# ---- block 1 ----
**config.mk**
```make
export PLATFORM = sky130hd
export DESIGN_NAME = meas_scheduler
export DESIGN_NICKNAME = d
export VERILOG_FILES = /design/src/rtl/meas_scheduler.sv
export SDC_FILE = /design/constraint.sdc
export NUM_CORES = 1
export LEC_CHECK = 0
export CAP_MARGIN = 10
export CELL_PAD_IN_SITES_DETAIL_PLACEMENT = 1
export CELL_PAD_IN_SITES_GLOBAL_PLACEMENT = 1
export CORE_ASPECT_RATIO = 1.25
export CORE_MARGIN = 4
export CORE_UTILIZATION = 44
export CTS_BUF_LIST = sky130_fd_sc_hd__clkbuf_8
export CTS_CLUSTER_DIAMETER = 80
export DETAILED_ROUTE_END_ITERATION = 8
export PLACE_DENSITY = 0.87
export SLEW_MARGIN = 15
export SYNTH_ARGS = -nofsm -noshare
export SYNTH_HDL_FRONTEND = slang
export SYNTH_SLANG_ARGS = --single-unit
export TNS_END_PERCENT = 5
```
**constraint.sdc**
```tcl
create_clock -name clk_4mhz -period 2.73 [get_ports clk_4mhz]
set_input_delay 0.6825 -clock clk_4mhz [delete_from_list [all_inputs] [get_ports clk_4mhz]]
set_output_delay 0.6825 -clock clk_4mhz [all_outputs]
set_load 0.005 [all_outputs]
```
**src/rtl/meas_scheduler.sv**
```systemverilog
// Measurement scheduler: frames a counting gate on 5 ms timebase ticks,
// then requests a host readout with an acknowledge timeout.
module meas_scheduler #(
    parameter int unsigned PERIOD_W    = 8,
    parameter logic [15:0] ACK_TIMEOUT = 16'd40000
) (
    input  logic                clk_4mhz,
    input  logic                reset_n,
    input  logic                clk_5ms,
    input  logic                start,
    input  logic                stop,
    input  logic [PERIOD_W-1:0] cfg_ticks,
    input  logic                rd_ack,
    output logic                gate,
    output logic                rd_req,
    output logic                busy,
    output logic [15:0]         frame_cnt,
    output logic                overrun
);

    localparam int unsigned TO_W = 16;

    typedef enum logic [1:0] {
        S_IDLE = 2'd0,
        S_ARM  = 2'd1,
        S_ACQ  = 2'd2,
        S_READ = 2'd3
    } state_t;

    state_t              state, state_n;
    logic [PERIOD_W-1:0] tick_left, tick_left_n;
    logic [15:0]         frame_cnt_n;
    logic                stop_pend, stop_pend_n;
    logic                overrun_n;
    logic [TO_W-1:0]     to_cnt, to_cnt_n;
    logic                c5_q;
    logic                tick_en;

    // Rising-edge detect of the timebase square wave, one-cycle registered pulse
    always_ff @(posedge clk_4mhz or negedge reset_n) begin
        if (!reset_n) begin
            c5_q    <= 1'b0;
            tick_en <= 1'b0;
        end else begin
            c5_q    <= clk_5ms;
            tick_en <= clk_5ms & ~c5_q;
        end
    end

    // State, datapath and registered outputs (outputs follow the next state)
    always_ff @(posedge clk_4mhz or negedge reset_n) begin
        if (!reset_n) begin
            state     <= S_IDLE;
            tick_left <= '0;
            frame_cnt <= '0;
            stop_pend <= 1'b0;
            overrun   <= 1'b0;
            to_cnt    <= '0;
            gate      <= 1'b0;
            rd_req    <= 1'b0;
            busy      <= 1'b0;
        end else begin
            state     <= state_n;
            tick_left <= tick_left_n;
            frame_cnt <= frame_cnt_n;
            stop_pend <= stop_pend_n;
            overrun   <= overrun_n;
            to_cnt    <= to_cnt_n;
            gate      <= (state_n == S_ACQ);
            rd_req    <= (state_n == S_READ);
            busy      <= (state_n != S_IDLE);
        end
    end

    // Next-state and datapath update
    always_comb begin
        state_n     = state;
        tick_left_n = tick_left;
        frame_cnt_n = frame_cnt;
        stop_pend_n = stop_pend;
        overrun_n   = overrun;
        to_cnt_n    = to_cnt;

        // A stop while running only takes effect at the end of the current frame
        if ((state != S_IDLE) && stop) begin
            stop_pend_n = 1'b1;
        end

        case (state)
            S_IDLE: begin
                if (start) begin
                    state_n     = S_ARM;
                    frame_cnt_n = '0;
                    stop_pend_n = 1'b0;
                    overrun_n   = 1'b0;
                end
            end
            S_ARM: begin
                if (tick_en) begin
                    // Zero-length request still produces a one-tick frame
                    tick_left_n = (cfg_ticks == '0) ? PERIOD_W'(1) : cfg_ticks;
                    state_n     = S_ACQ;
                end
            end
            S_ACQ: begin
                if (tick_en) begin
                    if (tick_left == PERIOD_W'(1)) begin
                        state_n     = S_READ;
                        frame_cnt_n = frame_cnt + 16'd1;
                        to_cnt_n    = '0;
                    end else begin
                        tick_left_n = tick_left - PERIOD_W'(1);
                    end
                end
            end
            S_READ: begin
                // An ack coinciding with the final timeout cycle wins over the timeout
                if (rd_ack || (to_cnt == (ACK_TIMEOUT - 16'd1))) begin
                    if (!rd_ack) begin
                        overrun_n = 1'b1;
                    end
                    if (stop_pend || stop) begin
                        state_n     = S_IDLE;
                        stop_pend_n = 1'b0;
                    end else begin
                        state_n = S_ARM;
                    end
                end else begin
                    to_cnt_n = to_cnt + 16'd1;
                end
            end
            default: begin
                state_n = S_IDLE;
            end
        endcase
    end

endmodule

```
# ---- block 2 ----
`config.mk`:
```
export PLATFORM = sky130hd
export DESIGN_NAME = pipeline_stall_controller
export DESIGN_NICKNAME = d
export VERILOG_FILES = /design/src/rtl/pipeline_stall_controller.sv
export SDC_FILE = /design/constraint.sdc
export NUM_CORES = 1
export LEC_CHECK = 0
export ABC_AREA = 1
export CAP_MARGIN = 20
export CORE_ASPECT_RATIO = 0.5
export CORE_MARGIN = 5
export CORE_UTILIZATION = 30
export CTS_BUF_LIST = sky130_fd_sc_hd__clkbuf_4 sky130_fd_sc_hd__clkbuf_8
export CTS_CLUSTER_DIAMETER = 60
export CTS_CLUSTER_SIZE = 20
export DETAILED_ROUTE_END_ITERATION = 7
export SLEW_MARGIN = 0
export SYNTH_ARGS = -nofsm -noshare
export SYNTH_HDL_FRONTEND = slang
export SYNTH_SLANG_ARGS = --single-unit
export TNS_END_PERCENT = 5
```
`constraint.sdc`:
```
create_clock -name clk -period 1.7 [get_ports clk]
set_clock_uncertainty 0.1 [all_clocks]
set_input_delay 0.34 -clock clk [delete_from_list [all_inputs] [get_ports clk]]
set_output_delay 0.34 -clock clk [all_outputs]
set_load 0.02 [all_outputs]
```
`src/rtl/pipeline_stall_controller.sv`:
```
// Central stall/flush sequencer for the 5-stage MIPS pipeline.
// Merges hazard-unit stalls, EXE-stage branch redirects and the multicycle
// SRAM handshake into the PC / IF/ID / ID/EXE control signals, and freezes
// the back half of the pipeline while a memory access is outstanding.
// A memory access that never completes parks the controller in a sticky
// error state until reset.
module pipeline_stall_controller #(
    parameter int MEM_TIMEOUT = 15,
    parameter int CNT_W       = 16
) (
    input  logic             clk,
    input  logic             rst,
    input  logic             hazard_detected,
    input  logic             branch_taken,
    input  logic             mem_access,
    input  logic             mem_ready,
    output logic             pc_en,
    output logic             if_id_en,
    output logic             if_id_flush,
    output logic             id_exe_bubble,
    output logic             pipe_freeze,
    output logic             mem_req,
    output logic             timeout_err,
    output logic [CNT_W-1:0] stall_count
);

    // The wait counter must hold values up to MEM_TIMEOUT-1; keep it at least
    // one bit wide so the design still elaborates with the timeout disabled.
    localparam int WCNT_W = (MEM_TIMEOUT > 0) ? $clog2(MEM_TIMEOUT + 1) : 1;
    localparam bit TIMEOUT_EN = (MEM_TIMEOUT > 0);
    localparam logic [WCNT_W-1:0] WCNT_LAST =
        (MEM_TIMEOUT > 0) ? WCNT_W'(MEM_TIMEOUT - 1) : '0;
    localparam logic [CNT_W-1:0] CNT_MAX = '1;

    typedef enum logic [1:0] {
        RUN      = 2'd0,
        MEM_WAIT = 2'd1,
        ERR      = 2'd2
    } state_t;

    state_t            state;
    state_t            next_state;
    logic              mem_done;
    logic              mem_done_next;
    logic [WCNT_W-1:0] wcnt;
    logic [WCNT_W-1:0] wcnt_next;
    logic              timeout_err_next;
    logic              freeze;

    // Freeze while a new access is starting in RUN, while waiting on the SRAM,
    // and forever once the access has timed out.
    always_comb begin
        freeze = 1'b0;
        case (state)
            RUN:      freeze = mem_access & ~mem_done;
            MEM_WAIT: freeze = 1'b1;
            ERR:      freeze = 1'b1;
            default:  freeze = 1'b1;
        endcase
    end

    // Next-state logic for the memory handshake sequencer.
    always_comb begin
        next_state       = state;
        mem_done_next    = mem_done;
        wcnt_next        = wcnt;
        timeout_err_next = timeout_err;
        case (state)
            RUN: begin
                // mem_done marks that the current MEM-stage access already
                // finished, so the same (still asserted) mem_access must not
                // start a second wait; it is consumed on the advancing cycle.
                if (mem_access && !mem_done) begin
                    next_state = MEM_WAIT;
                    wcnt_next  = '0;
                end else if (mem_done) begin
                    mem_done_next = 1'b0;
                end
            end
            MEM_WAIT: begin
                // A ready pulse on the timeout boundary still completes the access.
                if (mem_ready) begin
                    next_state    = RUN;
                    mem_done_next = 1'b1;
                end else if (TIMEOUT_EN && (wcnt == WCNT_LAST)) begin
                    next_state       = ERR;
                    timeout_err_next = 1'b1;
                end else begin
                    wcnt_next = wcnt + 1'b1;
                end
            end
            ERR: begin
                next_state = ERR;
            end
            default: begin
                next_state = RUN;
            end
        endcase
    end

    // Pipeline control outputs: freeze overrides everything, then branch
    // redirect beats a load-use hazard. All controls are idle during reset.
    always_comb begin
        pc_en         = 1'b0;
        if_id_en      = 1'b0;
        if_id_flush   = 1'b0;
        id_exe_bubble = 1'b0;
        pipe_freeze   = 1'b0;
        if (!rst) begin
            if (freeze) begin
                pipe_freeze = 1'b1;
            end else if (branch_taken) begin
                pc_en         = 1'b1;
                if_id_en      = 1'b1;
                if_id_flush   = 1'b1;
                id_exe_bubble = 1'b1;
            end else if (hazard_detected) begin
                id_exe_bubble = 1'b1;
            end else begin
                pc_en    = 1'b1;
                if_id_en = 1'b1;
            end
        end
    end

    // State register; mem_req is registered so it is high exactly while in MEM_WAIT.
    always_ff @(posedge clk) begin
        if (rst) begin
            state       <= RUN;
            mem_done    <= 1'b0;
            wcnt        <= '0;
            mem_req     <= 1'b0;
            timeout_err <= 1'b0;
        end else begin
            state       <= next_state;
            mem_done    <= mem_done_next;
            wcnt        <= wcnt_next;
            mem_req     <= (next_state == MEM_WAIT);
            timeout_err <= timeout_err_next;
        end
    end

    // Saturating count of cycles the PC was held, excluding the dead ERR state.
    always_ff @(posedge clk) begin
        if (rst) begin
            stall_count <= '0;
        end else if (!pc_en && (state != ERR) && (stall_count != CNT_MAX)) begin
            stall_count <= stall_count + 1'b1;
        end
    end

endmodule

```
# ---- block 3 ----
### src/rtl/instr_fetch_pkg.sv
// Shared types and constants for the instruction fetch unit: bus widths,
// the fetch state encoding and the {pc, instr} buffer entry.
package instr_fetch_pkg;

  localparam int INST_ADDR_W = 32;
  localparam int INST_W      = 32;

  localparam logic [INST_W-1:0]      ZERO_WORD = '0;
  localparam logic [INST_ADDR_W-1:0] PC_STEP   = 32'd4;

  typedef enum logic [1:0] {
    FETCH_WAIT = 2'd0,
    FETCH_RUN  = 2'd1,
    FETCH_HALT = 2'd2
  } fetch_state_e;

  typedef struct packed {
    logic [INST_ADDR_W-1:0] pc;
    logic [INST_W-1:0]      instr;
  } fetch_entry_t;

  function automatic logic is_aligned(input logic [INST_ADDR_W-1:0] addr);
    return addr[1:0] == 2'b00;
  endfunction

endpackage

### src/rtl/instr_fetch_if.sv
// Fetch-unit bus: ROM read port, execute redirect request and the
// valid/ready hand-off to decode. master = fetch unit, slave = its environment.
interface instr_fetch_if
  import instr_fetch_pkg::*;
();

  logic                   rom_ce;
  logic [INST_ADDR_W-1:0] rom_pc;
  logic [INST_W-1:0]      rom_instr;

  logic                   redirect_en;
  logic [INST_ADDR_W-1:0] redirect_pc;

  logic                   id_ready;
  logic                   id_valid;
  logic [INST_W-1:0]      id_instr;
  logic [INST_ADDR_W-1:0] id_pc;

  logic                   misalign_err;

  modport master (
    output rom_ce, rom_pc, id_valid, id_instr, id_pc, misalign_err,
    input  rom_instr, redirect_en, redirect_pc, id_ready
  );

  modport slave (
    input  rom_ce, rom_pc, id_valid, id_instr, id_pc, misalign_err,
    output rom_instr, redirect_en, redirect_pc, id_ready
  );

endinterface

### src/rtl/fetch_fifo.sv
// Synchronous FIFO of {pc, instr} entries between ROM read and decode.
// Flush wins over push and pop; DEPTH must be a power of two.
module fetch_fifo
  import instr_fetch_pkg::*;
#(
  parameter  int DEPTH = 2,
  localparam int PTR_W = $clog2(DEPTH),
  localparam int CNT_W = PTR_W + 1
) (
  input  logic             clk,
  input  logic             rst,
  input  logic             push,
  input  logic             pop,
  input  logic             flush,
  input  fetch_entry_t     entry,
  output logic             full,
  output logic             empty,
  output logic [CNT_W-1:0] count,
  output fetch_entry_t     head
);

  fetch_entry_t     mem [DEPTH];
  logic [PTR_W-1:0] rd_ptr;
  logic [PTR_W-1:0] wr_ptr;
  logic             do_push;
  logic             do_pop;

  assign full    = (count == CNT_W'(DEPTH));
  assign empty   = (count == '0);
  assign do_push = push && !full;
  assign do_pop  = pop && !empty;
  assign head    = mem[rd_ptr];

  always_ff @(posedge clk) begin
    if (rst || flush) begin
      rd_ptr <= '0;
      wr_ptr <= '0;
      count  <= '0;
    end else begin
      if (do_push) wr_ptr <= wr_ptr + PTR_W'(1);
      if (do_pop)  rd_ptr <= rd_ptr + PTR_W'(1);
      count <= count + CNT_W'(do_push) - CNT_W'(do_pop);
    end
  end

  // NOTE: storage is deliberately not reset; count/empty qualify every read.
  always_ff @(posedge clk) begin
    if (do_push && !flush) mem[wr_ptr] <= entry;
  end

endmodule

### src/rtl/instr_fetch.sv
// Instruction fetch unit: owns the PC, reads the combinational ROM, buffers
// words in fetch_fifo and hands them to decode; execute redirects flush and restart.
module instr_fetch
  import instr_fetch_pkg::*;
#(
  parameter logic [INST_ADDR_W-1:0] RESET_PC   = 32'h0000_0000,
  parameter int                     FIFO_DEPTH = 2
) (
  input logic          clk,
  input logic          rst,
  instr_fetch_if.master bus
);

  localparam int CNT_W = $clog2(FIFO_DEPTH) + 1;

  fetch_state_e           state_q, state_d;
  logic [INST_ADDR_W-1:0] fetch_pc_q, fetch_pc_d;
  logic                   misalign;
  logic                   rom_ce;
  logic                   push;
  logic                   pop;
  logic                   fifo_full;
  logic                   fifo_empty;
  logic [CNT_W-1:0]       fifo_count;
  fetch_entry_t           fifo_head;
  logic                   id_valid;

  // rom_ce depends only on registered state, never on id_ready.
  assign rom_ce   = (state_q == FETCH_RUN) && !fifo_full;
  assign push     = rom_ce && !bus.redirect_en;
  assign id_valid = (fifo_count != '0);
  assign pop      = id_valid && bus.id_ready;

  fetch_fifo #(.DEPTH(FIFO_DEPTH)) u_fifo (
    .clk   (clk),
    .rst   (rst),
    .push  (push),
    .pop   (pop),
    .flush (bus.redirect_en),
    .entry ('{pc: fetch_pc_q, instr: bus.rom_instr}),
    .full  (fifo_full),
    .empty (fifo_empty),
    .count (fifo_count),
    .head  (fifo_head)
  );

  always_ff @(posedge clk) begin
    if (rst) begin
      state_q    <= FETCH_WAIT;
      fetch_pc_q <= RESET_PC;
    end else begin
      state_q    <= state_d;
      fetch_pc_q <= fetch_pc_d;
    end
  end

  // NOTE: every output of this block gets a default first, so no latches form.
  always_comb begin
    state_d    = state_q;
    fetch_pc_d = fetch_pc_q;
    misalign   = 1'b0;
    if (bus.redirect_en) begin
      if (is_aligned(bus.redirect_pc)) begin
        fetch_pc_d = bus.redirect_pc;
        state_d    = FETCH_RUN;
      end else begin
        state_d  = FETCH_HALT;
        misalign = 1'b1;
      end
    end else begin
      unique case (state_q)
        FETCH_WAIT: state_d = FETCH_RUN;
        FETCH_RUN:  if (push) fetch_pc_d = fetch_pc_q + PC_STEP;
        FETCH_HALT: state_d = FETCH_HALT;
        default:    state_d = FETCH_WAIT;
      endcase
    end
  end

  assign bus.rom_ce       = rom_ce;
  assign bus.rom_pc       = fetch_pc_q;
  assign bus.id_valid     = id_valid;
  assign bus.id_instr     = fifo_empty ? ZERO_WORD : fifo_head.instr;
  assign bus.id_pc        = fifo_empty ? '0 : fifo_head.pc;
  assign bus.misalign_err = misalign && !rst;

endmodule
### src/flat_wrapper.sv
// flat-port wrapper written by rule: the top's interface ports become plain ports
module instr_fetch_flat import instr_fetch_pkg::*;
#(
  parameter logic [INST_ADDR_W-1:0] RESET_PC   = 32'h0000_0000,
  parameter int                     FIFO_DEPTH = 2
)
  (clk, rst, bus_rom_ce, bus_rom_pc, bus_id_valid, bus_id_instr, bus_id_pc, bus_misalign_err, bus_rom_instr, bus_redirect_en, bus_redirect_pc, bus_id_ready);
  instr_fetch_if bus_i ();
  input logic clk;
  input logic rst;
  output wire logic [$bits(bus_i.rom_ce)-1:0] bus_rom_ce;
  output wire logic [$bits(bus_i.rom_pc)-1:0] bus_rom_pc;
  output wire logic [$bits(bus_i.id_valid)-1:0] bus_id_valid;
  output wire logic [$bits(bus_i.id_instr)-1:0] bus_id_instr;
  output wire logic [$bits(bus_i.id_pc)-1:0] bus_id_pc;
  output wire logic [$bits(bus_i.misalign_err)-1:0] bus_misalign_err;
  input wire logic [$bits(bus_i.rom_instr)-1:0] bus_rom_instr;
  input wire logic [$bits(bus_i.redirect_en)-1:0] bus_redirect_en;
  input wire logic [$bits(bus_i.redirect_pc)-1:0] bus_redirect_pc;
  input wire logic [$bits(bus_i.id_ready)-1:0] bus_id_ready;
  assign bus_rom_ce = bus_i.rom_ce;
  assign bus_rom_pc = bus_i.rom_pc;
  assign bus_id_valid = bus_i.id_valid;
  assign bus_id_instr = bus_i.id_instr;
  assign bus_id_pc = bus_i.id_pc;
  assign bus_misalign_err = bus_i.misalign_err;
  assign bus_i.rom_instr = bus_rom_instr;
  assign bus_i.redirect_en = bus_redirect_en;
  assign bus_i.redirect_pc = bus_redirect_pc;
  assign bus_i.id_ready = bus_id_ready;
  instr_fetch #(.RESET_PC(RESET_PC), .FIFO_DEPTH(FIFO_DEPTH)) u_core (.clk(clk), .rst(rst), .bus(bus_i));
endmodule
### config.mk
export PLATFORM = sky130hd
export DESIGN_NAME = instr_fetch_flat
export DESIGN_NICKNAME = d
export VERILOG_FILES = /design/src/rtl/instr_fetch_pkg.sv /design/src/rtl/instr_fetch_if.sv /design/src/rtl/fetch_fifo.sv /design/src/rtl/instr_fetch.sv /design/src/flat_wrapper.sv
export SDC_FILE = /design/constraint.sdc
export NUM_CORES = 1
export LEC_CHECK = 0
export CORE_ASPECT_RATIO = 1.1
export CORE_MARGIN = 2
export CORE_UTILIZATION = 54
export DETAILED_ROUTE_END_ITERATION = 6
export PLACE_DENSITY = 0.93
export SYNTH_ARGS = -nofsm -noshare
export SYNTH_HDL_FRONTEND = slang
export SYNTH_SLANG_ARGS = --single-unit
### constraint.sdc
create_clock -name clk -period 12.56 [get_ports clk]
set_clock_uncertainty 0.2 [all_clocks]
set_input_delay 2.512 -clock clk [delete_from_list [all_inputs] [get_ports clk]]
set_output_delay 2.512 -clock clk [all_outputs]
set_load 0.01 [all_outputs]
# ---- block 4 ----
===== src/rtl/sobel_uart_tx.sv =====
// Sobel return path: buffers filtered pixel bytes in a FIFO and serialises them as UART 8N1, LSB first.
// Define SOBEL_UART_TX_PARITY_EN to insert an even-parity bit between the data bits and the stop bit.
module sobel_uart_tx #(
  parameter int BAUD_CNT_END = 5207,
  parameter int FIFO_DEPTH   = 16,
  parameter int ADDR_W       = 4
) (
  input  logic       sclk,
  input  logic       rst_n,
  input  logic       pi_flag,
  input  logic [7:0] pi_data,
  output logic       tx,
  output logic       busy,
  output logic       full,
  output logic       ovf
);

  localparam int BAUD_W = (BAUD_CNT_END > 0) ? $clog2(BAUD_CNT_END + 1) : 1;
  localparam logic [BAUD_W-1:0] BAUD_END = BAUD_W'(BAUD_CNT_END);
  localparam logic [ADDR_W:0]   DEPTH    = (ADDR_W+1)'(FIFO_DEPTH);

  typedef enum logic [2:0] {
    IDLE,
    START,
    DATA,
`ifdef SOBEL_UART_TX_PARITY_EN
    PARITY,
`endif
    STOP
  } txState_t;

  txState_t state_q, state_d;

  logic [7:0]        mem_q [FIFO_DEPTH];
  logic [ADDR_W-1:0] wrPtr_q, rdPtr_q;
  logic [ADDR_W:0]   count_q, count_d;
  logic              full_q, ovf_q;

  logic [BAUD_W-1:0] baudCnt_q, baudCnt_d;
  logic [2:0]        bitCnt_q, bitCnt_d;
  logic [7:0]        shift_q, shift_d;
  logic              tx_q, tx_d;
  logic              busy_q, busy_d;
`ifdef SOBEL_UART_TX_PARITY_EN
  logic              parity_q, parity_d;
`endif

  logic       push, pop, baudEnd, fifoEmpty;
  logic [7:0] headData;

  // Full is judged on the pre-edge count, so a pop on the same edge cannot rescue a write.
  assign push      = pi_flag && (count_q != DEPTH);
  assign fifoEmpty = (count_q == '0);
  assign headData  = mem_q[rdPtr_q];
  assign baudEnd   = (baudCnt_q == BAUD_END);

  always_comb begin
    count_d = count_q;
    unique case ({push, pop})
      2'b10:   count_d = count_q + 1'b1;
      2'b01:   count_d = count_q - 1'b1;
      default: count_d = count_q;
    endcase
  end

  always_ff @(posedge sclk) begin
    if (push) mem_q[wrPtr_q] <= pi_data;
  end

  always_ff @(posedge sclk or negedge rst_n) begin
    if (!rst_n) begin
      wrPtr_q <= '0;
      rdPtr_q <= '0;
      count_q <= '0;
      full_q  <= 1'b0;
      ovf_q   <= 1'b0;
    end else begin
      if (push) wrPtr_q <= wrPtr_q + 1'b1;
      if (pop)  rdPtr_q <= rdPtr_q + 1'b1;
      count_q <= count_d;
      full_q  <= (count_d == DEPTH);
      if (pi_flag && (count_q == DEPTH)) ovf_q <= 1'b1;
    end
  end

  always_comb begin
    state_d   = state_q;
    baudCnt_d = baudCnt_q;
    bitCnt_d  = bitCnt_q;
    shift_d   = shift_q;
    tx_d      = tx_q;
    busy_d    = busy_q;
    pop       = 1'b0;
`ifdef SOBEL_UART_TX_PARITY_EN
    parity_d  = parity_q;
`endif
    unique case (state_q)
      IDLE: begin
        tx_d   = 1'b1;
        busy_d = 1'b0;
        if (!fifoEmpty) begin
          pop       = 1'b1;
          shift_d   = headData;
          baudCnt_d = '0;
          tx_d      = 1'b0;
          busy_d    = 1'b1;
          state_d   = START;
`ifdef SOBEL_UART_TX_PARITY_EN
          parity_d  = ^headData;
`endif
        end
      end
      START: begin
        if (baudEnd) begin
          baudCnt_d = '0;
          tx_d      = shift_q[0];
          bitCnt_d  = '0;
          state_d   = DATA;
        end else begin
          baudCnt_d = baudCnt_q + 1'b1;
        end
      end
      DATA: begin
        if (baudEnd) begin
          baudCnt_d = '0;
          if (bitCnt_q == 3'd7) begin
`ifdef SOBEL_UART_TX_PARITY_EN
            tx_d    = parity_q;
            state_d = PARITY;
`else
            tx_d    = 1'b1;
            state_d = STOP;
`endif
          end else begin
            shift_d  = {1'b0, shift_q[7:1]};
            tx_d     = shift_q[1];
            bitCnt_d = bitCnt_q + 1'b1;
          end
        end else begin
          baudCnt_d = baudCnt_q + 1'b1;
        end
      end
`ifdef SOBEL_UART_TX_PARITY_EN
      PARITY: begin
        if (baudEnd) begin
          baudCnt_d = '0;
          tx_d      = 1'b1;
          state_d   = STOP;
        end else begin
          baudCnt_d = baudCnt_q + 1'b1;
        end
      end
`endif
      STOP: begin
        if (baudEnd) begin
          baudCnt_d = '0;
          // A queued byte chains straight into the next start bit with no idle gap.
          if (!fifoEmpty) begin
            pop       = 1'b1;
            shift_d   = headData;
            tx_d      = 1'b0;
            state_d   = START;
`ifdef SOBEL_UART_TX_PARITY_EN
            parity_d  = ^headData;
`endif
          end else begin
            tx_d    = 1'b1;
            busy_d  = 1'b0;
            state_d = IDLE;
          end
        end else begin
          baudCnt_d = baudCnt_q + 1'b1;
        end
      end
      default: state_d = IDLE;
    endcase
  end

  always_ff @(posedge sclk or negedge rst_n) begin
    if (!rst_n) begin
      state_q   <= IDLE;
      baudCnt_q <= '0;
      bitCnt_q  <= '0;
      shift_q   <= '0;
      tx_q      <= 1'b1;
      busy_q    <= 1'b0;
`ifdef SOBEL_UART_TX_PARITY_EN
      parity_q  <= 1'b0;
`endif
    end else begin
      state_q   <= state_d;
      baudCnt_q <= baudCnt_d;
      bitCnt_q  <= bitCnt_d;
      shift_q   <= shift_d;
      tx_q      <= tx_d;
      busy_q    <= busy_d;
`ifdef SOBEL_UART_TX_PARITY_EN
      parity_q  <= parity_d;
`endif
    end
  end

  assign tx   = tx_q;
  assign busy = busy_q;
  assign full = full_q;
  assign ovf  = ovf_q;

endmodule


===== config.mk =====
export PLATFORM = sky130hd
export DESIGN_NAME = sobel_uart_tx
export DESIGN_NICKNAME = d
export VERILOG_FILES = /design/src/rtl/sobel_uart_tx.sv
export SDC_FILE = /design/constraint.sdc
export NUM_CORES = 1
export LEC_CHECK = 0
export ABC_AREA = 1
export ABC_CLOCK_PERIOD_IN_PS = 5700
export CAP_MARGIN = 20
export CORE_UTILIZATION = 37
export DETAILED_ROUTE_END_ITERATION = 7
export GPL_TIMING_DRIVEN = 0
export HOLD_SLACK_MARGIN = 0.1
export SLEW_MARGIN = 15
export SYNTH_ARGS = -nofsm -noshare
export SYNTH_HDL_FRONTEND = slang
export SYNTH_SLANG_ARGS = --single-unit

===== constraint.sdc =====
create_clock -name sclk -period 5.7 [get_ports sclk]
set_input_delay 1.425 -clock sclk [delete_from_list [all_inputs] [get_ports sclk]]
set_output_delay 1.425 -clock sclk [all_outputs]
set_load 0.005 [all_outputs]


==> notes/layouts.md <==
Pictures saved along the way, in no particular order.

Cell outlines without signal wires.
picture 1
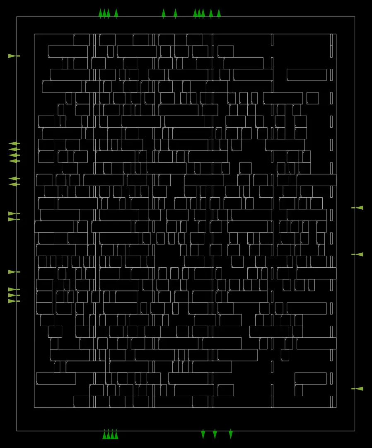
picture 2
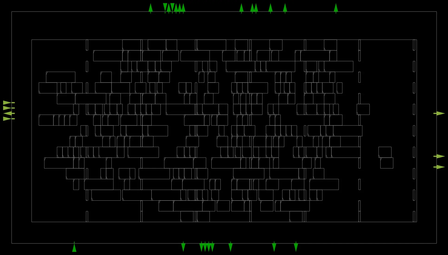
picture 3
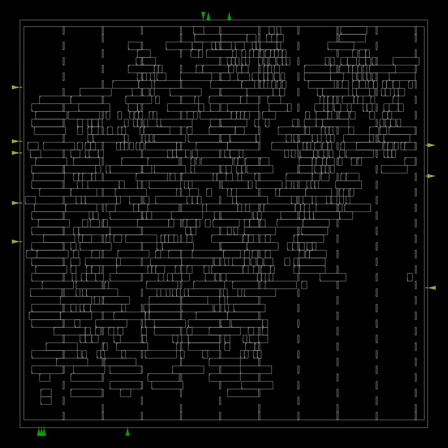
picture 4
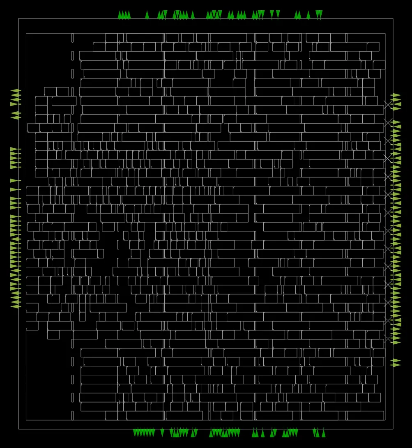
- block 1 = picture 1
- block 4 = picture 3
- block 3 = picture 4
- block 2 = picture 2
- fewest cells: picture 2
- fewest sequential cells: picture 2

### Signal metal coverage by tile, block 2

The bar under the picture is 20 um long. 22 x 12 tiles, from dark purple (low) to yellow (high), scaled to the fullest tile. Values are wire area over tile area, all layers added.
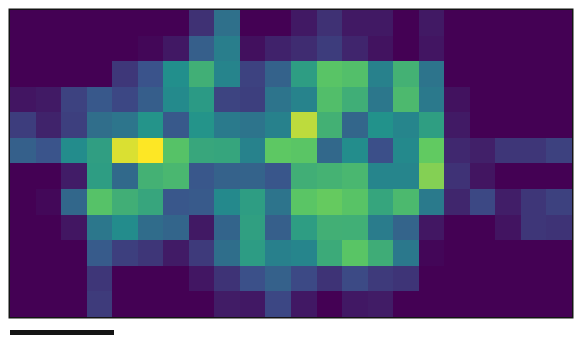
emptiest ninth of the die: lower right
mean over tiles: 0.088
nearly empty tiles: 34%
fullest tile: 0.38
tiles over half the peak: 18%
WL final: 3.63 mm
average wire per cell in the routed design: 10.6 um
total track usage: 11.7%
vias: 1,477

==> flow_metrics.env, block 2 <==
# physical design summary
export IMPL_clock_buffers=4
export IMPL_netlist_area_mm2=0.00143
export IMPL_path_buffers=2
export IMPL_required_ns=1.26
export IMPL_ant_nets=0
export IMPL_htreeDepth=1
export IMPL_nonClkBufAreaFrac_pct=22.8
export IMPL_flop_cell="dfxtp_1"
export IMPL_p_int_w=0.000892
export IMPL_lay_top_count="nand2_1"
export IMPL_status="finished, final reports clean"
export IMPL_holdWs_ns=0.352
export IMPL_regToRegStartpoint="stall_count[9]"
export IMPL_slew_viol_final=0
export IMPL_rr_worst_depth=8
export IMPL_clkLatencyLatePin_ns=0.27
export IMPL_mi_logic_area_um2=840
export IMPL_yosysChipArea_mm2=0.00143
export IMPL_num_antenna_cells=0
## block 2: power by group through the flow
stage	clock network (W)	registers, W	logic [W]
6_report	0.000380	0.000620	0.000232
2_1_floorplan	0	0.000645	0.000107
5_1_grt	0.000414	0.000622	0.000253
4_1_cts	0.000401	0.000618	0.000218
3_5_place_dp	0	0.000632	0.000226
3_3_place_gp	0	0.000631	0.000223
## block 2: flip-flops by register name (all words and copies together) (netlist names)
| register | cells |
|---|---|
| wcnt | 4 |
| state | 2 |
| timeout_err | 1 |
| mem_req | 1 |
| mem_done | 1 |
| stall_count | 16 |
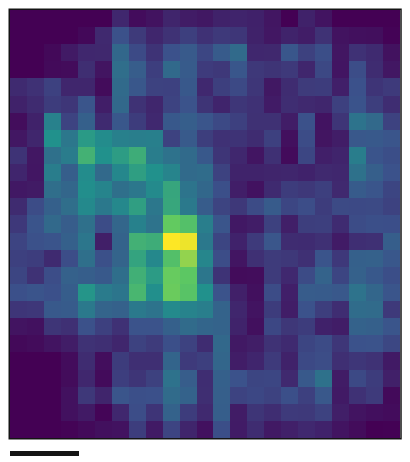
*Signal metal coverage by tile, block 3*
The bar under the picture is 20 um long. 23 x 25 tiles, from dark purple (low) to yellow (high), scaled to the fullest tile. Values are wire area over tile area, all layers added.
tiles over half the peak: 4.7%
densest ninth of the die: centre
mean over tiles: 0.21
emptiest ninth of the die: lower left
fullest tile: 1.0
nearly empty tiles: 6.8%

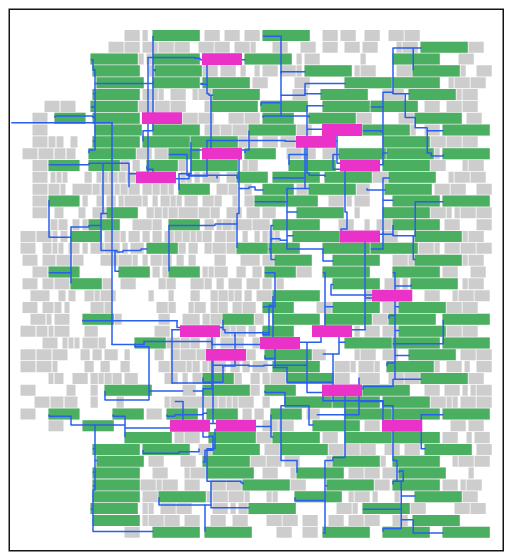
*Clock wires, drivers and flops, block 3*
[magenta] cells driving clock nets | count: 17
[blue] clock wires | length: 1,810 um
[green] flip-flops | count: 167
flops lie: spread over the die

==> flow_metrics.env, block 3 <==
# physical design summary
export IMPL_min_to="u_core.u_fifo.mem[1][32]"
export IMPL_antenna_found_initial=0
export IMPL_warnings=26
export IMPL_gp_congestion=0.873
export IMPL_crit_fanout=51
export IMPL_nFillCells=815
export IMPL_path_buffers=4
export IMPL_ant_nets=0
export IMPL_xor_share_pct=0.494
export IMPL_syn_area_per_cell_um2=12.3
export IMPL_worstSetupStartpointType="primary input"
export IMPL_slowest_delay_ns=0.57
export IMPL_synthTopLogicFamily="simple AND/OR/NAND/NOR gates"
export IMPL_die_area_mm2=0.0141
export IMPL_busiest_layer="met2"
export IMPL_min_path_type="reg -> reg"
export IMPL_status="finished, violations left"
export IMPL_violations="design-rule violations"
export IMPL_top_cell="edfxtp_1"
export IMPL_min_from="u_core.bus.rom_pc[0]"
export IMPL_slowest_stage="clkdlybuf4s50_1"
export IMPL_power_w=0.00123
export IMPL_reg2reg_slack_ns=9.27
export IMPL_overflow=0
export IMPL_wl_met3_mm=1.61
export IMPL_setup_ws_ns=5.24
export IMPL_use_met3_pct=6.13
export IMPL_synthSimpleGateAreaFrac_pct=13.8
export IMPL_wl_per_cell_um=19.7
export IMPL_critPathTopFamily="buffers and inverters"
export IMPL_synth_seq_share_pct=65.2
export IMPL_drc=14
export IMPL_cts_sinks=167
export IMPL_mi_logic_area_mm2=0.00234
export IMPL_post_route_util_pct=74.8
==> block 3: area by class of cell <==
class                           instances  area share [%]
Multi-Input combinational cell        369            24.7
Clock inverter                         13            1.41
Tap cell                              157            2.07
Clock buffer                           19            4.77
Timing Repair Buffer                  173            18.0
Sequential cell                       167            48.7
Inverter                                8           0.316
==> block 3: power by group <==
group / internal (W) / leakage, nW / switching (W)
Sequential: 0.000607 / 1.49 / 0.0000148
Clock: 0.000289 / 0.285 / 0.000222
Combinational: 0.0000498 / 1.34 / 0.0000446
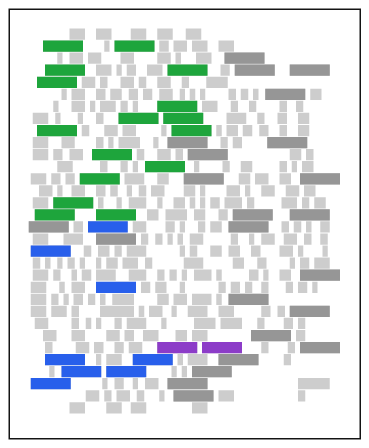
*Where the registers sit, block 1*
Other sequential cells in the stronger grey, the rest of the logic in the fainter grey.
| colour | netlist name | flops |
|---|---|---|
| purple | state | 2 |
| green | frame_cnt | 16 |
| blue | tick_left | 8 |

==> flow_metrics.env, block 1 <==
# physical design summary
export IMPL_status="finished, final reports clean"
export IMPL_first_pass_iters=4
export IMPL_async_reset_ff_share_pct=100
export IMPL_clock_buffers=6
export IMPL_setup_ws_ns=0.252
export IMPL_syn_area_per_cell_um2=9.20
export IMPL_ff_latch_area_mm2=0.00123
export IMPL_grt_max_degree=50
export IMPL_criticalPathCategory="reg -> reg"
export IMPL_critPathTopFamily="simple AND/OR/NAND/NOR gates"
export IMPL_biggestCellCategory="logic gates"
export IMPL_relSlewSlack_pct=68.1
export IMPL_fmax_mhz=403
export IMPL_regToRegEndpoint="to_cnt[6]"
export IMPL_yosys_area_top_type="dfrtp_1"
export IMPL_reg2reg_slack_ns=0.25
export IMPL_end_kind="flip-flop"
export IMPL_grt_pass1_wl_mm=11.9
export IMPL_busiest_layer="met2"
export IMPL_use_met1_pct=22.9
export IMPL_cts_sinks=49
export IMPL_pre_cts_ws_ns=0.0177
export IMPL_required_ns=2.96
export IMPL_regToRegStartpoint="to_cnt[0]"
export IMPL_ys_top_cells_by_count="dfrtp_1, nand2_1, a21oi_1, nor2_1, o21ai_0"
export IMPL_top_cells_by_area="dfrtp_1, a21oi_1, nand2_1"
export IMPL_p_comb_share_pct=41.4
export IMPL_pg_seq_w=0.00114
export IMPL_fa_ha_area_share_pct=3.63
export IMPL_comb_power_w=0.00113
export IMPL_io_pins=34
export IMPL_setup_worst_path_end="to_cnt[6]"
export IMPL_port_buffers=33
export IMPL_n_all_inverters=13
export IMPL_syn_instance_count=300
export IMPL_first_iter_violations=33
export IMPL_period_used_pct=90.8
export IMPL_sw_frac_of_total_pct=42.1
export IMPL_buffers=44
export IMPL_yosysChipArea_mm2=0.00276
block 1: through the flow:
step | area (um2) | hold slack [ns] | power, W | util, %
2_1_floorplan | 2760 | 0.378 | 0.00188 | -
3_3_place_gp | 3230 | 0.383 | 0.00221 | 52.7
3_5_place_dp | 3230 | 0.388 | 0.00229 | 52.7
4_1_cts | 3320 | 0.346 | 0.00277 | 54.2
5_1_grt | 3320 | 0.357 | 0.00295 | 54.2
6_report | 3320 | 0.337 | 0.00273 | 54.2
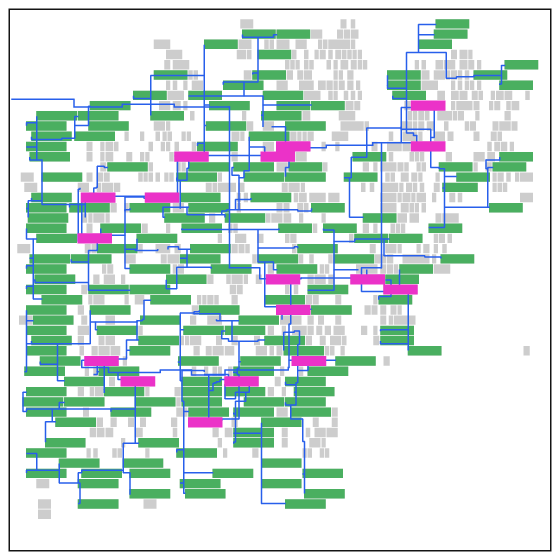
*Clock wires, drivers and flops, block 4*
[blue] clock wires | length: 1,990 um
[green] flip-flops | count: 171
[magenta] cells driving clock nets | count: 17
flops lie: spread over the die

==> flow_metrics.env, block 4 <==
# physical design summary
export IMPL_status="finished, final reports clean"
export IMPL_post_route_util_pct=43.4
export IMPL_use_met3_pct=3.87
export IMPL_busiest_layer="met2"
export IMPL_pre_cts_ws_ns=2.01
export IMPL_finalSetupTns_ns=0
export IMPL_peakVddDrop_v=0.000235
export IMPL_cts_buffer_depth=2
export IMPL_met2_length_mm=8.71
export IMPL_p_leak_nw=3.02
export IMPL_synth_nets=683
export IMPL_lay_top_count="edfxtp_1"
export IMPL_sh_seq_area_pct=57.9
export IMPL_clkLatencyLatePin_ns=0.43
export IMPL_period_used_pct=56.3
export IMPL_setup_ws_ns=2.49
export IMPL_biggestCellCategory="flip-flops and latches"
export IMPL_ys_sh_aoi_pct=12.9
export IMPL_grt_util_met2_pct=30.8
export IMPL_postCtsResizedCells=0
export IMPL_end_kind="flip-flop"
export IMPL_holdWs_ns=0.476
export IMPL_hold_buffers=0
export IMPL_gp_congestion=0.865
export IMPL_num_antenna_cells=0
export IMPL_nets=717
export IMPL_dp_hpwl_mm=11.8
export IMPL_yosysChipArea_mm2=0.00744
export IMPL_cts_tree="done"
export IMPL_reg_largest_list="mem_q (128), baudCnt_q (13), shift_q (8)"
export IMPL_ff_latch_area_mm2=0.00492
export IMPL_power_w=0.00299
export IMPL_ant_nets=0
export IMPL_yosys_cells=658
export IMPL_buffers=43
export IMPL_drc=0
export IMPL_clk_pin_slew_worst_paths_ns=0.07
export IMPL_fp_util_pct=38.0
export IMPL_fmax_mhz=312
export IMPL_design_area_mm2=0.00850
export IMPL_die_h_um=144
export IMPL_synth_seq_share_pct=66.2
export IMPL_nFillCells=1837
export IMPL_cp_cell_sequence="clkdlybuf4s50_1 > nand2_2 > inv_1 > nand2_1 > nor2_1"
export IMPL_worst_pin_slew_ns=1.01
export IMPL_powerDensity_mw_per_mm2=352
export IMPL_async_reset_ff_share_pct=25.1
export IMPL_slowest_delay_ns=0.81
export IMPL_syn_instance_count=658
export IMPL_n_all_inverters=50
export IMPL_top_cell="edfxtp_1"
export IMPL_ys_top_cells_by_count="edfxtp_1, nor2_1, o21ai_0"
block 4: power breakdown:
part	internal (W)	switching (W)	total [W]
registers	0.00147	0.0000558	0.00153
logic	0.000107	0.000233	0.000340
clock network	0.000584	0.000542	0.00113
total	0.00216	0.000830	0.00299
block 4: path summary, 6_finish.rpt:
path,cells past startpoint,start,end,slack (ns)
worst max-delay path,5,pi_flag,mem_q[11][3],2.49
worst min-delay path,1,ovf,ovf,0.48
worst max register to register,16,baudCnt_q[0],full,2.96
worst min register to register,1,ovf,ovf,0.48
max in group asynchronous,2,rst_n,wrPtr_q[1],4.27
min in group asynchronous,1,rst_n,bitCnt_q[1],0.94

# ---- block 5 ----
### Where the registers sit, block 5

Other sequential cells in the stronger grey, the rest of the logic in the fainter grey.
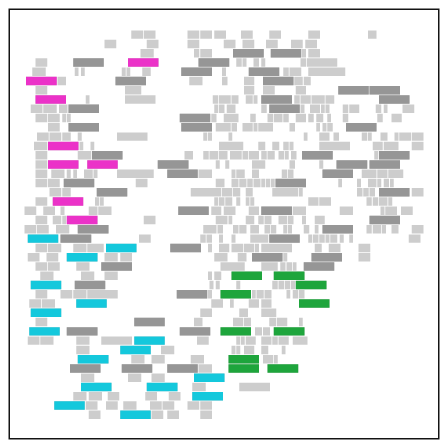

`src/rtl/flt2int_batch_ctrl.sv`:
```
// Batch sequencer: converts fp16 operands in data memory to int16 results
// through a shared multi-cycle converter with a start/done handshake.
module flt2int_batch_ctrl #(
  parameter int unsigned ADDR_W  = 8,
  parameter int unsigned CNT_W   = 4,
  parameter int unsigned STRIDE  = 4,
  parameter int unsigned TIMEOUT = 1023
) (
  input  logic              clk,
  input  logic              reset,
  input  logic              start,
  input  logic [ADDR_W-1:0] base_in,
  input  logic [CNT_W-1:0]  count_in,
  output logic              done,
  output logic              busy,
  output logic              err,
  output logic [CNT_W-1:0]  conv_count,
  output logic [ADDR_W-1:0] mem_addr,
  output logic              mem_wen,
  output logic [7:0]        mem_wdata,
  input  logic [7:0]        mem_rdata,
  output logic              cvt_start,
  output logic [15:0]       cvt_in,
  input  logic              cvt_done,
  input  logic [15:0]       cvt_out
);

  localparam int unsigned TMR_W = (TIMEOUT < 2) ? 1 : $clog2(TIMEOUT + 1);

  typedef enum logic [3:0] {
    S_IDLE,
    S_RD_LO,
    S_RD_HI,
    S_LAUNCH,
    S_WAIT,
    S_WR_LO,
    S_WR_HI,
    S_NEXT,
    S_FIN
  } state_t;

  state_t             state;
  logic [ADDR_W-1:0]  ptr;
  logic [CNT_W-1:0]   rem;
  logic [7:0]         op_lo;
  logic [7:0]         res_hi;
  logic [TMR_W-1:0]   timer;
  logic               armed;

  // Outputs are registered: each transition loads the values the next state presents.
  always_ff @(posedge clk or negedge reset) begin
    if (!reset) begin
      state      <= S_IDLE;
      ptr        <= '0;
      rem        <= '0;
      op_lo      <= '0;
      res_hi     <= '0;
      timer      <= '0;
      armed      <= 1'b0;
      done       <= 1'b0;
      busy       <= 1'b0;
      err        <= 1'b0;
      conv_count <= '0;
      mem_addr   <= '0;
      mem_wen    <= 1'b0;
      mem_wdata  <= '0;
      cvt_start  <= 1'b0;
      cvt_in     <= '0;
    end else begin
      case (state)
        S_IDLE, S_FIN: begin
          if (start) begin
            ptr        <= base_in;
            rem        <= count_in;
            conv_count <= '0;
            err        <= 1'b0;
            if (count_in == '0) begin
              state <= S_FIN;
              done  <= 1'b1;
              busy  <= 1'b0;
            end else begin
              state    <= S_RD_LO;
              done     <= 1'b0;
              busy     <= 1'b1;
              mem_addr <= base_in;
            end
          end
        end
        S_RD_LO: begin
          op_lo    <= mem_rdata;
          mem_addr <= ptr + ADDR_W'(1);
          state    <= S_RD_HI;
        end
        S_RD_HI: begin
          cvt_in    <= {mem_rdata, op_lo};
          cvt_start <= 1'b1;
          state     <= S_LAUNCH;
        end
        S_LAUNCH: begin
          cvt_start <= 1'b0;
          armed     <= 1'b0;
          timer     <= '0;
          state     <= S_WAIT;
        end
        S_WAIT: begin
          // A done level still high from the previous conversion is ignored until it drops.
          if (cvt_done && armed) begin
            res_hi    <= cvt_out[15:8];
            mem_addr  <= ptr + ADDR_W'(2);
            mem_wen   <= 1'b1;
            mem_wdata <= cvt_out[7:0];
            state     <= S_WR_LO;
          end else begin
            if (!cvt_done) armed <= 1'b1;
            timer <= timer + TMR_W'(1);
            if (timer == TMR_W'(TIMEOUT - 1)) begin
              err   <= 1'b1;
              done  <= 1'b1;
              busy  <= 1'b0;
              state <= S_FIN;
            end
          end
        end
        S_WR_LO: begin
          mem_addr  <= ptr + ADDR_W'(3);
          mem_wdata <= res_hi;
          state     <= S_WR_HI;
        end
        S_WR_HI: begin
          mem_wen <= 1'b0;
          state   <= S_NEXT;
        end
        S_NEXT: begin
          conv_count <= conv_count + CNT_W'(1);
          ptr        <= ptr + ADDR_W'(STRIDE);
          rem        <= rem - CNT_W'(1);
          if (rem == CNT_W'(1)) begin
            state <= S_FIN;
            done  <= 1'b1;
            busy  <= 1'b0;
          end else begin
            state    <= S_RD_LO;
            mem_addr <= ptr + ADDR_W'(STRIDE);
          end
        end
        default: state <= S_IDLE;
      endcase
    end
  end

endmodule

```
`config.mk`:
```
export PLATFORM = sky130hd
export DESIGN_NAME = flt2int_batch_ctrl
export DESIGN_NICKNAME = d
export VERILOG_FILES = /design/src/rtl/flt2int_batch_ctrl.sv
export SDC_FILE = /design/constraint.sdc
export NUM_CORES = 1
export LEC_CHECK = 0
export CAP_MARGIN = 20
export CORE_MARGIN = 4
export CORE_UTILIZATION = 30
export DETAILED_ROUTE_END_ITERATION = 6
export PLACE_DENSITY = 0.59
export SYNTH_ARGS = -nofsm -noshare
export SYNTH_HDL_FRONTEND = slang
export SYNTH_SLANG_ARGS = --single-unit
```
`constraint.sdc`:
```
create_clock -name clk -period 5.6 [get_ports clk]
set_input_delay 1.12 -clock clk [delete_from_list [all_inputs] [get_ports clk]]
set_output_delay 1.12 -clock clk [all_outputs]
set_load 0.005 [all_outputs]
```
# ---- block 6 ----
$ cat config.mk
export PLATFORM = sky130hd
export DESIGN_NAME = alu_exec_unit
export DESIGN_NICKNAME = d
export VERILOG_FILES = /design/src/rtl/alu_exec_unit_pkg.sv /design/src/rtl/alu_exec_unit_serial_shifter.sv /design/src/rtl/alu_exec_unit.sv
export SDC_FILE = /design/constraint.sdc
export NUM_CORES = 1
export LEC_CHECK = 0
export CAP_MARGIN = 20
export CORE_ASPECT_RATIO = 0.8
export CORE_MARGIN = 2
export CORE_UTILIZATION = 37
export DETAILED_ROUTE_END_ITERATION = 12
export DONT_BUFFER_PORTS = 1
export HOLD_SLACK_MARGIN = 0.08
export MAX_ROUTING_LAYER = met4
export SETUP_SLACK_MARGIN = 0.1
export SYNTH_ARGS = -nofsm -noshare
export SYNTH_HDL_FRONTEND = slang
export SYNTH_HIERARCHICAL = 1
export SYNTH_SLANG_ARGS = --single-unit
$ cat constraint.sdc
create_clock -name clk -period 3.4 [get_ports clk]
set_input_delay 0.34 -clock clk [delete_from_list [all_inputs] [get_ports clk]]
set_output_delay 0.34 -clock clk [all_outputs]
set_load 0.02 [all_outputs]
$ cat src/rtl/alu_exec_unit_pkg.sv
// Shared ALU opcode constants and execute-unit FSM state type.
// Both packages must be compiled before alu_exec_unit and serial_shifter.

package alu_encoding;

  localparam logic [3:0] ALU_ADD    = 4'h0;
  localparam logic [3:0] ALU_SUB    = 4'h1;
  localparam logic [3:0] ALU_AND    = 4'h2;
  localparam logic [3:0] ALU_OR     = 4'h3;
  localparam logic [3:0] ALU_XOR    = 4'h4;
  localparam logic [3:0] ALU_SLT    = 4'h5;
  localparam logic [3:0] ALU_SLL    = 4'h6;
  localparam logic [3:0] ALU_SRL    = 4'h7;
  localparam logic [3:0] ALU_SRA    = 4'h8;
  localparam logic [3:0] ALU_PASS_B = 4'h9;

  function automatic logic is_shift_op(input logic [3:0] ctrl);
    return (ctrl == ALU_SLL) || (ctrl == ALU_SRL) || (ctrl == ALU_SRA);
  endfunction

endpackage

package cpu_types;

  typedef enum logic [1:0] {
    IDLE  = 2'd0,
    SHIFT = 2'd1,
    DONE  = 2'd2
  } alu_exec_state_t;

endpackage

$ cat src/rtl/alu_exec_unit_serial_shifter.sv
// Iterative shifter: moves SHIFT_STEP bits per cycle until the loaded amount is used up.
// done/data_out present the value that will be held after the current cycle's final step.

module serial_shifter
  import alu_encoding::*;
#(
  parameter int unsigned XLEN       = 32,
  parameter int unsigned SHIFT_STEP = 1
) (
  input  logic            clk,
  input  logic            rst,
  input  logic            kill,
  input  logic            load,
  input  logic [3:0]      op,
  input  logic [XLEN-1:0] data,
  input  logic [4:0]      amount,
  output logic            busy,
  output logic            done,
  output logic [XLEN-1:0] data_out
);

  logic [XLEN-1:0] data_q, data_nxt;
  logic [4:0]      cnt_q, cnt_nxt;
  logic [3:0]      op_q;

  // Unrolled single-bit steps; each only fires while count remains, so k = min(step, count).
  always_comb begin
    data_nxt = data_q;
    cnt_nxt  = cnt_q;
    for (int unsigned i = 0; i < SHIFT_STEP; i++) begin
      if (cnt_nxt != 5'd0) begin
        case (op_q)
          ALU_SLL: data_nxt = {data_nxt[XLEN-2:0], 1'b0};
          ALU_SRL: data_nxt = {1'b0, data_nxt[XLEN-1:1]};
          default: data_nxt = {data_nxt[XLEN-1], data_nxt[XLEN-1:1]};
        endcase
        cnt_nxt = cnt_nxt - 5'd1;
      end
    end
  end

  assign busy     = (cnt_q != 5'd0);
  assign done     = busy && (cnt_nxt == 5'd0);
  assign data_out = data_nxt;

  always_ff @(posedge clk) begin
    if (rst) begin
      data_q <= '0;
      cnt_q  <= '0;
      op_q   <= '0;
    end else if (kill) begin
      cnt_q <= '0;
    end else if (load) begin
      data_q <= data;
      cnt_q  <= amount;
      op_q   <= op;
    end else if (busy) begin
      data_q <= data_nxt;
      cnt_q  <= cnt_nxt;
    end
  end

endmodule

$ cat src/rtl/alu_exec_unit.sv
// Execute-stage ALU with valid/ready handshakes, registered result and zero flag.
// Define ALU_EXEC_FAST_SHIFT_EN to replace the iterative shifter with a single-cycle barrel shifter.

module alu_exec_unit
  import alu_encoding::*;
  import cpu_types::*;
#(
  parameter int unsigned XLEN       = 32,
  parameter int unsigned SHIFT_STEP = 1
) (
  input  logic            clk,
  input  logic            rst,
  input  logic            kill,
  input  logic            in_valid,
  output logic            in_ready,
  input  logic [3:0]      alu_ctrl,
  input  logic [XLEN-1:0] op_a,
  input  logic [XLEN-1:0] op_b,
  output logic            out_valid,
  input  logic            out_ready,
  output logic [XLEN-1:0] result,
  output logic            zero
);

  alu_exec_state_t state_q, state_d;
  logic [XLEN-1:0] result_q, result_d;
  logic            zero_q, zero_d;
  logic            sh_load, sh_busy, sh_done;
  logic [XLEN-1:0] sh_out;

  function automatic logic [XLEN-1:0] alu_compute(input logic [3:0]      ctrl,
                                                  input logic [XLEN-1:0] a,
                                                  input logic [XLEN-1:0] b);
    logic [XLEN-1:0] r;
    r = '0;
    case (ctrl)
      ALU_ADD:    r = a + b;
      ALU_SUB:    r = a - b;
      ALU_AND:    r = a & b;
      ALU_OR:     r = a | b;
      ALU_XOR:    r = a ^ b;
      ALU_SLT:    r = {{(XLEN-1){1'b0}}, ($signed(a) < $signed(b))};
      ALU_PASS_B: r = b;
`ifdef ALU_EXEC_FAST_SHIFT_EN
      ALU_SLL:    r = a << b[4:0];
      ALU_SRL:    r = a >> b[4:0];
      ALU_SRA:    r = XLEN'($signed(a) >>> b[4:0]);
`else
      // Only zero-amount shifts take this path; nonzero amounts go to the serial shifter.
      ALU_SLL, ALU_SRL, ALU_SRA: r = a;
`endif
      default:    r = '0;
    endcase
    return r;
  endfunction

`ifdef ALU_EXEC_FAST_SHIFT_EN
  localparam bit FastShift = 1'b1;

  assign sh_busy = 1'b0;
  assign sh_done = 1'b0;
  assign sh_out  = '0;
`else
  localparam bit FastShift = 1'b0;

  serial_shifter #(
    .XLEN       (XLEN),
    .SHIFT_STEP (SHIFT_STEP)
  ) u_serial_shifter (
    .clk      (clk),
    .rst      (rst),
    .kill     (kill),
    .load     (sh_load),
    .op       (alu_ctrl),
    .data     (op_a),
    .amount   (op_b[4:0]),
    .busy     (sh_busy),
    .done     (sh_done),
    .data_out (sh_out)
  );
`endif

  assign in_ready  = (state_q == IDLE) && !kill && !sh_busy;
  assign out_valid = (state_q == DONE);
  assign result    = result_q;
  assign zero      = zero_q;

  always_comb begin
    state_d  = state_q;
    result_d = result_q;
    zero_d   = zero_q;
    sh_load  = 1'b0;
    if (kill) begin
      state_d = IDLE;
    end else begin
      unique case (state_q)
        IDLE: begin
          if (in_valid && in_ready) begin
            if (!FastShift && is_shift_op(alu_ctrl) && (op_b[4:0] != 5'd0)) begin
              sh_load = 1'b1;
              state_d = SHIFT;
            end else begin
              result_d = alu_compute(alu_ctrl, op_a, op_b);
              zero_d   = (result_d == '0);
              state_d  = DONE;
            end
          end
        end
        SHIFT: begin
          if (sh_done) begin
            result_d = sh_out;
            zero_d   = (sh_out == '0);
            state_d  = DONE;
          end
        end
        DONE: begin
          if (out_ready) begin
            state_d = IDLE;
          end
        end
        default: state_d = IDLE;
      endcase
    end
  end

  always_ff @(posedge clk) begin
    if (rst) begin
      state_q  <= IDLE;
      result_q <= '0;
      zero_q   <= 1'b0;
    end else begin
      state_q  <= state_d;
      result_q <= result_d;
      zero_q   <= zero_d;
    end
  end

endmodule

# ---- block 7 ----
`config.mk`:
```
export PLATFORM = sky130hd
export DESIGN_NAME = rv_alu_arbiter
export DESIGN_NICKNAME = d
export VERILOG_FILES = /design/src/rtl/rv_alu_arbiter.sv
export SDC_FILE = /design/constraint.sdc
export NUM_CORES = 1
export LEC_CHECK = 0
export ABC_AREA = 1
export CAP_MARGIN = 20
export CELL_PAD_IN_SITES_DETAIL_PLACEMENT = 2
export CELL_PAD_IN_SITES_GLOBAL_PLACEMENT = 2
export CORE_UTILIZATION = 16
export DETAILED_ROUTE_END_ITERATION = 7
export HOLD_SLACK_MARGIN = 0.1
export PLACE_DENSITY = 0.93
export SLEW_MARGIN = 20
export SYNTH_ARGS = -nofsm -noshare
export SYNTH_HDL_FRONTEND = slang
export SYNTH_SLANG_ARGS = --single-unit
```
`constraint.sdc`:
```
create_clock -name i_clk -period 1.7 [get_ports i_clk]
set_input_delay 0.34 -clock i_clk [delete_from_list [all_inputs] [get_ports i_clk]]
set_output_delay 0.34 -clock i_clk [all_outputs]
set_load 0.01 [all_outputs]
```
`src/rtl/rv_alu_arbiter.sv`:
```
// Round-robin arbiter sharing one combinational ALU between the integer pipeline (port 0)
// and the branch/address unit (port 1), with a one-entry response register per port.
module rv_alu_arbiter #(
   parameter int TAG_W = 4
) (
   input  logic             i_clk,
   input  logic             i_reset_n,
   input  logic             i_req0_valid,
   output logic             o_req0_ready,
   input  logic [31:0]      i_req0_src_a,
   input  logic [31:0]      i_req0_src_b,
   input  logic [5:0]       i_req0_ctrl,
   input  logic [TAG_W-1:0] i_req0_tag,
   input  logic             i_req1_valid,
   output logic             o_req1_ready,
   input  logic [31:0]      i_req1_src_a,
   input  logic [31:0]      i_req1_src_b,
   input  logic [5:0]       i_req1_ctrl,
   input  logic [TAG_W-1:0] i_req1_tag,
   output logic             o_rsp0_valid,
   input  logic             i_rsp0_ready,
   output logic [31:0]      o_rsp0_result,
   output logic             o_rsp0_zero,
   output logic [TAG_W-1:0] o_rsp0_tag,
   output logic             o_rsp1_valid,
   input  logic             i_rsp1_ready,
   output logic [31:0]      o_rsp1_result,
   output logic             o_rsp1_zero,
   output logic [TAG_W-1:0] o_rsp1_tag,
   output logic [31:0]      o_alu_src_a,
   output logic [31:0]      o_alu_src_b,
   output logic [5:0]       o_alu_ctrl,
   input  logic [31:0]      i_alu_result,
   input  logic             i_alu_zero
);

   // Handshake: a request transfers on a cycle where valid && ready; a response transfers
   // on a cycle where o_rspN_valid && i_rspN_ready. A slot may drain and refill in one cycle.

   logic             r_last;
   logic             r_rsp0_valid;
   logic [31:0]      r_rsp0_result;
   logic             r_rsp0_zero;
   logic [TAG_W-1:0] r_rsp0_tag;
   logic             r_rsp1_valid;
   logic [31:0]      r_rsp1_result;
   logic             r_rsp1_zero;
   logic [TAG_W-1:0] r_rsp1_tag;

   logic w_avail0;
   logic w_avail1;
   logic w_elig0;
   logic w_elig1;
   logic w_grant0;
   logic w_grant1;

   always_comb begin
      w_avail0 = !r_rsp0_valid || i_rsp0_ready;
      w_avail1 = !r_rsp1_valid || i_rsp1_ready;
      w_elig0  = i_req0_valid && w_avail0;
      w_elig1  = i_req1_valid && w_avail1;
      // r_last names the most recent winner; on a conflict the other port goes.
      w_grant0 = w_elig0 && (!w_elig1 || r_last);
      w_grant1 = w_elig1 && (!w_elig0 || !r_last);
   end

   assign o_req0_ready = w_grant0;
   assign o_req1_ready = w_grant1;

   assign o_alu_src_a = w_grant1 ? i_req1_src_a : i_req0_src_a;
   assign o_alu_src_b = w_grant1 ? i_req1_src_b : i_req0_src_b;
   assign o_alu_ctrl  = w_grant1 ? i_req1_ctrl  : i_req0_ctrl;

   always_ff @(posedge i_clk or negedge i_reset_n) begin
      if (!i_reset_n) begin
         r_last <= 1'b1;
      end else if (w_grant0) begin
         r_last <= 1'b0;
      end else if (w_grant1) begin
         r_last <= 1'b1;
      end
   end

   always_ff @(posedge i_clk or negedge i_reset_n) begin
      if (!i_reset_n) begin
         r_rsp0_valid  <= 1'b0;
         r_rsp0_result <= '0;
         r_rsp0_zero   <= 1'b0;
         r_rsp0_tag    <= '0;
      end else if (w_grant0) begin
         r_rsp0_valid  <= 1'b1;
         r_rsp0_result <= i_alu_result;
         r_rsp0_zero   <= i_alu_zero;
         r_rsp0_tag    <= i_req0_tag;
      end else if (r_rsp0_valid && i_rsp0_ready) begin
         r_rsp0_valid  <= 1'b0;
      end
   end

   always_ff @(posedge i_clk or negedge i_reset_n) begin
      if (!i_reset_n) begin
         r_rsp1_valid  <= 1'b0;
         r_rsp1_result <= '0;
         r_rsp1_zero   <= 1'b0;
         r_rsp1_tag    <= '0;
      end else if (w_grant1) begin
         r_rsp1_valid  <= 1'b1;
         r_rsp1_result <= i_alu_result;
         r_rsp1_zero   <= i_alu_zero;
         r_rsp1_tag    <= i_req1_tag;
      end else if (r_rsp1_valid && i_rsp1_ready) begin
         r_rsp1_valid  <= 1'b0;
      end
   end

   assign o_rsp0_valid  = r_rsp0_valid;
   assign o_rsp0_result = r_rsp0_result;
   assign o_rsp0_zero   = r_rsp0_zero;
   assign o_rsp0_tag    = r_rsp0_tag;
   assign o_rsp1_valid  = r_rsp1_valid;
   assign o_rsp1_result = r_rsp1_result;
   assign o_rsp1_zero   = r_rsp1_zero;
   assign o_rsp1_tag    = r_rsp1_tag;

endmodule

```
### Cell outlines without signal wires, block 6

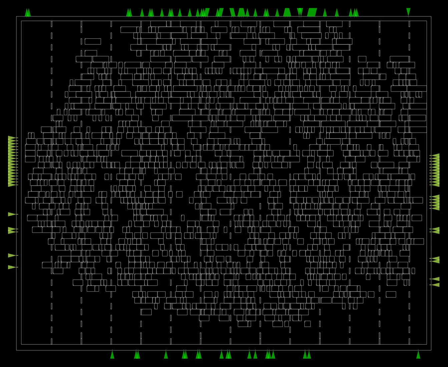
registers: 76
non-filler cells, final: 1,931
Final Util: 43.6%

==> flow_metrics.env, block 6 <==
# physical design summary
export IMPL_powerDensity_mw_per_mm2=503
export IMPL_use_met3_pct=8.35
export IMPL_syn_area_per_cell_um2=7.04
export IMPL_nets=1745
export IMPL_fa_ha_area_share_pct=14.0
export IMPL_nonClkBufAreaFrac_pct=10.5
export IMPL_coreArea_mm2=0.0281
export IMPL_comb_power_w=0.00368
export IMPL_peakVddDrop_v=0.000804
export IMPL_busiest_layer="met2"
export IMPL_regToRegStartpoint="u_serial_shifter/cnt_q[0]"
export IMPL_p_comb_share_pct=59.8
export IMPL_top_cells_by_area="dfxtp_1, ha_1, a21oi_1"
export IMPL_reg2reg_slack_ns=0.26
export IMPL_seqPwrFrac_pct=22.3
export IMPL_placed_area_mm2=0.0118
export IMPL_taps=370
export IMPL_yosysChipArea_mm2=0.0105
export IMPL_wl_met1_mm=19.7
export IMPL_first_pass_iters=7
export IMPL_period_needed_ns=3.30
export IMPL_fp_dieW_um=192
export IMPL_clk_pin_slew_worst_paths_ns=0.06
export IMPL_buffers=166
export IMPL_yosys_cells=1487
export IMPL_die_area_mm2=0.0297
export IMPL_lay_top_cells="nor2_1, a21oi_1, buf_4, inv_1, ha_1"
export IMPL_top_cell="nor2_1"
export IMPL_design_area_mm2=0.0123
export IMPL_lay_top_count="nor2_1"
export IMPL_synth_seq_share_pct=14.5
export IMPL_worstSetupStartpointType="primary input"
export IMPL_flop_cell="dfxtp_1"
export IMPL_ys_warn_count=6
export IMPL_rsz0062_at_grt="true"
export IMPL_ff_latch_area_mm2=0.00152
export IMPL_port_buffers=0
export IMPL_io_pins=108
export IMPL_status="finished, final reports clean"
## block 6: stage by stage
step,cells,hold WS (ns),total power (W),util (%),setup TNS (ns)
5_1_grt,1931,0.130,0.00657,43.6,0
2_1_floorplan,1487,0.419,0.00386,-,0
3_5_place_dp,1913,0.416,0.00488,42.0,-1.35
6_report,1931,0.142,0.00616,43.6,0
4_1_cts,1931,0.130,0.00603,43.4,0
3_3_place_gp,1913,0.415,0.00484,42.0,-0.707
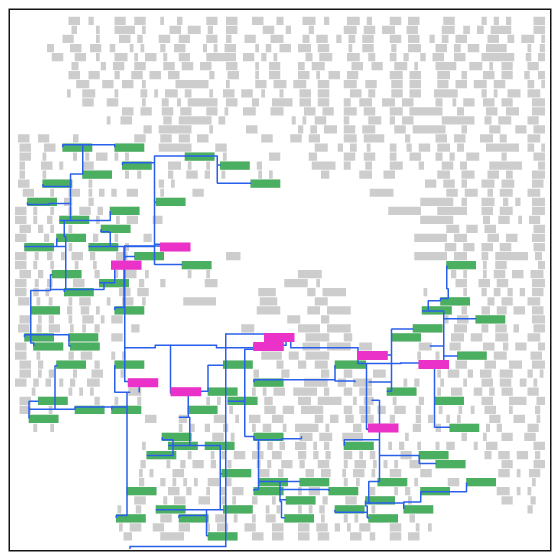
*Clock wires, drivers and flops, block 7*
[blue] clock wires | length: 1,290 um
[green] flip-flops | count: 77
[magenta] cells driving clock nets | count: 9
routed clock nets: 10

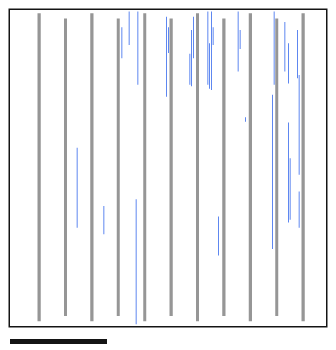
*Met4 routing, block 7*
The bar under the picture is 50 um long. Supply wires on this layer in grey.
share of all routed wire: 2.8%
nets with wire on the layer: 24
longest straight run: 78.9 um
wire length on this layer: 817 um
vias: 5,824
WL final: 29.7 mm

==> flow_metrics.env, block 7 <==
# physical design summary
export IMPL_biggestCellCategory="non-clock buffers"
export IMPL_p_leak_nw=4.65
export IMPL_finalSetupTns_ns=-26.73
export IMPL_placed_area_mm2=0.00792
export IMPL_dp_hpwl_mm=17.4
export IMPL_comb_share_pct=26.5
export IMPL_worstHoldPathCells=2
export IMPL_synth_nets=759
export IMPL_ys_warn_count=0
export IMPL_nets=1143
export IMPL_hold_buffers=1
export IMPL_drive_gt1_share_pct=32.8
export IMPL_clkLatencyLatePin_ns=0.35
export IMPL_ys_sh_aoi_pct=0.669
export IMPL_violations="negative setup slack"
export IMPL_die_area_mm2=0.0264
export IMPL_gp_congestion=0.775
export IMPL_power_top_group="combinational logic"
export IMPL_ant_nets=0
export IMPL_slew_viol_final=0
export IMPL_reg2reg_slack_ns=0
export IMPL_synth_seq_share_pct=46.8
export IMPL_place_inst=1218
export IMPL_crit_arrival_ns=1.84
export IMPL_drc=0
export IMPL_clk_pin_slew_worst_paths_ns=0.07
export IMPL_min_path_type="reg -> reg"
export IMPL_required_ns=1.36
export IMPL_yosysChipArea_mm2=0.00412
export IMPL_synth_cell_types=14
export IMPL_slowest_delay_ns=0.43
export IMPL_n_all_inverters=5
export IMPL_buffers=420
export IMPL_p_comb_share_pct=50.0
export IMPL_min_to="o_rsp1_result[13]"
export IMPL_clock_skew_final_ns=0.0190
export IMPL_status="finished, violations left"
export IMPL_die_h_um=162
export IMPL_power_w=0.00895
export IMPL_setup_viol=72
export IMPL_core_rowCount=58
export IMPL_criticalPathCategory="reg -> out"
export IMPL_lay_top_count="clkdlybuf4s50_1"
export IMPL_ff_latch_area_mm2=0.00193
export IMPL_xor_share_pct=0
export IMPL_fin_cells=1291
export IMPL_grt_pass1_wl_mm=41.5
export IMPL_min_from="o_rsp1_result[13]"
export IMPL_grt_pass1_vias=6549
export IMPL_setup_ws_ns=-0.479
export IMPL_synthSimpleGateAreaFrac_pct=44.7
export IMPL_fp_util_pct=16.3
export IMPL_sw_frac_of_total_pct=37.1
export IMPL_cts_sinks=77
==> block 7: metal layers <==
layer / routed length [um] / up-vias / global-route usage (%)
li1: - / 2612 / -
met2: 15900 / 233 / 40.0
met1: 10900 / 2917 / 23.2
met5: 12 / - / 0
met3: 2070 / 60 / 5.19
met4: 817 / 2 / 5.15
==> block 7: cell usage after synthesis, drive strengths merged <==
cell | number | area, um2
nand3 | 146 | 736
dfstp | 1 | 26.3
o21ai | 1 | 5.00
nand2 | 294 | 1100
dfrtp | 76 | 1900
inv | 5 | 18.8
buf | 33 | 250
a21boi | 2 | 22.5
clkbuf | 14 | 52.6
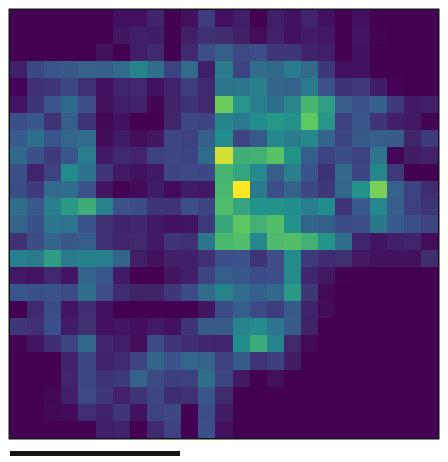
*Signal metal coverage by tile, block 5*
The bar under the picture is 50 um long. 25 x 25 tiles, from dark purple (low) to yellow (high), scaled to the fullest tile. Values are wire area over tile area, all layers added.
tiles over half the peak: 6.2%
fullest tile: 0.58
mean over tiles: 0.10
densest ninth of the die: centre
emptiest ninth of the die: lower right
nearly empty tiles: 27%
vias: 3,256
WL final: 10.1 mm
total track usage: 13.2%
average wire per cell in the routed design: 15.6 um

Notes on 'Where the registers sit' of block 5 above:
| colour | netlist name | flops |
|---|---|---|
| cyan | cvt_in | 16 |
| green | timer | 10 |
| magenta | res_hi | 8 |
not coloured: 50
Final Util: 40.5%
register area: 0.00210 mm2
P_seq: 0.00114 W
fraction of area in registers: 38.7%

==> flow_metrics.env, block 5 <==
# physical design summary
export IMPL_criticalPathCategory="reg -> reg"
export IMPL_num_antenna_cells=0
export IMPL_drv_cap=0
export IMPL_drc=0
export IMPL_nets=517
export IMPL_min_path_type="reg -> reg"
export IMPL_switchingPower_w=0.00112
export IMPL_worstSetupStartpointType="flip-flop"
export IMPL_synth_seq_share_pct=50.7
export IMPL_port_buffers=80
export IMPL_crit_start="state[0]"
export IMPL_hold_viol_final=0
export IMPL_io_pins=81
export IMPL_async_reset_ff_share_pct=100
export IMPL_p_leak_nw=2.29
export IMPL_worst_pin_slew_ns=0.900
export IMPL_synth_nets=440
export IMPL_setup_worst_path_end="mem_addr[5]"
export IMPL_design_area_mm2=0.00543
export IMPL_met2_length_mm=4.61
export IMPL_reg_largest_list="cvt_in (16), timer (10)"
export IMPL_fp_dieW_um=126
export IMPL_status="finished, final reports clean"
export IMPL_p_comb_share_pct=43.0
export IMPL_cts_buffer_depth=2
export IMPL_grt_max_degree=47
export IMPL_drive_gt1_share_pct=13.1
export IMPL_setup_ws_ns=2.43
export IMPL_yosys_area_top_type="dfrtp_1"
export IMPL_end_kind="flip-flop"
## block 5: final cells by class
type / instances / share of cell area [%]
Clock buffer: 13 / 4.98
Timing Repair Buffer: 82 / 15.0
Tap cell: 176 / 4.05
Multi-Input combinational cell: 281 / 35.4
Sequential cell: 84 / 38.7
Clock inverter: 3 / 1.24
Inverter: 10 / 0.691
## block 5: cell families after synthesis
logic type      after synthesis  share of synthesized area, %
flops                        84                          50.7
xor+xnor                     14                          2.96
fa+ha+maj                     9                          2.90
buf+inv                      26                          2.96
compound gates               88                          14.1
mux                          37                          9.99
simple gates                133                          16.4

# ---- block 8 ----
### Cell outlines without signal wires, block 8

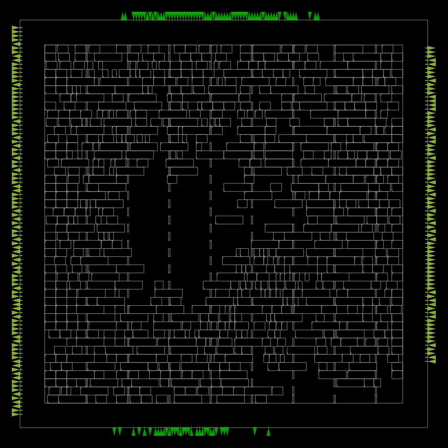

$ cat src/rtl/mem_port_arbiter.sv
// Round-robin arbiter sharing one single-port memory between
// the instruction-fetch port and the data port.
module mem_port_arbiter #(
    parameter int AW      = 32,
    parameter int DW      = 32,
    parameter int TIMEOUT = 15
) (
    input  logic          clk,
    input  logic          reset,
    input  logic          i_req,
    input  logic [AW-1:0] i_addr,
    output logic          i_gnt,
    output logic          i_rvalid,
    output logic [DW-1:0] i_rdata,
    output logic          i_err,
    input  logic          d_req,
    input  logic          d_we,
    input  logic [AW-1:0] d_addr,
    input  logic [DW-1:0] d_wdata,
    output logic          d_gnt,
    output logic          d_rvalid,
    output logic [DW-1:0] d_rdata,
    output logic          d_err,
    output logic          m_req,
    output logic          m_we,
    output logic [AW-1:0] m_addr,
    output logic [DW-1:0] m_wdata,
    input  logic          m_ready,
    input  logic [DW-1:0] m_rdata,
    output logic          busy
);

    typedef enum logic [1:0] {
        IDLE   = 2'd0,
        I_BUSY = 2'd1,
        D_BUSY = 2'd2
    } state_t;

    localparam logic [7:0] TO = 8'(TIMEOUT);

    state_t        state_q, state_d;
    logic          last_d_q, last_d_d;
    logic [7:0]    cnt_q, cnt_d;
    logic          m_req_q, m_req_d;
    logic          m_we_q, m_we_d;
    logic [AW-1:0] m_addr_q, m_addr_d;
    logic [DW-1:0] m_wdata_q, m_wdata_d;
    logic          i_gnt_q, i_gnt_d;
    logic          d_gnt_q, d_gnt_d;
    logic          i_rvalid_q, i_rvalid_d;
    logic          d_rvalid_q, d_rvalid_d;
    logic          i_err_q, i_err_d;
    logic          d_err_q, d_err_d;
    logic [DW-1:0] i_rdata_q, i_rdata_d;
    logic [DW-1:0] d_rdata_q, d_rdata_d;
    logic          busy_q, busy_d;

    logic          win_d, win_i, tout;
    logic [DW-1:0] rd_val;

    // Data wins when alone or when fetch won last time
    assign win_d  = d_req && (!i_req || !last_d_q);
    assign win_i  = i_req && !win_d;
    assign tout   = !m_ready && (TO != 8'd0)
                    && ((cnt_q + 8'd1) == TO);
    assign rd_val = m_we_q ? '0 : m_rdata;

    // State register
    always_ff @(posedge clk or posedge reset) begin
        if (reset) state_q <= IDLE;
        else       state_q <= state_d;
    end

    // Next-state logic
    always_comb begin
        state_d = state_q;
        unique case (state_q)
            IDLE: begin
                if (win_d)      state_d = D_BUSY;
                else if (win_i) state_d = I_BUSY;
            end
            I_BUSY, D_BUSY: begin
                if (m_ready || tout) state_d = IDLE;
            end
            default: state_d = IDLE;
        endcase
    end

    // Output and datapath next values
    always_comb begin
        last_d_d   = last_d_q;
        cnt_d      = cnt_q;
        m_req_d    = m_req_q;
        m_we_d     = m_we_q;
        m_addr_d   = m_addr_q;
        m_wdata_d  = m_wdata_q;
        i_rdata_d  = i_rdata_q;
        d_rdata_d  = d_rdata_q;
        i_gnt_d    = 1'b0;
        d_gnt_d    = 1'b0;
        i_rvalid_d = 1'b0;
        d_rvalid_d = 1'b0;
        i_err_d    = 1'b0;
        d_err_d    = 1'b0;
        busy_d     = (state_d != IDLE);
        unique case (state_q)
            IDLE: begin
                if (win_d || win_i) begin
                    m_req_d   = 1'b1;
                    cnt_d     = 8'd0;
                    last_d_d  = win_d;
                    i_gnt_d   = win_i;
                    d_gnt_d   = win_d;
                    m_we_d    = win_d ? d_we : 1'b0;
                    m_addr_d  = win_d ? d_addr : i_addr;
                    m_wdata_d = win_d ? d_wdata : '0;
                end
            end
            I_BUSY, D_BUSY: begin
                if (m_ready || tout) begin
                    m_req_d = 1'b0;
                    if (state_q == I_BUSY) begin
                        i_rvalid_d = 1'b1;
                        i_err_d    = !m_ready;
                        i_rdata_d  = m_ready ? rd_val : '0;
                    end else begin
                        d_rvalid_d = 1'b1;
                        d_err_d    = !m_ready;
                        d_rdata_d  = m_ready ? rd_val : '0;
                    end
                end else begin
                    cnt_d = cnt_q + 8'd1;
                end
            end
            default: ;
        endcase
    end

    // Registered outputs and arbitration history
    always_ff @(posedge clk or posedge reset) begin
        if (reset) begin
            last_d_q   <= 1'b0;
            cnt_q      <= 8'd0;
            m_req_q    <= 1'b0;
            m_we_q     <= 1'b0;
            m_addr_q   <= '0;
            m_wdata_q  <= '0;
            i_gnt_q    <= 1'b0;
            d_gnt_q    <= 1'b0;
            i_rvalid_q <= 1'b0;
            d_rvalid_q <= 1'b0;
            i_err_q    <= 1'b0;
            d_err_q    <= 1'b0;
            i_rdata_q  <= '0;
            d_rdata_q  <= '0;
            busy_q     <= 1'b0;
        end else begin
            last_d_q   <= last_d_d;
            cnt_q      <= cnt_d;
            m_req_q    <= m_req_d;
            m_we_q     <= m_we_d;
            m_addr_q   <= m_addr_d;
            m_wdata_q  <= m_wdata_d;
            i_gnt_q    <= i_gnt_d;
            d_gnt_q    <= d_gnt_d;
            i_rvalid_q <= i_rvalid_d;
            d_rvalid_q <= d_rvalid_d;
            i_err_q    <= i_err_d;
            d_err_q    <= d_err_d;
            i_rdata_q  <= i_rdata_d;
            d_rdata_q  <= d_rdata_d;
            busy_q     <= busy_d;
        end
    end

    assign i_gnt    = i_gnt_q;
    assign d_gnt    = d_gnt_q;
    assign i_rvalid = i_rvalid_q;
    assign d_rvalid = d_rvalid_q;
    assign i_err    = i_err_q;
    assign d_err    = d_err_q;
    assign i_rdata  = i_rdata_q;
    assign d_rdata  = d_rdata_q;
    assign m_req    = m_req_q;
    assign m_we     = m_we_q;
    assign m_addr   = m_addr_q;
    assign m_wdata  = m_wdata_q;
    assign busy     = busy_q;

endmodule

$ cat config.mk
export PLATFORM = sky130hd
export DESIGN_NAME = mem_port_arbiter
export DESIGN_NICKNAME = d
export VERILOG_FILES = /design/src/rtl/mem_port_arbiter.sv
export SDC_FILE = /design/constraint.sdc
export NUM_CORES = 1
export LEC_CHECK = 0
export ABC_CLOCK_PERIOD_IN_PS = 6500
export CAP_MARGIN = 20
export CORE_MARGIN = 8
export CORE_UTILIZATION = 42
export CTS_CLUSTER_SIZE = 8
export DETAILED_ROUTE_END_ITERATION = 8
export PLACE_DENSITY = 0.81
export REMOVE_ABC_BUFFERS = 1
export SLEW_MARGIN = 10
export SYNTH_ARGS = -nofsm -noshare
export SYNTH_HDL_FRONTEND = slang
export SYNTH_SLANG_ARGS = --single-unit
$ cat constraint.sdc
create_clock -name clk -period 6.5 [get_ports clk]
set_clock_uncertainty 0.2 [all_clocks]
set_input_delay 1.3 -clock clk [delete_from_list [all_inputs] [get_ports clk]]
set_output_delay 1.3 -clock clk [all_outputs]
set_load 0.03 [all_outputs]
# ---- block 9 ----
==> config.mk <==
export PLATFORM = sky130hd
export DESIGN_NAME = fpmul_job_sequencer_flat
export DESIGN_NICKNAME = d
export VERILOG_FILES = /design/src/rtl/fpmul_job_sequencer_if.sv /design/src/rtl/fpmul_job_sequencer.sv /design/src/flat_wrapper.sv
export SDC_FILE = /design/constraint.sdc
export NUM_CORES = 1
export LEC_CHECK = 0
export CAP_MARGIN = 15
export CORE_UTILIZATION = 43
export CTS_CLUSTER_SIZE = 16
export DETAILED_ROUTE_END_ITERATION = 16
export GPL_ROUTABILITY_DRIVEN = 0
export PLACE_DENSITY = 0.85
export SLEW_MARGIN = 10
export SYNTH_ARGS = -nofsm -noshare
export SYNTH_HDL_FRONTEND = slang
export SYNTH_SLANG_ARGS = --single-unit
==> constraint.sdc <==
create_clock -name Clk -period 6 [get_ports Clk]
set_input_delay 1.2 -clock Clk [delete_from_list [all_inputs] [get_ports Clk]]
set_output_delay 1.2 -clock Clk [all_outputs]
set_load 0.1 [all_outputs]
==> src/rtl/fpmul_job_sequencer_if.sv <==
// Stream and peripheral-bus signals of the FP-multiplier job sequencer.
// master: the sequencer side; slave: the environment (producer, consumer, peripheral).
interface fpmul_job_sequencer_if;
  logic        in_valid;
  logic        in_ready;
  logic [31:0] in_a;
  logic [31:0] in_b;
  logic        out_valid;
  logic        out_ready;
  logic [31:0] out_p;
  logic [5:0]  out_flags;
  logic        out_timeout;
  logic [1:0]  bus_a;
  logic        bus_we;
  logic [31:0] bus_wdata;
  logic [31:0] bus_rdata;
  logic [15:0] job_count;

  modport master (
    input  in_valid, in_a, in_b, out_ready, bus_rdata,
    output in_ready, out_valid, out_p, out_flags, out_timeout,
           bus_a, bus_we, bus_wdata, job_count
  );

  modport slave (
    output in_valid, in_a, in_b, out_ready, bus_rdata,
    input  in_ready, out_valid, out_p, out_flags, out_timeout,
           bus_a, bus_we, bus_wdata, job_count
  );
endinterface

==> src/rtl/fpmul_job_sequencer.sv <==
// Sequencer: takes one operand pair, programs the FP-multiplier peripheral over
// its 2-bit register bus, polls for done (with timeout), reads back the product
// and flags and hands them out on a valid/ready stream. One job in flight.
// All outputs are registered; bus outputs are loaded with the values of the
// state being entered, so they are valid for the whole cycle of that state.
module fpmul_job_sequencer #(
  parameter int TIMEOUT = 255
) (
  input logic Clk,
  input logic Rst,
  fpmul_job_sequencer_if.master io
);
  localparam logic [1:0]  A_OPA   = 2'd0;
  localparam logic [1:0]  A_OPB   = 2'd1;
  localparam logic [1:0]  A_PROD  = 2'd2;
  localparam logic [1:0]  A_CTL   = 2'd3;
  localparam logic [31:0] START_W = 32'h0001_0000;
  localparam logic [15:0] T_LAST  = 16'(TIMEOUT - 1);

  typedef enum logic [2:0] {IDLE, WR_A, WR_B, START, WAIT, RD_P, OUT} state_t;

  state_t      state;
  logic [31:0] opnd_b;
  logic [15:0] timer;

  // Job FSM with registered stream, bus and counter outputs.
  always_ff @(posedge Clk or posedge Rst) begin
    if (Rst) begin
      state           <= IDLE;
      opnd_b          <= '0;
      timer           <= '0;
      io.in_ready     <= 1'b1;
      io.out_valid    <= 1'b0;
      io.out_p        <= '0;
      io.out_flags    <= '0;
      io.out_timeout  <= 1'b0;
      io.bus_a        <= A_CTL;
      io.bus_we       <= 1'b0;
      io.bus_wdata    <= '0;
      io.job_count    <= '0;
    end else begin
      case (state)
        IDLE: if (io.in_valid) begin
          // A goes straight onto the bus; B is kept for the next cycle.
          opnd_b       <= io.in_b;
          io.in_ready  <= 1'b0;
          io.bus_a     <= A_OPA;
          io.bus_we    <= 1'b1;
          io.bus_wdata <= io.in_a;
          state        <= WR_A;
        end
        WR_A: begin
          io.bus_a     <= A_OPB;
          io.bus_wdata <= opnd_b;
          state        <= WR_B;
        end
        WR_B: begin
          io.bus_a     <= A_CTL;
          io.bus_wdata <= START_W;
          state        <= START;
        end
        START: begin
          timer        <= '0;
          io.bus_a     <= A_CTL;
          io.bus_we    <= 1'b0;
          io.bus_wdata <= '0;
          state        <= WAIT;
        end
        WAIT: begin
          if (io.bus_rdata[0]) begin
            io.out_flags <= io.bus_rdata[13:8];
            io.bus_a     <= A_PROD;
            state        <= RD_P;
          end else if (timer == T_LAST) begin
            // Abandon the job; the peripheral is left as-is and the next
            // job's start write clears its done bit.
            io.out_p       <= '0;
            io.out_flags   <= '0;
            io.out_timeout <= 1'b1;
            io.out_valid   <= 1'b1;
            state          <= OUT;
          end else begin
            timer <= timer + 16'd1;
          end
        end
        RD_P: begin
          io.out_p       <= io.bus_rdata;
          io.out_timeout <= 1'b0;
          io.out_valid   <= 1'b1;
          io.bus_a       <= A_CTL;
          state          <= OUT;
        end
        OUT: if (io.out_ready) begin
          io.out_valid <= 1'b0;
          io.in_ready  <= 1'b1;
          io.job_count <= io.job_count + 16'd1;
          state        <= IDLE;
        end
        default: begin
          io.in_ready  <= 1'b1;
          io.out_valid <= 1'b0;
          io.bus_a     <= A_CTL;
          io.bus_we    <= 1'b0;
          io.bus_wdata <= '0;
          state        <= IDLE;
        end
      endcase
    end
  end
endmodule

==> src/flat_wrapper.sv <==
// flat-port wrapper written by rule: the top's interface ports become plain ports
module fpmul_job_sequencer_flat 
#(
  parameter int TIMEOUT = 255
)
  (Clk, Rst, io_in_valid, io_in_a, io_in_b, io_out_ready, io_bus_rdata, io_in_ready, io_out_valid, io_out_p, io_out_flags, io_out_timeout, io_bus_a, io_bus_we, io_bus_wdata, io_job_count);
  fpmul_job_sequencer_if io_i ();
  input logic Clk;
  input logic Rst;
  input wire logic [$bits(io_i.in_valid)-1:0] io_in_valid;
  input wire logic [$bits(io_i.in_a)-1:0] io_in_a;
  input wire logic [$bits(io_i.in_b)-1:0] io_in_b;
  input wire logic [$bits(io_i.out_ready)-1:0] io_out_ready;
  input wire logic [$bits(io_i.bus_rdata)-1:0] io_bus_rdata;
  output wire logic [$bits(io_i.in_ready)-1:0] io_in_ready;
  output wire logic [$bits(io_i.out_valid)-1:0] io_out_valid;
  output wire logic [$bits(io_i.out_p)-1:0] io_out_p;
  output wire logic [$bits(io_i.out_flags)-1:0] io_out_flags;
  output wire logic [$bits(io_i.out_timeout)-1:0] io_out_timeout;
  output wire logic [$bits(io_i.bus_a)-1:0] io_bus_a;
  output wire logic [$bits(io_i.bus_we)-1:0] io_bus_we;
  output wire logic [$bits(io_i.bus_wdata)-1:0] io_bus_wdata;
  output wire logic [$bits(io_i.job_count)-1:0] io_job_count;
  assign io_i.in_valid = io_in_valid;
  assign io_i.in_a = io_in_a;
  assign io_i.in_b = io_in_b;
  assign io_i.out_ready = io_out_ready;
  assign io_i.bus_rdata = io_bus_rdata;
  assign io_in_ready = io_i.in_ready;
  assign io_out_valid = io_i.out_valid;
  assign io_out_p = io_i.out_p;
  assign io_out_flags = io_i.out_flags;
  assign io_out_timeout = io_i.out_timeout;
  assign io_bus_a = io_i.bus_a;
  assign io_bus_we = io_i.bus_we;
  assign io_bus_wdata = io_i.bus_wdata;
  assign io_job_count = io_i.job_count;
  fpmul_job_sequencer #(.TIMEOUT(TIMEOUT)) u_core (.Clk(Clk), .Rst(Rst), .io(io_i));
endmodule
# ---- block 10 ----
==> src/rtl/persiana_pkg.sv <==
// persiana_pkg
// Shared encodings for the blind-motor command arbiter:
//   - target / position codes (same code space as the light-sensor input)
//   - requester grant codes
//   - FSM state codes
//   - man_to_pos(): one-hot manual request -> target code (POS_NONE if not one-hot)
// The target/position codes are numerically ordered bottom-to-top
// (closed < middle < open), so direction is a plain magnitude compare.
package persiana_pkg;

    typedef logic [1:0] pos_t;
    typedef logic [1:0] grant_t;

    localparam pos_t POS_NONE   = 2'b00;
    localparam pos_t POS_CLOSED = 2'b01;
    localparam pos_t POS_MIDDLE = 2'b10;
    localparam pos_t POS_OPEN   = 2'b11;

    localparam grant_t GRANT_NONE = 2'b00;
    localparam grant_t GRANT_MAN  = 2'b01;
    localparam grant_t GRANT_AUTO = 2'b10;

    localparam logic [2:0] ST_IDLE   = 3'd0;
    localparam logic [2:0] ST_RUN_UP = 3'd1;
    localparam logic [2:0] ST_RUN_DN = 3'd2;
    localparam logic [2:0] ST_SETTLE = 3'd3;
    localparam logic [2:0] ST_FAULT  = 3'd4;

    // man_req is {abrir, medio, cerrar}
    function automatic pos_t man_to_pos(input logic [2:0] man_req);
        case (man_req)
            3'b100:  man_to_pos = POS_OPEN;
            3'b010:  man_to_pos = POS_MIDDLE;
            3'b001:  man_to_pos = POS_CLOSED;
            default: man_to_pos = POS_NONE;
        endcase
    endfunction

endpackage

==> src/rtl/persiana_tick_cnt.sv <==
// persiana_tick_cnt
// Saturating up-counter of prescaler ticks with synchronous clear.
// Ports:
//   clk    - system clock
//   rst_n  - asynchronous active-low reset
//   clr    - synchronous clear (wins over tick)
//   tick   - count enable strobe
//   at_max - high once MAX ticks have been counted; holds there (no wrap)
module persiana_tick_cnt
    import persiana_pkg::*;
#(
    parameter int MAX = 2
) (
    input  logic clk,
    input  logic rst_n,
    input  logic clr,
    input  logic tick,
    output logic at_max
);

    localparam int         W     = $clog2(MAX) + 1;
    localparam logic [W-1:0] MAX_V = W'(MAX);

    logic [W-1:0] cnt_q;
    logic [W-1:0] cnt_d;

    always_comb begin
        cnt_d = cnt_q;
        if (clr) begin
            cnt_d = '0;
        end else if (tick && (cnt_q < MAX_V)) begin
            cnt_d = cnt_q + W'(1);
        end
    end

    always_ff @(posedge clk or negedge rst_n) begin
        if (!rst_n) begin
            cnt_q <= '0;
        end else begin
            cnt_q <= cnt_d;
        end
    end

    assign at_max = (cnt_q >= MAX_V);

endmodule

==> src/rtl/persiana_cmd_arbiter.sv <==
// persiana_cmd_arbiter
// Arbitrates manual and automatic (light sensor) blind-position requests and
// drives the up/down motor commands with dead time on every reversal.
// Optional motion timeout: define PERSIANA_TIMEOUT_EN to enable the FAULT path
// (timeout and multi-limit-sensor faults); otherwise fault is tied 0.
// Ports:
//   clk, reseteo_n       - clock, asynchronous active-low reset
//   tick                 - prescaler strobe for dead time / timeout counters
//   man_req[2:0]         - one-hot manual target {abrir, medio, cerrar}
//   auto_en, sensor[1:0] - automatic requester enable and target
//   s_inf, s_med, s_sup  - limit sensors (closed, middle, open)
//   clear_fault          - leaves FAULT (timeout build only)
//   subir, bajar         - registered motor commands
//   grant[1:0]           - active requester (00 none, 01 manual, 10 auto)
//   target[1:0]          - latched target
//   busy, done, fault    - motion/settling, target-reached pulse, FAULT state
//
// state   | meaning
// --------+-----------------------------------------------------------
// IDLE    | motor off, waiting for a request
// RUN_UP  | subir=1, travelling towards a higher target
// RUN_DN  | bajar=1, travelling towards a lower target
// SETTLE  | motor off for DEAD_TICKS ticks before running settle_up_q dir
// FAULT   | motor off, fault=1 until clear_fault (timeout build only)
module persiana_cmd_arbiter
    import persiana_pkg::*;
#(
    parameter int DEAD_TICKS    = 2,
    parameter int TIMEOUT_TICKS = 20
) (
    input  logic       clk,
    input  logic       reseteo_n,
    input  logic       tick,
    input  logic [2:0] man_req,
    input  logic       auto_en,
    input  logic [1:0] sensor,
    input  logic       s_inf,
    input  logic       s_med,
    input  logic       s_sup,
    input  logic       clear_fault,
    output logic       subir,
    output logic       bajar,
    output logic [1:0] grant,
    output logic [1:0] target,
    output logic       busy,
    output logic       done,
    output logic       fault
);

    logic [2:0] state_q, state_d;
    pos_t       pos_q, pos_d;
    pos_t       target_q, target_d;
    grant_t     grant_q, grant_d;
    logic       settle_up_q, settle_up_d;
    logic       subir_q, subir_d;
    logic       bajar_q, bajar_d;
    logic       done_q, done_d;

    logic       running;
    logic       dead_at_max;
    logic       to_at_max;
    logic       clr_fault_in;
    logic [2:0] stop_state;

    // ---------------- request arbitration ----------------
    pos_t   man_pos;
    pos_t   req_pos;
    grant_t req_grant;
    logic   req_valid;

    assign man_pos = man_to_pos(man_req);

    always_comb begin
        req_valid = 1'b0;
        req_pos   = POS_NONE;
        req_grant = GRANT_NONE;
        if (man_pos != POS_NONE) begin
            req_valid = 1'b1;
            req_pos   = man_pos;
            req_grant = GRANT_MAN;
        end else if (auto_en && (sensor != POS_NONE)) begin
            req_valid = 1'b1;
            req_pos   = sensor;
            req_grant = GRANT_AUTO;
        end
    end

    // ---------------- limit sensors ----------------
    logic lim_multi;
    logic tgt_hit;

    assign lim_multi = (s_inf & s_med) | (s_inf & s_sup) | (s_med & s_sup);
    assign tgt_hit   = ((target_q == POS_CLOSED) & s_inf) |
                       ((target_q == POS_MIDDLE) & s_med) |
                       ((target_q == POS_OPEN)   & s_sup);

    // ---------------- direction decisions ----------------
    // From rest: unknown position means only "closed" lies below.
    logic idle_up;
    logic idle_eq;
    assign idle_up = (pos_q == POS_NONE) ? (req_pos != POS_CLOSED) : (req_pos > pos_q);
    assign idle_eq = (pos_q != POS_NONE) && (req_pos == pos_q);

    // While moving, pos_q is the sensor just left behind, so a target equal
    // to it lies behind the motor and needs a reversal.
    logic mv_up;
    always_comb begin
        if (state_q == ST_RUN_UP) begin
            mv_up = (pos_q == POS_NONE) ? (req_pos != POS_CLOSED) : (req_pos > pos_q);
        end else begin
            mv_up = (pos_q == POS_NONE) ? (req_pos != POS_CLOSED) : !(req_pos < pos_q);
        end
    end

    // Manual may override auto mid-motion; auto never overrides manual.
    logic retarget;
    assign retarget = req_valid &&
                      !((grant_q == GRANT_MAN) && (req_grant == GRANT_AUTO)) &&
                      ((req_pos != target_q) || (req_grant != grant_q));

    // ---------------- counters ----------------
    assign running = (state_q == ST_RUN_UP) || (state_q == ST_RUN_DN);

    persiana_tick_cnt #(.MAX(DEAD_TICKS)) u_dead (
        .clk    (clk),
        .rst_n  (reseteo_n),
        .clr    (state_q != ST_SETTLE),
        .tick   (tick),
        .at_max (dead_at_max)
    );

`ifdef PERSIANA_TIMEOUT_EN
    persiana_tick_cnt #(.MAX(TIMEOUT_TICKS)) u_timeout (
        .clk    (clk),
        .rst_n  (reseteo_n),
        .clr    (!running),
        .tick   (tick),
        .at_max (to_at_max)
    );
    assign clr_fault_in = clear_fault;
    assign stop_state   = ST_FAULT;
    assign fault        = (state_q == ST_FAULT);
`else
    localparam int unused_timeout_ticks = TIMEOUT_TICKS;
    logic unused_clear_fault;
    assign unused_clear_fault = clear_fault;
    assign to_at_max          = 1'b0;
    assign clr_fault_in       = 1'b0;
    assign stop_state         = ST_IDLE;
    assign fault              = 1'b0;
`endif

    // ---------------- FSM ----------------
    always_comb begin
        state_d     = state_q;
        pos_d       = pos_q;
        target_d    = target_q;
        grant_d     = grant_q;
        settle_up_d = settle_up_q;
        done_d      = 1'b0;

        // Only an unambiguous single sensor updates the position.
        if (!lim_multi) begin
            if (s_inf) begin
                pos_d = POS_CLOSED;
            end else if (s_med) begin
                pos_d = POS_MIDDLE;
            end else if (s_sup) begin
                pos_d = POS_OPEN;
            end
        end

        case (state_q)
            ST_IDLE: begin
                if (req_valid && !lim_multi) begin
                    if (idle_eq) begin
                        // Already there: one done pulse, not repeated while held.
                        if (req_pos != target_q) begin
                            target_d = req_pos;
                            done_d   = 1'b1;
                        end
                    end else begin
                        target_d = req_pos;
                        grant_d  = req_grant;
                        state_d  = idle_up ? ST_RUN_UP : ST_RUN_DN;
                    end
                end
            end
            ST_RUN_UP, ST_RUN_DN: begin
                if (lim_multi || to_at_max) begin
                    state_d = stop_state;
                    grant_d = GRANT_NONE;
                end else if (tgt_hit) begin
                    state_d = ST_IDLE;
                    grant_d = GRANT_NONE;
                    done_d  = 1'b1;
                end else if ((state_q == ST_RUN_UP) && s_sup) begin
                    // Middle overshoot from an unknown start: come back down.
                    if (target_q == POS_MIDDLE) begin
                        state_d     = ST_SETTLE;
                        settle_up_d = 1'b0;
                    end else begin
                        state_d = ST_IDLE;
                        grant_d = GRANT_NONE;
                    end
                end else if ((state_q == ST_RUN_DN) && s_inf) begin
                    state_d = ST_IDLE;
                    grant_d = GRANT_NONE;
                end else if (retarget) begin
                    target_d = req_pos;
                    grant_d  = req_grant;
                    if (mv_up != (state_q == ST_RUN_UP)) begin
                        state_d     = ST_SETTLE;
                        settle_up_d = mv_up;
                    end
                end
            end
            ST_SETTLE: begin
                if (lim_multi) begin
                    state_d = stop_state;
                    grant_d = GRANT_NONE;
                end else if (dead_at_max) begin
                    state_d = settle_up_q ? ST_RUN_UP : ST_RUN_DN;
                end
            end
            ST_FAULT: begin
                if (clr_fault_in) begin
                    state_d = ST_IDLE;
                    pos_d   = POS_NONE;
                end
            end
            default: begin
                state_d = ST_IDLE;
                grant_d = GRANT_NONE;
            end
        endcase

        subir_d = (state_d == ST_RUN_UP);
        bajar_d = (state_d == ST_RUN_DN);
    end

    always_ff @(posedge clk or negedge reseteo_n) begin
        if (!reseteo_n) begin
            state_q     <= ST_IDLE;
            pos_q       <= POS_NONE;
            target_q    <= POS_NONE;
            grant_q     <= GRANT_NONE;
            settle_up_q <= 1'b0;
            subir_q     <= 1'b0;
            bajar_q     <= 1'b0;
            done_q      <= 1'b0;
        end else begin
            state_q     <= state_d;
            pos_q       <= pos_d;
            target_q    <= target_d;
            grant_q     <= grant_d;
            settle_up_q <= settle_up_d;
            subir_q     <= subir_d;
            bajar_q     <= bajar_d;
            done_q      <= done_d;
        end
    end

    assign subir  = subir_q;
    assign bajar  = bajar_q;
    assign grant  = grant_q;
    assign target = target_q;
    assign done   = done_q;
    assign busy   = running || (state_q == ST_SETTLE);

endmodule

==> config.mk <==
export PLATFORM = sky130hd
export DESIGN_NAME = persiana_cmd_arbiter
export DESIGN_NICKNAME = d
export VERILOG_FILES = /design/src/rtl/persiana_pkg.sv /design/src/rtl/persiana_tick_cnt.sv /design/src/rtl/persiana_cmd_arbiter.sv
export SDC_FILE = /design/constraint.sdc
export NUM_CORES = 1
export LEC_CHECK = 0
export CAP_MARGIN = 10
export CORE_MARGIN = 5
export CORE_UTILIZATION = 40
export DETAILED_ROUTE_END_ITERATION = 8
export PLACE_DENSITY = 0.64
export SLEW_MARGIN = 0
export SYNTH_ARGS = -nofsm -noshare
export SYNTH_HDL_FRONTEND = slang
export SYNTH_SLANG_ARGS = --single-unit
==> constraint.sdc <==
create_clock -name clk -period 3.3 [get_ports clk]
set_clock_uncertainty 0.2 [all_clocks]
set_input_delay 0.495 -clock clk [delete_from_list [all_inputs] [get_ports clk]]
set_output_delay 0.495 -clock clk [all_outputs]
set_load 0.03 [all_outputs]
### Sizing map, block 10

The bar under the picture is 20 um long.
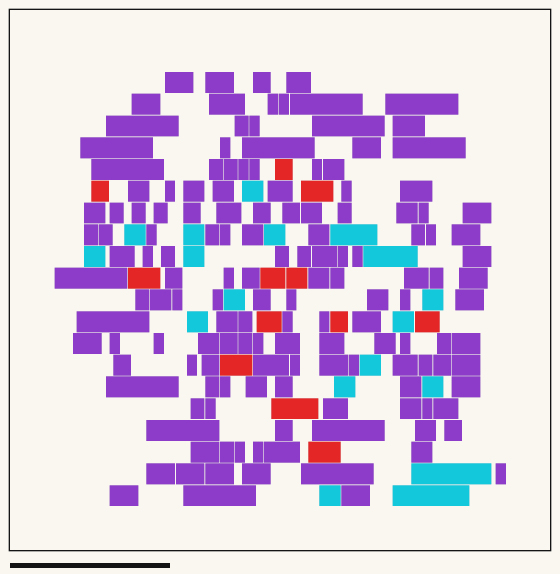
| colour | size | cells | share |
|---|---|---|---|
| purple | drive 1 or less | 147 | 83% |
| cyan | drive 3 to 4 | 18 | 10% |
| red | drive 2 | 12 | 6.8% |
Worst Slack Setup Final: 0.233 ns
Area Overhead vs Synth: 21.3%
nonclk buf count: 30

==> flow_metrics.env, block 10 <==
# physical design summary
export IMPL_status="finished, final reports clean"
export IMPL_peakVddDrop_v=0.000291
export IMPL_fmax_mhz=326
export IMPL_switchingPower_w=0.000509
export IMPL_cts_sinks=15
export IMPL_postCtsSetupBuffers=0
export IMPL_num_antenna_cells=0
export IMPL_rsz0062_at_grt="false"
export IMPL_comb_share_pct=53.0
export IMPL_die_area_mm2=0.00456
export IMPL_n_all_inverters=7
export IMPL_seqPwrFrac_pct=28.7
export IMPL_ant_nets=0
export IMPL_gp_congestion=0.898
export IMPL_ys_flops=15
export IMPL_synth_seq_share_pct=28.3
export IMPL_p_comb_share_pct=62.1
export IMPL_regToRegEndpoint="target[1]"
export IMPL_clock_buffers=4
export IMPL_cts_tree="done"
export IMPL_placed_area_mm2=0.00158
export IMPL_hold_buffers=0
export IMPL_power_top_group="combinational logic"
export IMPL_ys_top_cells_by_count="dfrtp_1, nor2_1, nand2_1"
export IMPL_ys_warn_count=0
export IMPL_nets=194
export IMPL_drc=0
export IMPL_clock_cell_area_share_pct=1.63
export IMPL_syn_area_per_cell_um2=8.77
export IMPL_largest_reg_flops=3
export IMPL_yosysChipArea_mm2=0.00133
export IMPL_synthSimpleGateAreaFrac_pct=22.8
export IMPL_drv_cap=0
export IMPL_fp_util_pct=42.7
export IMPL_grt_pass1_vias=1202
export IMPL_required_ns=3.26
export IMPL_nFillCells=332
export IMPL_setup_viol=0
export IMPL_post_route_util_pct=51.8
export IMPL_grt_max_degree=16
export IMPL_holdWs_ns=0.331
export IMPL_reg2reg_slack_ns=0.77
export IMPL_coreArea_mm2=0.00310
export IMPL_first_pass_iters=4
export IMPL_power_w=0.00112
export IMPL_vias=1179
export IMPL_slew_viol_final=0
export IMPL_root_buffer="clkbuf_4"
export IMPL_criticalPathCategory="in -> reg"
export IMPL_syn_instance_count=151
export IMPL_crit_arrival_ns=3.02
export IMPL_htreeDepth=1
export IMPL_clkLatencyLatePin_ns=0.28
export IMPL_finalSetupTns_ns=0
export IMPL_xor_share_pct=4.72
export IMPL_slowest_stage="clkdlybuf4s50_1"
export IMPL_core_rowCount=20
## block 10: per-layer routing
layer / GRT usage (%) / share of wire (%) / routed length [um] / vias up
met5: 0 / 0 / 0 / -
met1: 20.2 / 46 / 1370 / 556
met2: 24.5 / 47 / 1400 / 22
li1: - / - / - / 594
met3: 2.33 / 4.9 / 147 / 7
met4: 4.81 / 1.9 / 55 / 0
## block 10: critical path, delay by kind of cell
family	cells	cell delay, ns
AND/OR/NAND/NOR	2	0.28
AND-OR/OR-AND	7	1.21
adder cells (fa/ha/maj)	1	0.29
buffers and inverters	2	0.74
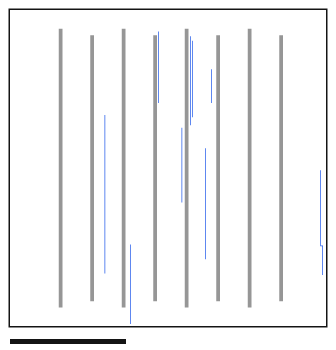
*Met4 routing, block 8*
The bar under the picture is 50 um long. Supply wires on this layer in grey.
main direction: vertical
nets with wire on the layer: 8

About 'Cell outlines without signal wires' of block 8:
Final Util: 66.7%
num rows: 44
Core Region: 0.0143 mm2
# Taps: 184
non-filler cells, final: 956

==> flow_metrics.env, block 8 <==
# physical design summary
export IMPL_overflow=0
export IMPL_worstHoldPathCells=2
export IMPL_powerDensity_mw_per_mm2=556
export IMPL_port_buffers=270
export IMPL_busiest_layer="met2"
export IMPL_criticalPathCategory="in -> reg"
export IMPL_syn_instance_count=499
export IMPL_placed_area_mm2=0.00893
export IMPL_min_to="m_addr[9]"
export IMPL_met2_length_mm=8.78
export IMPL_async_reset_ff_share_pct=100
export IMPL_netlist_area_mm2=0.00607
export IMPL_num_antenna_cells=0
export IMPL_status="finished, final reports clean"
export IMPL_postCtsSetupBuffers=0
export IMPL_grt_util_met2_pct=31.9
export IMPL_setup_viol=0
export IMPL_syn_to_final_growth_pct=57.4
export IMPL_p_int_w=0.00309
export IMPL_synthTopLogicFamily="AND-OR/OR-AND gates"
export IMPL_ys_sh_aoi_pct=20.2
export IMPL_warnings=30
export IMPL_crit_fanout=36
export IMPL_cts_sinks=148
export IMPL_yosys_area_top_type="dfrtp_1"
export IMPL_wl_met3_mm=2.13
export IMPL_synth_seq_share_pct=61.0
export IMPL_power_w=0.00531
export IMPL_ys_flops=148
export IMPL_wl_per_cell_um=19.5
export IMPL_period_needed_ns=3.29
-- block 8: power by group through the flow --
stage                     Combinational, W  Sequential (W)  Clock (W)
final                              0.00273         0.00161   0.000971
after global routing               0.00290         0.00165    0.00103
after CTS                          0.00276         0.00160   0.000992
after detailed placement           0.00275         0.00160          0
after global placement             0.00268         0.00160          0
after floorplan                   0.000758         0.00238          0
-- block 8: cell type report --
type / count / area, um2
fill: 1040 / 4770
clock buffer: 21 / 470
tap: 184 / 230
sequential: 148 / 3700
timing repair buffer: 277 / 2770
inverter: 7 / 31.3
multi-input combinational: 308 / 2210
clock inverter: 11 / 126
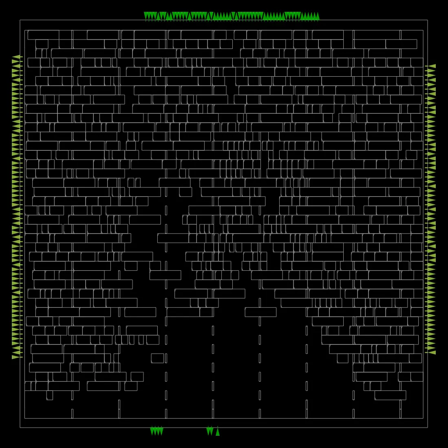
*Cell outlines without signal wires, block 9*
num rows: 42
registers: 143

==> flow_metrics.env, block 9 <==
# physical design summary
export IMPL_drc=0
export IMPL_highest_layer="met4"
export IMPL_first_pass_iters=5
export IMPL_ys_flops=143
export IMPL_flop_cell="dfrtp_1"
export IMPL_peakVddDrop_v=0.000318
export IMPL_status="finished, final reports clean"
export IMPL_p_leak_nw=3.68
export IMPL_slew_viol_final=0
export IMPL_relSlewSlack_pct=24.6
export IMPL_wl_per_cell_um=18.4
export IMPL_reg2reg_slack_ns=3.24
export IMPL_grt_pass1_vias=5249
export IMPL_wl_met1_mm=6.49
export IMPL_end_kind="output pin"
export IMPL_grt_pass1_wl_mm=26.6
export IMPL_place_inst=863
export IMPL_xor_share_pct=2.19
export IMPL_synth_cell_types=44
export IMPL_fin_cells=895
export IMPL_synth_edff_count=0
export IMPL_grt_util_met2_pct=39.2
export IMPL_min_to="u_core.io.bus_wdata[20]"
export IMPL_htreeDepth=4
export IMPL_setup_viol=0
export IMPL_drive_gt1_share_pct=11.1
export IMPL_period_used_pct=55.3
export IMPL_cp_cell_sequence="clkdlybuf4s50_1"
export IMPL_worst_pin_slew_ns=1.12
export IMPL_buffers=196
export IMPL_port_buffers=191
export IMPL_p_comb_share_pct=50.7
export IMPL_clk_pin_slew_worst_paths_ns=0.06
export IMPL_io_pins=192
export IMPL_seqPwrFrac_pct=28.3
[block 9: cell families after synthesis]
kind of cell,Yosys count
adders and majority gates,3
muxes,34
buffers and inverters,42
xor gates and xnor gates,15
AOI/OAI and AO/OA,157
DFF,143
and+or+nand+nor,129
[block 9: power groups by stage]
stage | clock [W] | combinational [W] | sequential [W]
2_1_floorplan | 0 | 0.000724 | 0.00287
3_3_place_gp | 0 | 0.00268 | 0.00152
3_5_place_dp | 0 | 0.00274 | 0.00154
4_1_cts | 0.00115 | 0.00276 | 0.00153
5_1_grt | 0.00120 | 0.00287 | 0.00157
6_report | 0.00114 | 0.00275 | 0.00153

==> gallery <==
Where the registers sit.
Other sequential cells in the stronger grey, the rest of the logic in the fainter grey.
panel A
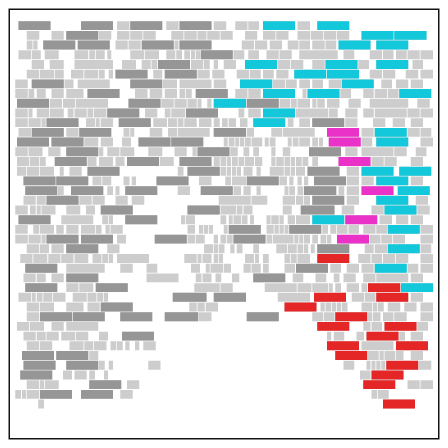
panel B
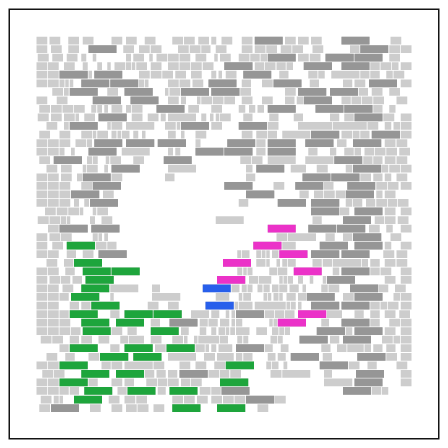
panel C
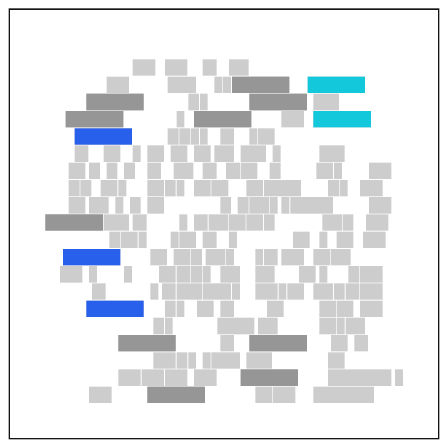
block 9 -> panel A
block 8 -> panel B
block 10 -> panel C
The one with the fewest cells is panel C.
The one with the fewest sequential cells is panel C.

Key to panel B:
| colour | netlist name | flops |
|---|---|---|
| green | m_wdata | 32 |
| blue | state_q | 2 |
| magenta | cnt_q | 8 |


# ---- block 11 ----
--- src/rtl/alici.sv ---
// Frame receiver: accepts either a whole parallel word in one strobe or a
// serial frame of N/3 three-bit characters, most significant first.
module alici #(
  parameter int N           = 30,
  parameter int ZAMAN_ASIMI = 16
) (
  input  logic         clk,
  input  logic         rst,
  input  logic         basla,
  input  logic         mod,
  input  logic         gecerli,
  input  logic [N-1:0] gelen_veri,
  output logic [N-1:0] alinan_veri,
  output logic         hazir,
  output logic         mesgul,
  output logic         hata
);

  localparam int         CHARS   = N / 3;
  localparam logic [4:0] CNT_TOP = 5'(CHARS - 1);
  localparam logic [7:0] IDLE_LIM = 8'(ZAMAN_ASIMI);

  typedef enum logic {BOS, AL} state_t;

  state_t         state_q, state_d;
  logic [4:0]     cnt_q, cnt_d;
  logic [7:0]     idle_q, idle_d;
  logic [N-1:0]   buf_q, buf_d;
  logic [N-1:0]   word_d;
  logic           hazir_d, hata_d;

  function automatic logic [N-1:0] put_char(input logic [N-1:0] w,
                                            input logic [4:0]   idx,
                                            input logic [2:0]   c);
    logic [N-1:0] r;
    r = w;
    r[int'(idx)*3 +: 3] = c;
    return r;
  endfunction

  always_comb begin
    state_d = state_q;
    cnt_d   = cnt_q;
    idle_d  = idle_q;
    buf_d   = buf_q;
    word_d  = alinan_veri;
    hazir_d = 1'b0;
    hata_d  = 1'b0;
    if (basla) begin
      // A strobe always opens a fresh frame; one already in flight is dropped.
      if (state_q == AL) hata_d = 1'b1;
      idle_d  = '0;
      cnt_d   = CNT_TOP;
      buf_d   = '0;
      state_d = BOS;
      if (!mod) begin
        word_d  = gelen_veri;
        hazir_d = 1'b1;
      end else begin
        state_d = AL;
        if (gecerli) begin
          buf_d = put_char('0, CNT_TOP, gelen_veri[2:0]);
          if (CNT_TOP == 5'd0) begin
            word_d  = buf_d;
            hazir_d = 1'b1;
            state_d = BOS;
          end else begin
            cnt_d = CNT_TOP - 5'd1;
          end
        end
      end
    end else if (state_q == AL) begin
      if (gecerli) begin
        buf_d  = put_char(buf_q, cnt_q, gelen_veri[2:0]);
        idle_d = '0;
        if (cnt_q == 5'd0) begin
          word_d  = buf_d;
          hazir_d = 1'b1;
          state_d = BOS;
          cnt_d   = CNT_TOP;
        end else begin
          cnt_d = cnt_q - 5'd1;
        end
      end else begin
        idle_d = idle_q + 8'd1;
        if (idle_d == IDLE_LIM) begin
          hata_d  = 1'b1;
          state_d = BOS;
          cnt_d   = CNT_TOP;
          idle_d  = '0;
        end
      end
    end
  end

  always_ff @(posedge clk or negedge rst) begin
    if (!rst) begin
      state_q     <= BOS;
      cnt_q       <= CNT_TOP;
      idle_q      <= '0;
      buf_q       <= '0;
      alinan_veri <= '0;
      hazir       <= 1'b0;
      hata        <= 1'b0;
    end else begin
      state_q     <= state_d;
      cnt_q       <= cnt_d;
      idle_q      <= idle_d;
      buf_q       <= buf_d;
      alinan_veri <= word_d;
      hazir       <= hazir_d;
      hata        <= hata_d;
    end
  end

  assign mesgul = (state_q == AL);

endmodule

--- config.mk ---
export PLATFORM = sky130hd
export DESIGN_NAME = alici
export DESIGN_NICKNAME = d
export VERILOG_FILES = /design/src/rtl/alici.sv
export SDC_FILE = /design/constraint.sdc
export NUM_CORES = 1
export LEC_CHECK = 0
export ABC_CLOCK_PERIOD_IN_PS = 2880
export CORE_ASPECT_RATIO = 0.7
export CORE_UTILIZATION = 49
export DETAILED_ROUTE_END_ITERATION = 10
export GPL_TIMING_DRIVEN = 0
export PLACE_DENSITY = 0.77
export SYNTH_ARGS = -nofsm -noshare
export SYNTH_HDL_FRONTEND = slang
export SYNTH_SLANG_ARGS = --single-unit
--- constraint.sdc ---
create_clock -name clk -period 2.88 [get_ports clk]
set_clock_uncertainty 0.1 [all_clocks]
set_input_delay 0.432 -clock clk [delete_from_list [all_inputs] [get_ports clk]]
set_output_delay 0.432 -clock clk [all_outputs]
set_load 0.01 [all_outputs]
==> flow_metrics.env <==
# physical design summary
export IMPL_status="finished, final reports clean"
export IMPL_min_to="alinan_veri[2]"
export IMPL_placed_area_mm2=0.00511
export IMPL_crit_start="cnt_q[0]"
export IMPL_period_needed_ns=2.73
export IMPL_cts_buffer_depth=2
export IMPL_postCtsResizedCells=15
export IMPL_gp_congestion=0.875
export IMPL_num_antenna_cells=0
export IMPL_p_int_w=0.00218
export IMPL_required_ns=2.99
export IMPL_synthTopLogicFamily="simple AND/OR/NAND/NOR gates"
export IMPL_fp_dieW_um=114
export IMPL_p_clk_share_pct=38.2
export IMPL_sw_frac_of_total_pct=31.1
export IMPL_grt_max_degree=50
export IMPL_critPathTopFamily="simple AND/OR/NAND/NOR gates"
export IMPL_overflow=0
export IMPL_crit_fanout=9
export IMPL_power_w=0.00316
export IMPL_ys_sh_aoi_pct=16.5
export IMPL_lay_top_cells="dfrtp_1, clkdlybuf4s50_1, nor2_1, o21ai_0"
export IMPL_seqPwrFrac_pct=38.3
export IMPL_slew_viol_final=0
export IMPL_reg2reg_slack_ns=0.15
export IMPL_pre_cts_ws_ns=-0.559
export IMPL_min_from="alinan_veri[2]"
export IMPL_switchingPower_w=0.000982
export IMPL_yosysChipArea_mm2=0.00427
export IMPL_relSlewSlack_pct=53.4
export IMPL_nets=595
export IMPL_rsz0062_at_grt="false"
export IMPL_mux_area_share_pct=10.8
export IMPL_holdWs_ns=0.405
export IMPL_synth_top_area_share_pct=43.4
export IMPL_drt_vias_per_instance=5.93
export IMPL_rr_worst_depth=10
export IMPL_slowest_delay_ns=0.53
export IMPL_syn_to_final_growth_pct=29.1
export IMPL_clk_pin_slew_worst_paths_ns=0.07
export IMPL_synth_cell_types=54
export IMPL_design_area_mm2=0.00552
export IMPL_clkLatencyLatePin_ns=0.34
export IMPL_regToRegEndpoint="buf_q[25]"
export IMPL_die_area_mm2=0.00910
export IMPL_hold_buffers=1
export IMPL_ys_warn_count=0
export IMPL_htreeDepth=3
export IMPL_warnings=28
[layout make-up]
class / instances / area (um2) / share of cell area (%)
sequential: 76 / 1900 / 34.5
tap: 120 / 150 / 2.72
buffer: 30 / 134 / 2.43
clock buffer: 9 / 225 / 4.08
inverter: 7 / 26.3 / 0.476
multi-input combinational: 361 / 2280 / 41.3
clock inverter: 7 / 88.8 / 1.61
timing repair buffer: 70 / 711 / 12.9
[routing by layer]
metal / track usage [%] / routed length (um)
met5: 0 / 0
met4: 6.97 / 103
met3: 5.58 / 883
met2: 43.3 / 5360
met1: 38.9 / 5480
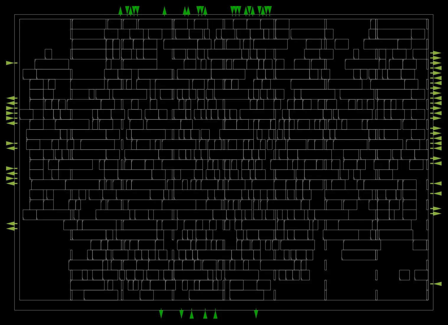
*Cell outlines without signal wires, block 11*
Core Region: 0.00844 mm2
Final Util: 65.3%
non-filler cells, final: 680
registers: 76

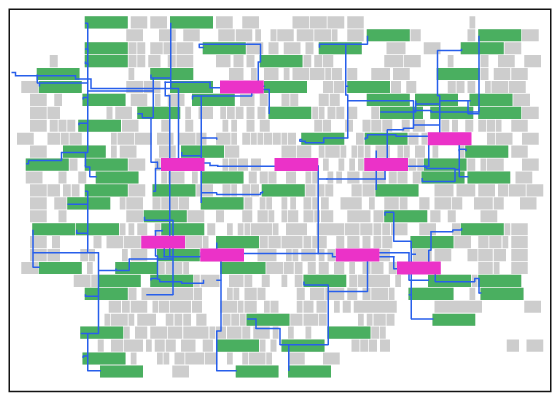
*Clock wires, drivers and flops, block 11*
[green] flip-flops | count: 76
[magenta] cells driving clock nets | count: 9
[blue] clock wires | length: 1,030 um
routed clock nets: 10
flops lie: spread over the die

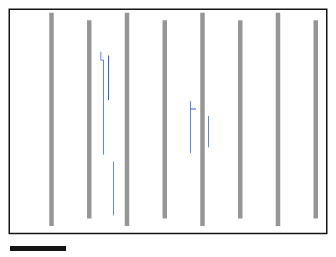
*Met4 routing, block 11*
The bar under the picture is 20 um long. Supply wires on this layer in grey.
share of all routed wire: 0.87%
main direction: vertical
nets with wire on the layer: 4
wire length on this layer: 103 um
longest straight run: 33.9 um



==> gallery <==
Cell outlines without signal wires.
Plate I
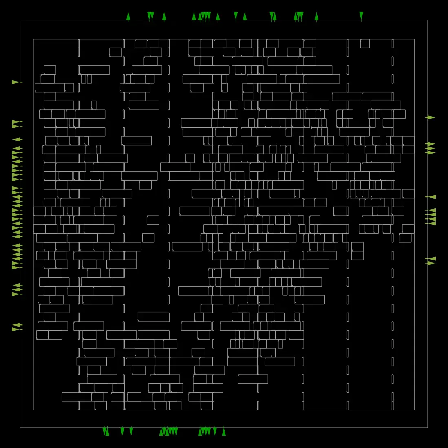
Plate II
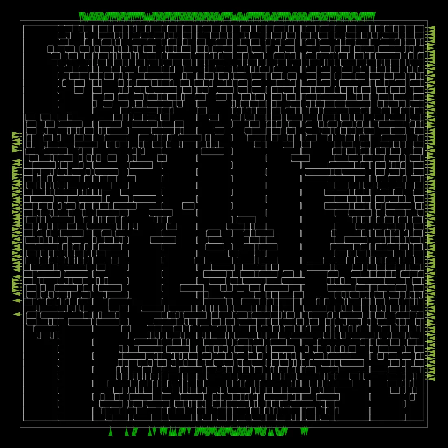
Plate III
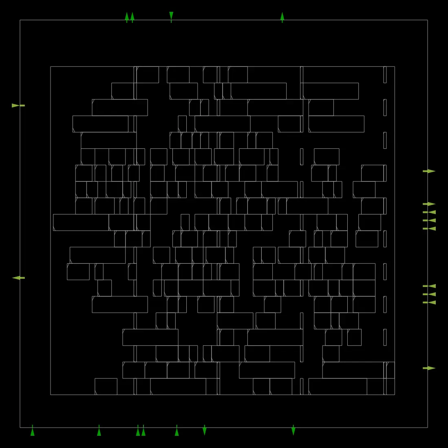
| from | picture |
|---|---|
| block 7 | Plate II |
| block 5 | Plate I |
| block 10 | Plate III |
Of these, fewest cells: Plate III


## Gallery

Signal metal coverage by tile.
shot_01.png
The bar under the picture is 50 um long. 27 x 27 tiles, from dark purple (low) to yellow (high), scaled to the fullest tile. Values are wire area over tile area, all layers added.
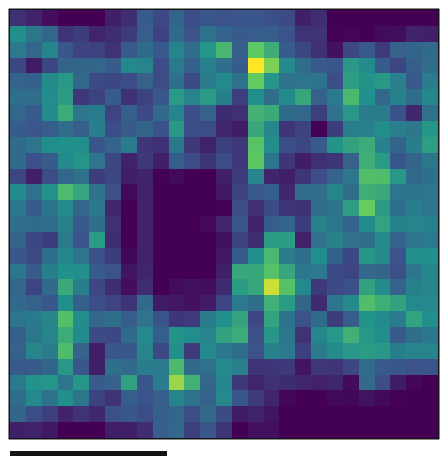
shot_02.png
The bar under the picture is 20 um long. 23 x 16 tiles, from dark purple (low) to yellow (high), scaled to the fullest tile. Values are wire area over tile area, all layers added.
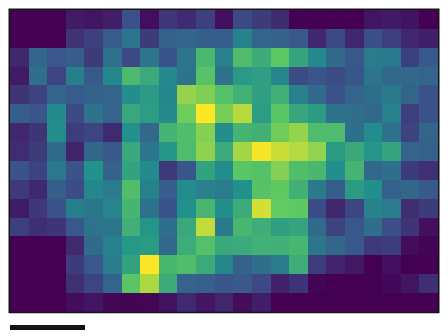
shot_03.png
The bar under the picture is 20 um long. 14 x 14 tiles, from dark purple (low) to yellow (high), scaled to the fullest tile. Values are wire area over tile area, all layers added.
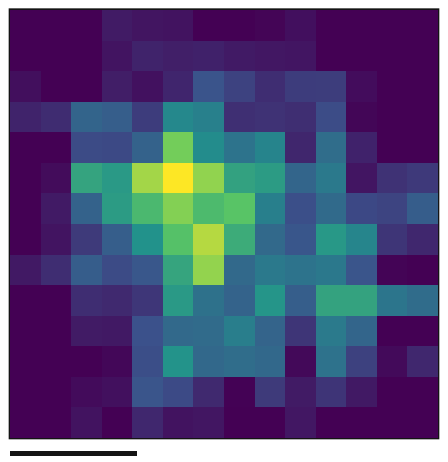
shot_04.png
The bar under the picture is 20 um long. 24 x 24 tiles, from dark purple (low) to yellow (high), scaled to the fullest tile. Values are wire area over tile area, all layers added.
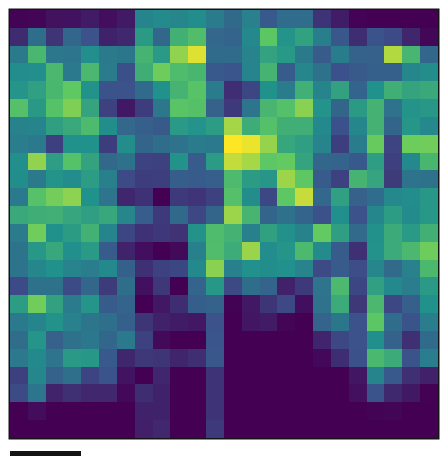
shot_05.png
The bar under the picture is 50 um long. 29 x 29 tiles, from dark purple (low) to yellow (high), scaled to the fullest tile. Values are wire area over tile area, all layers added.
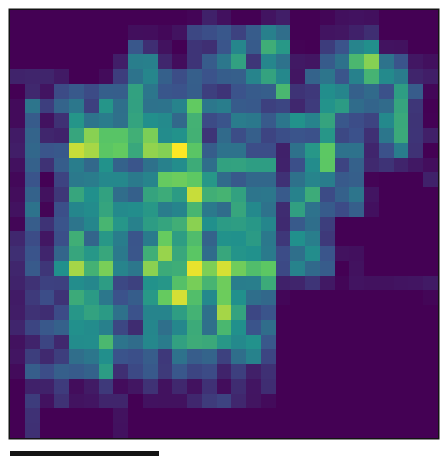
shot_06.png
The bar under the picture is 20 um long. 16 x 19 tiles, from dark purple (low) to yellow (high), scaled to the fullest tile. Values are wire area over tile area, all layers added.
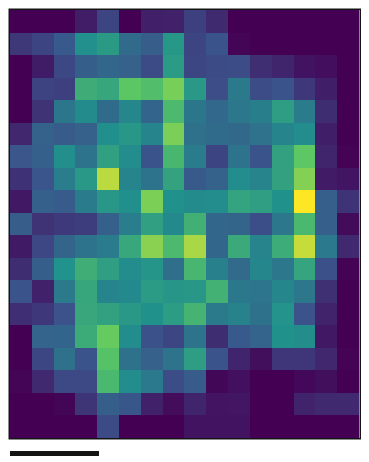
block 10: shot_03.png
block 9: shot_04.png
block 11: shot_02.png
block 4: shot_05.png
block 8: shot_01.png
block 1: shot_06.png

Key to shot_03.png:
tiles over half the peak: 13%
nearly empty tiles: 29%
mean over tiles: 0.10
fullest tile: 0.50
densest ninth of the die: centre

Power and IR drop assume default switching activity.
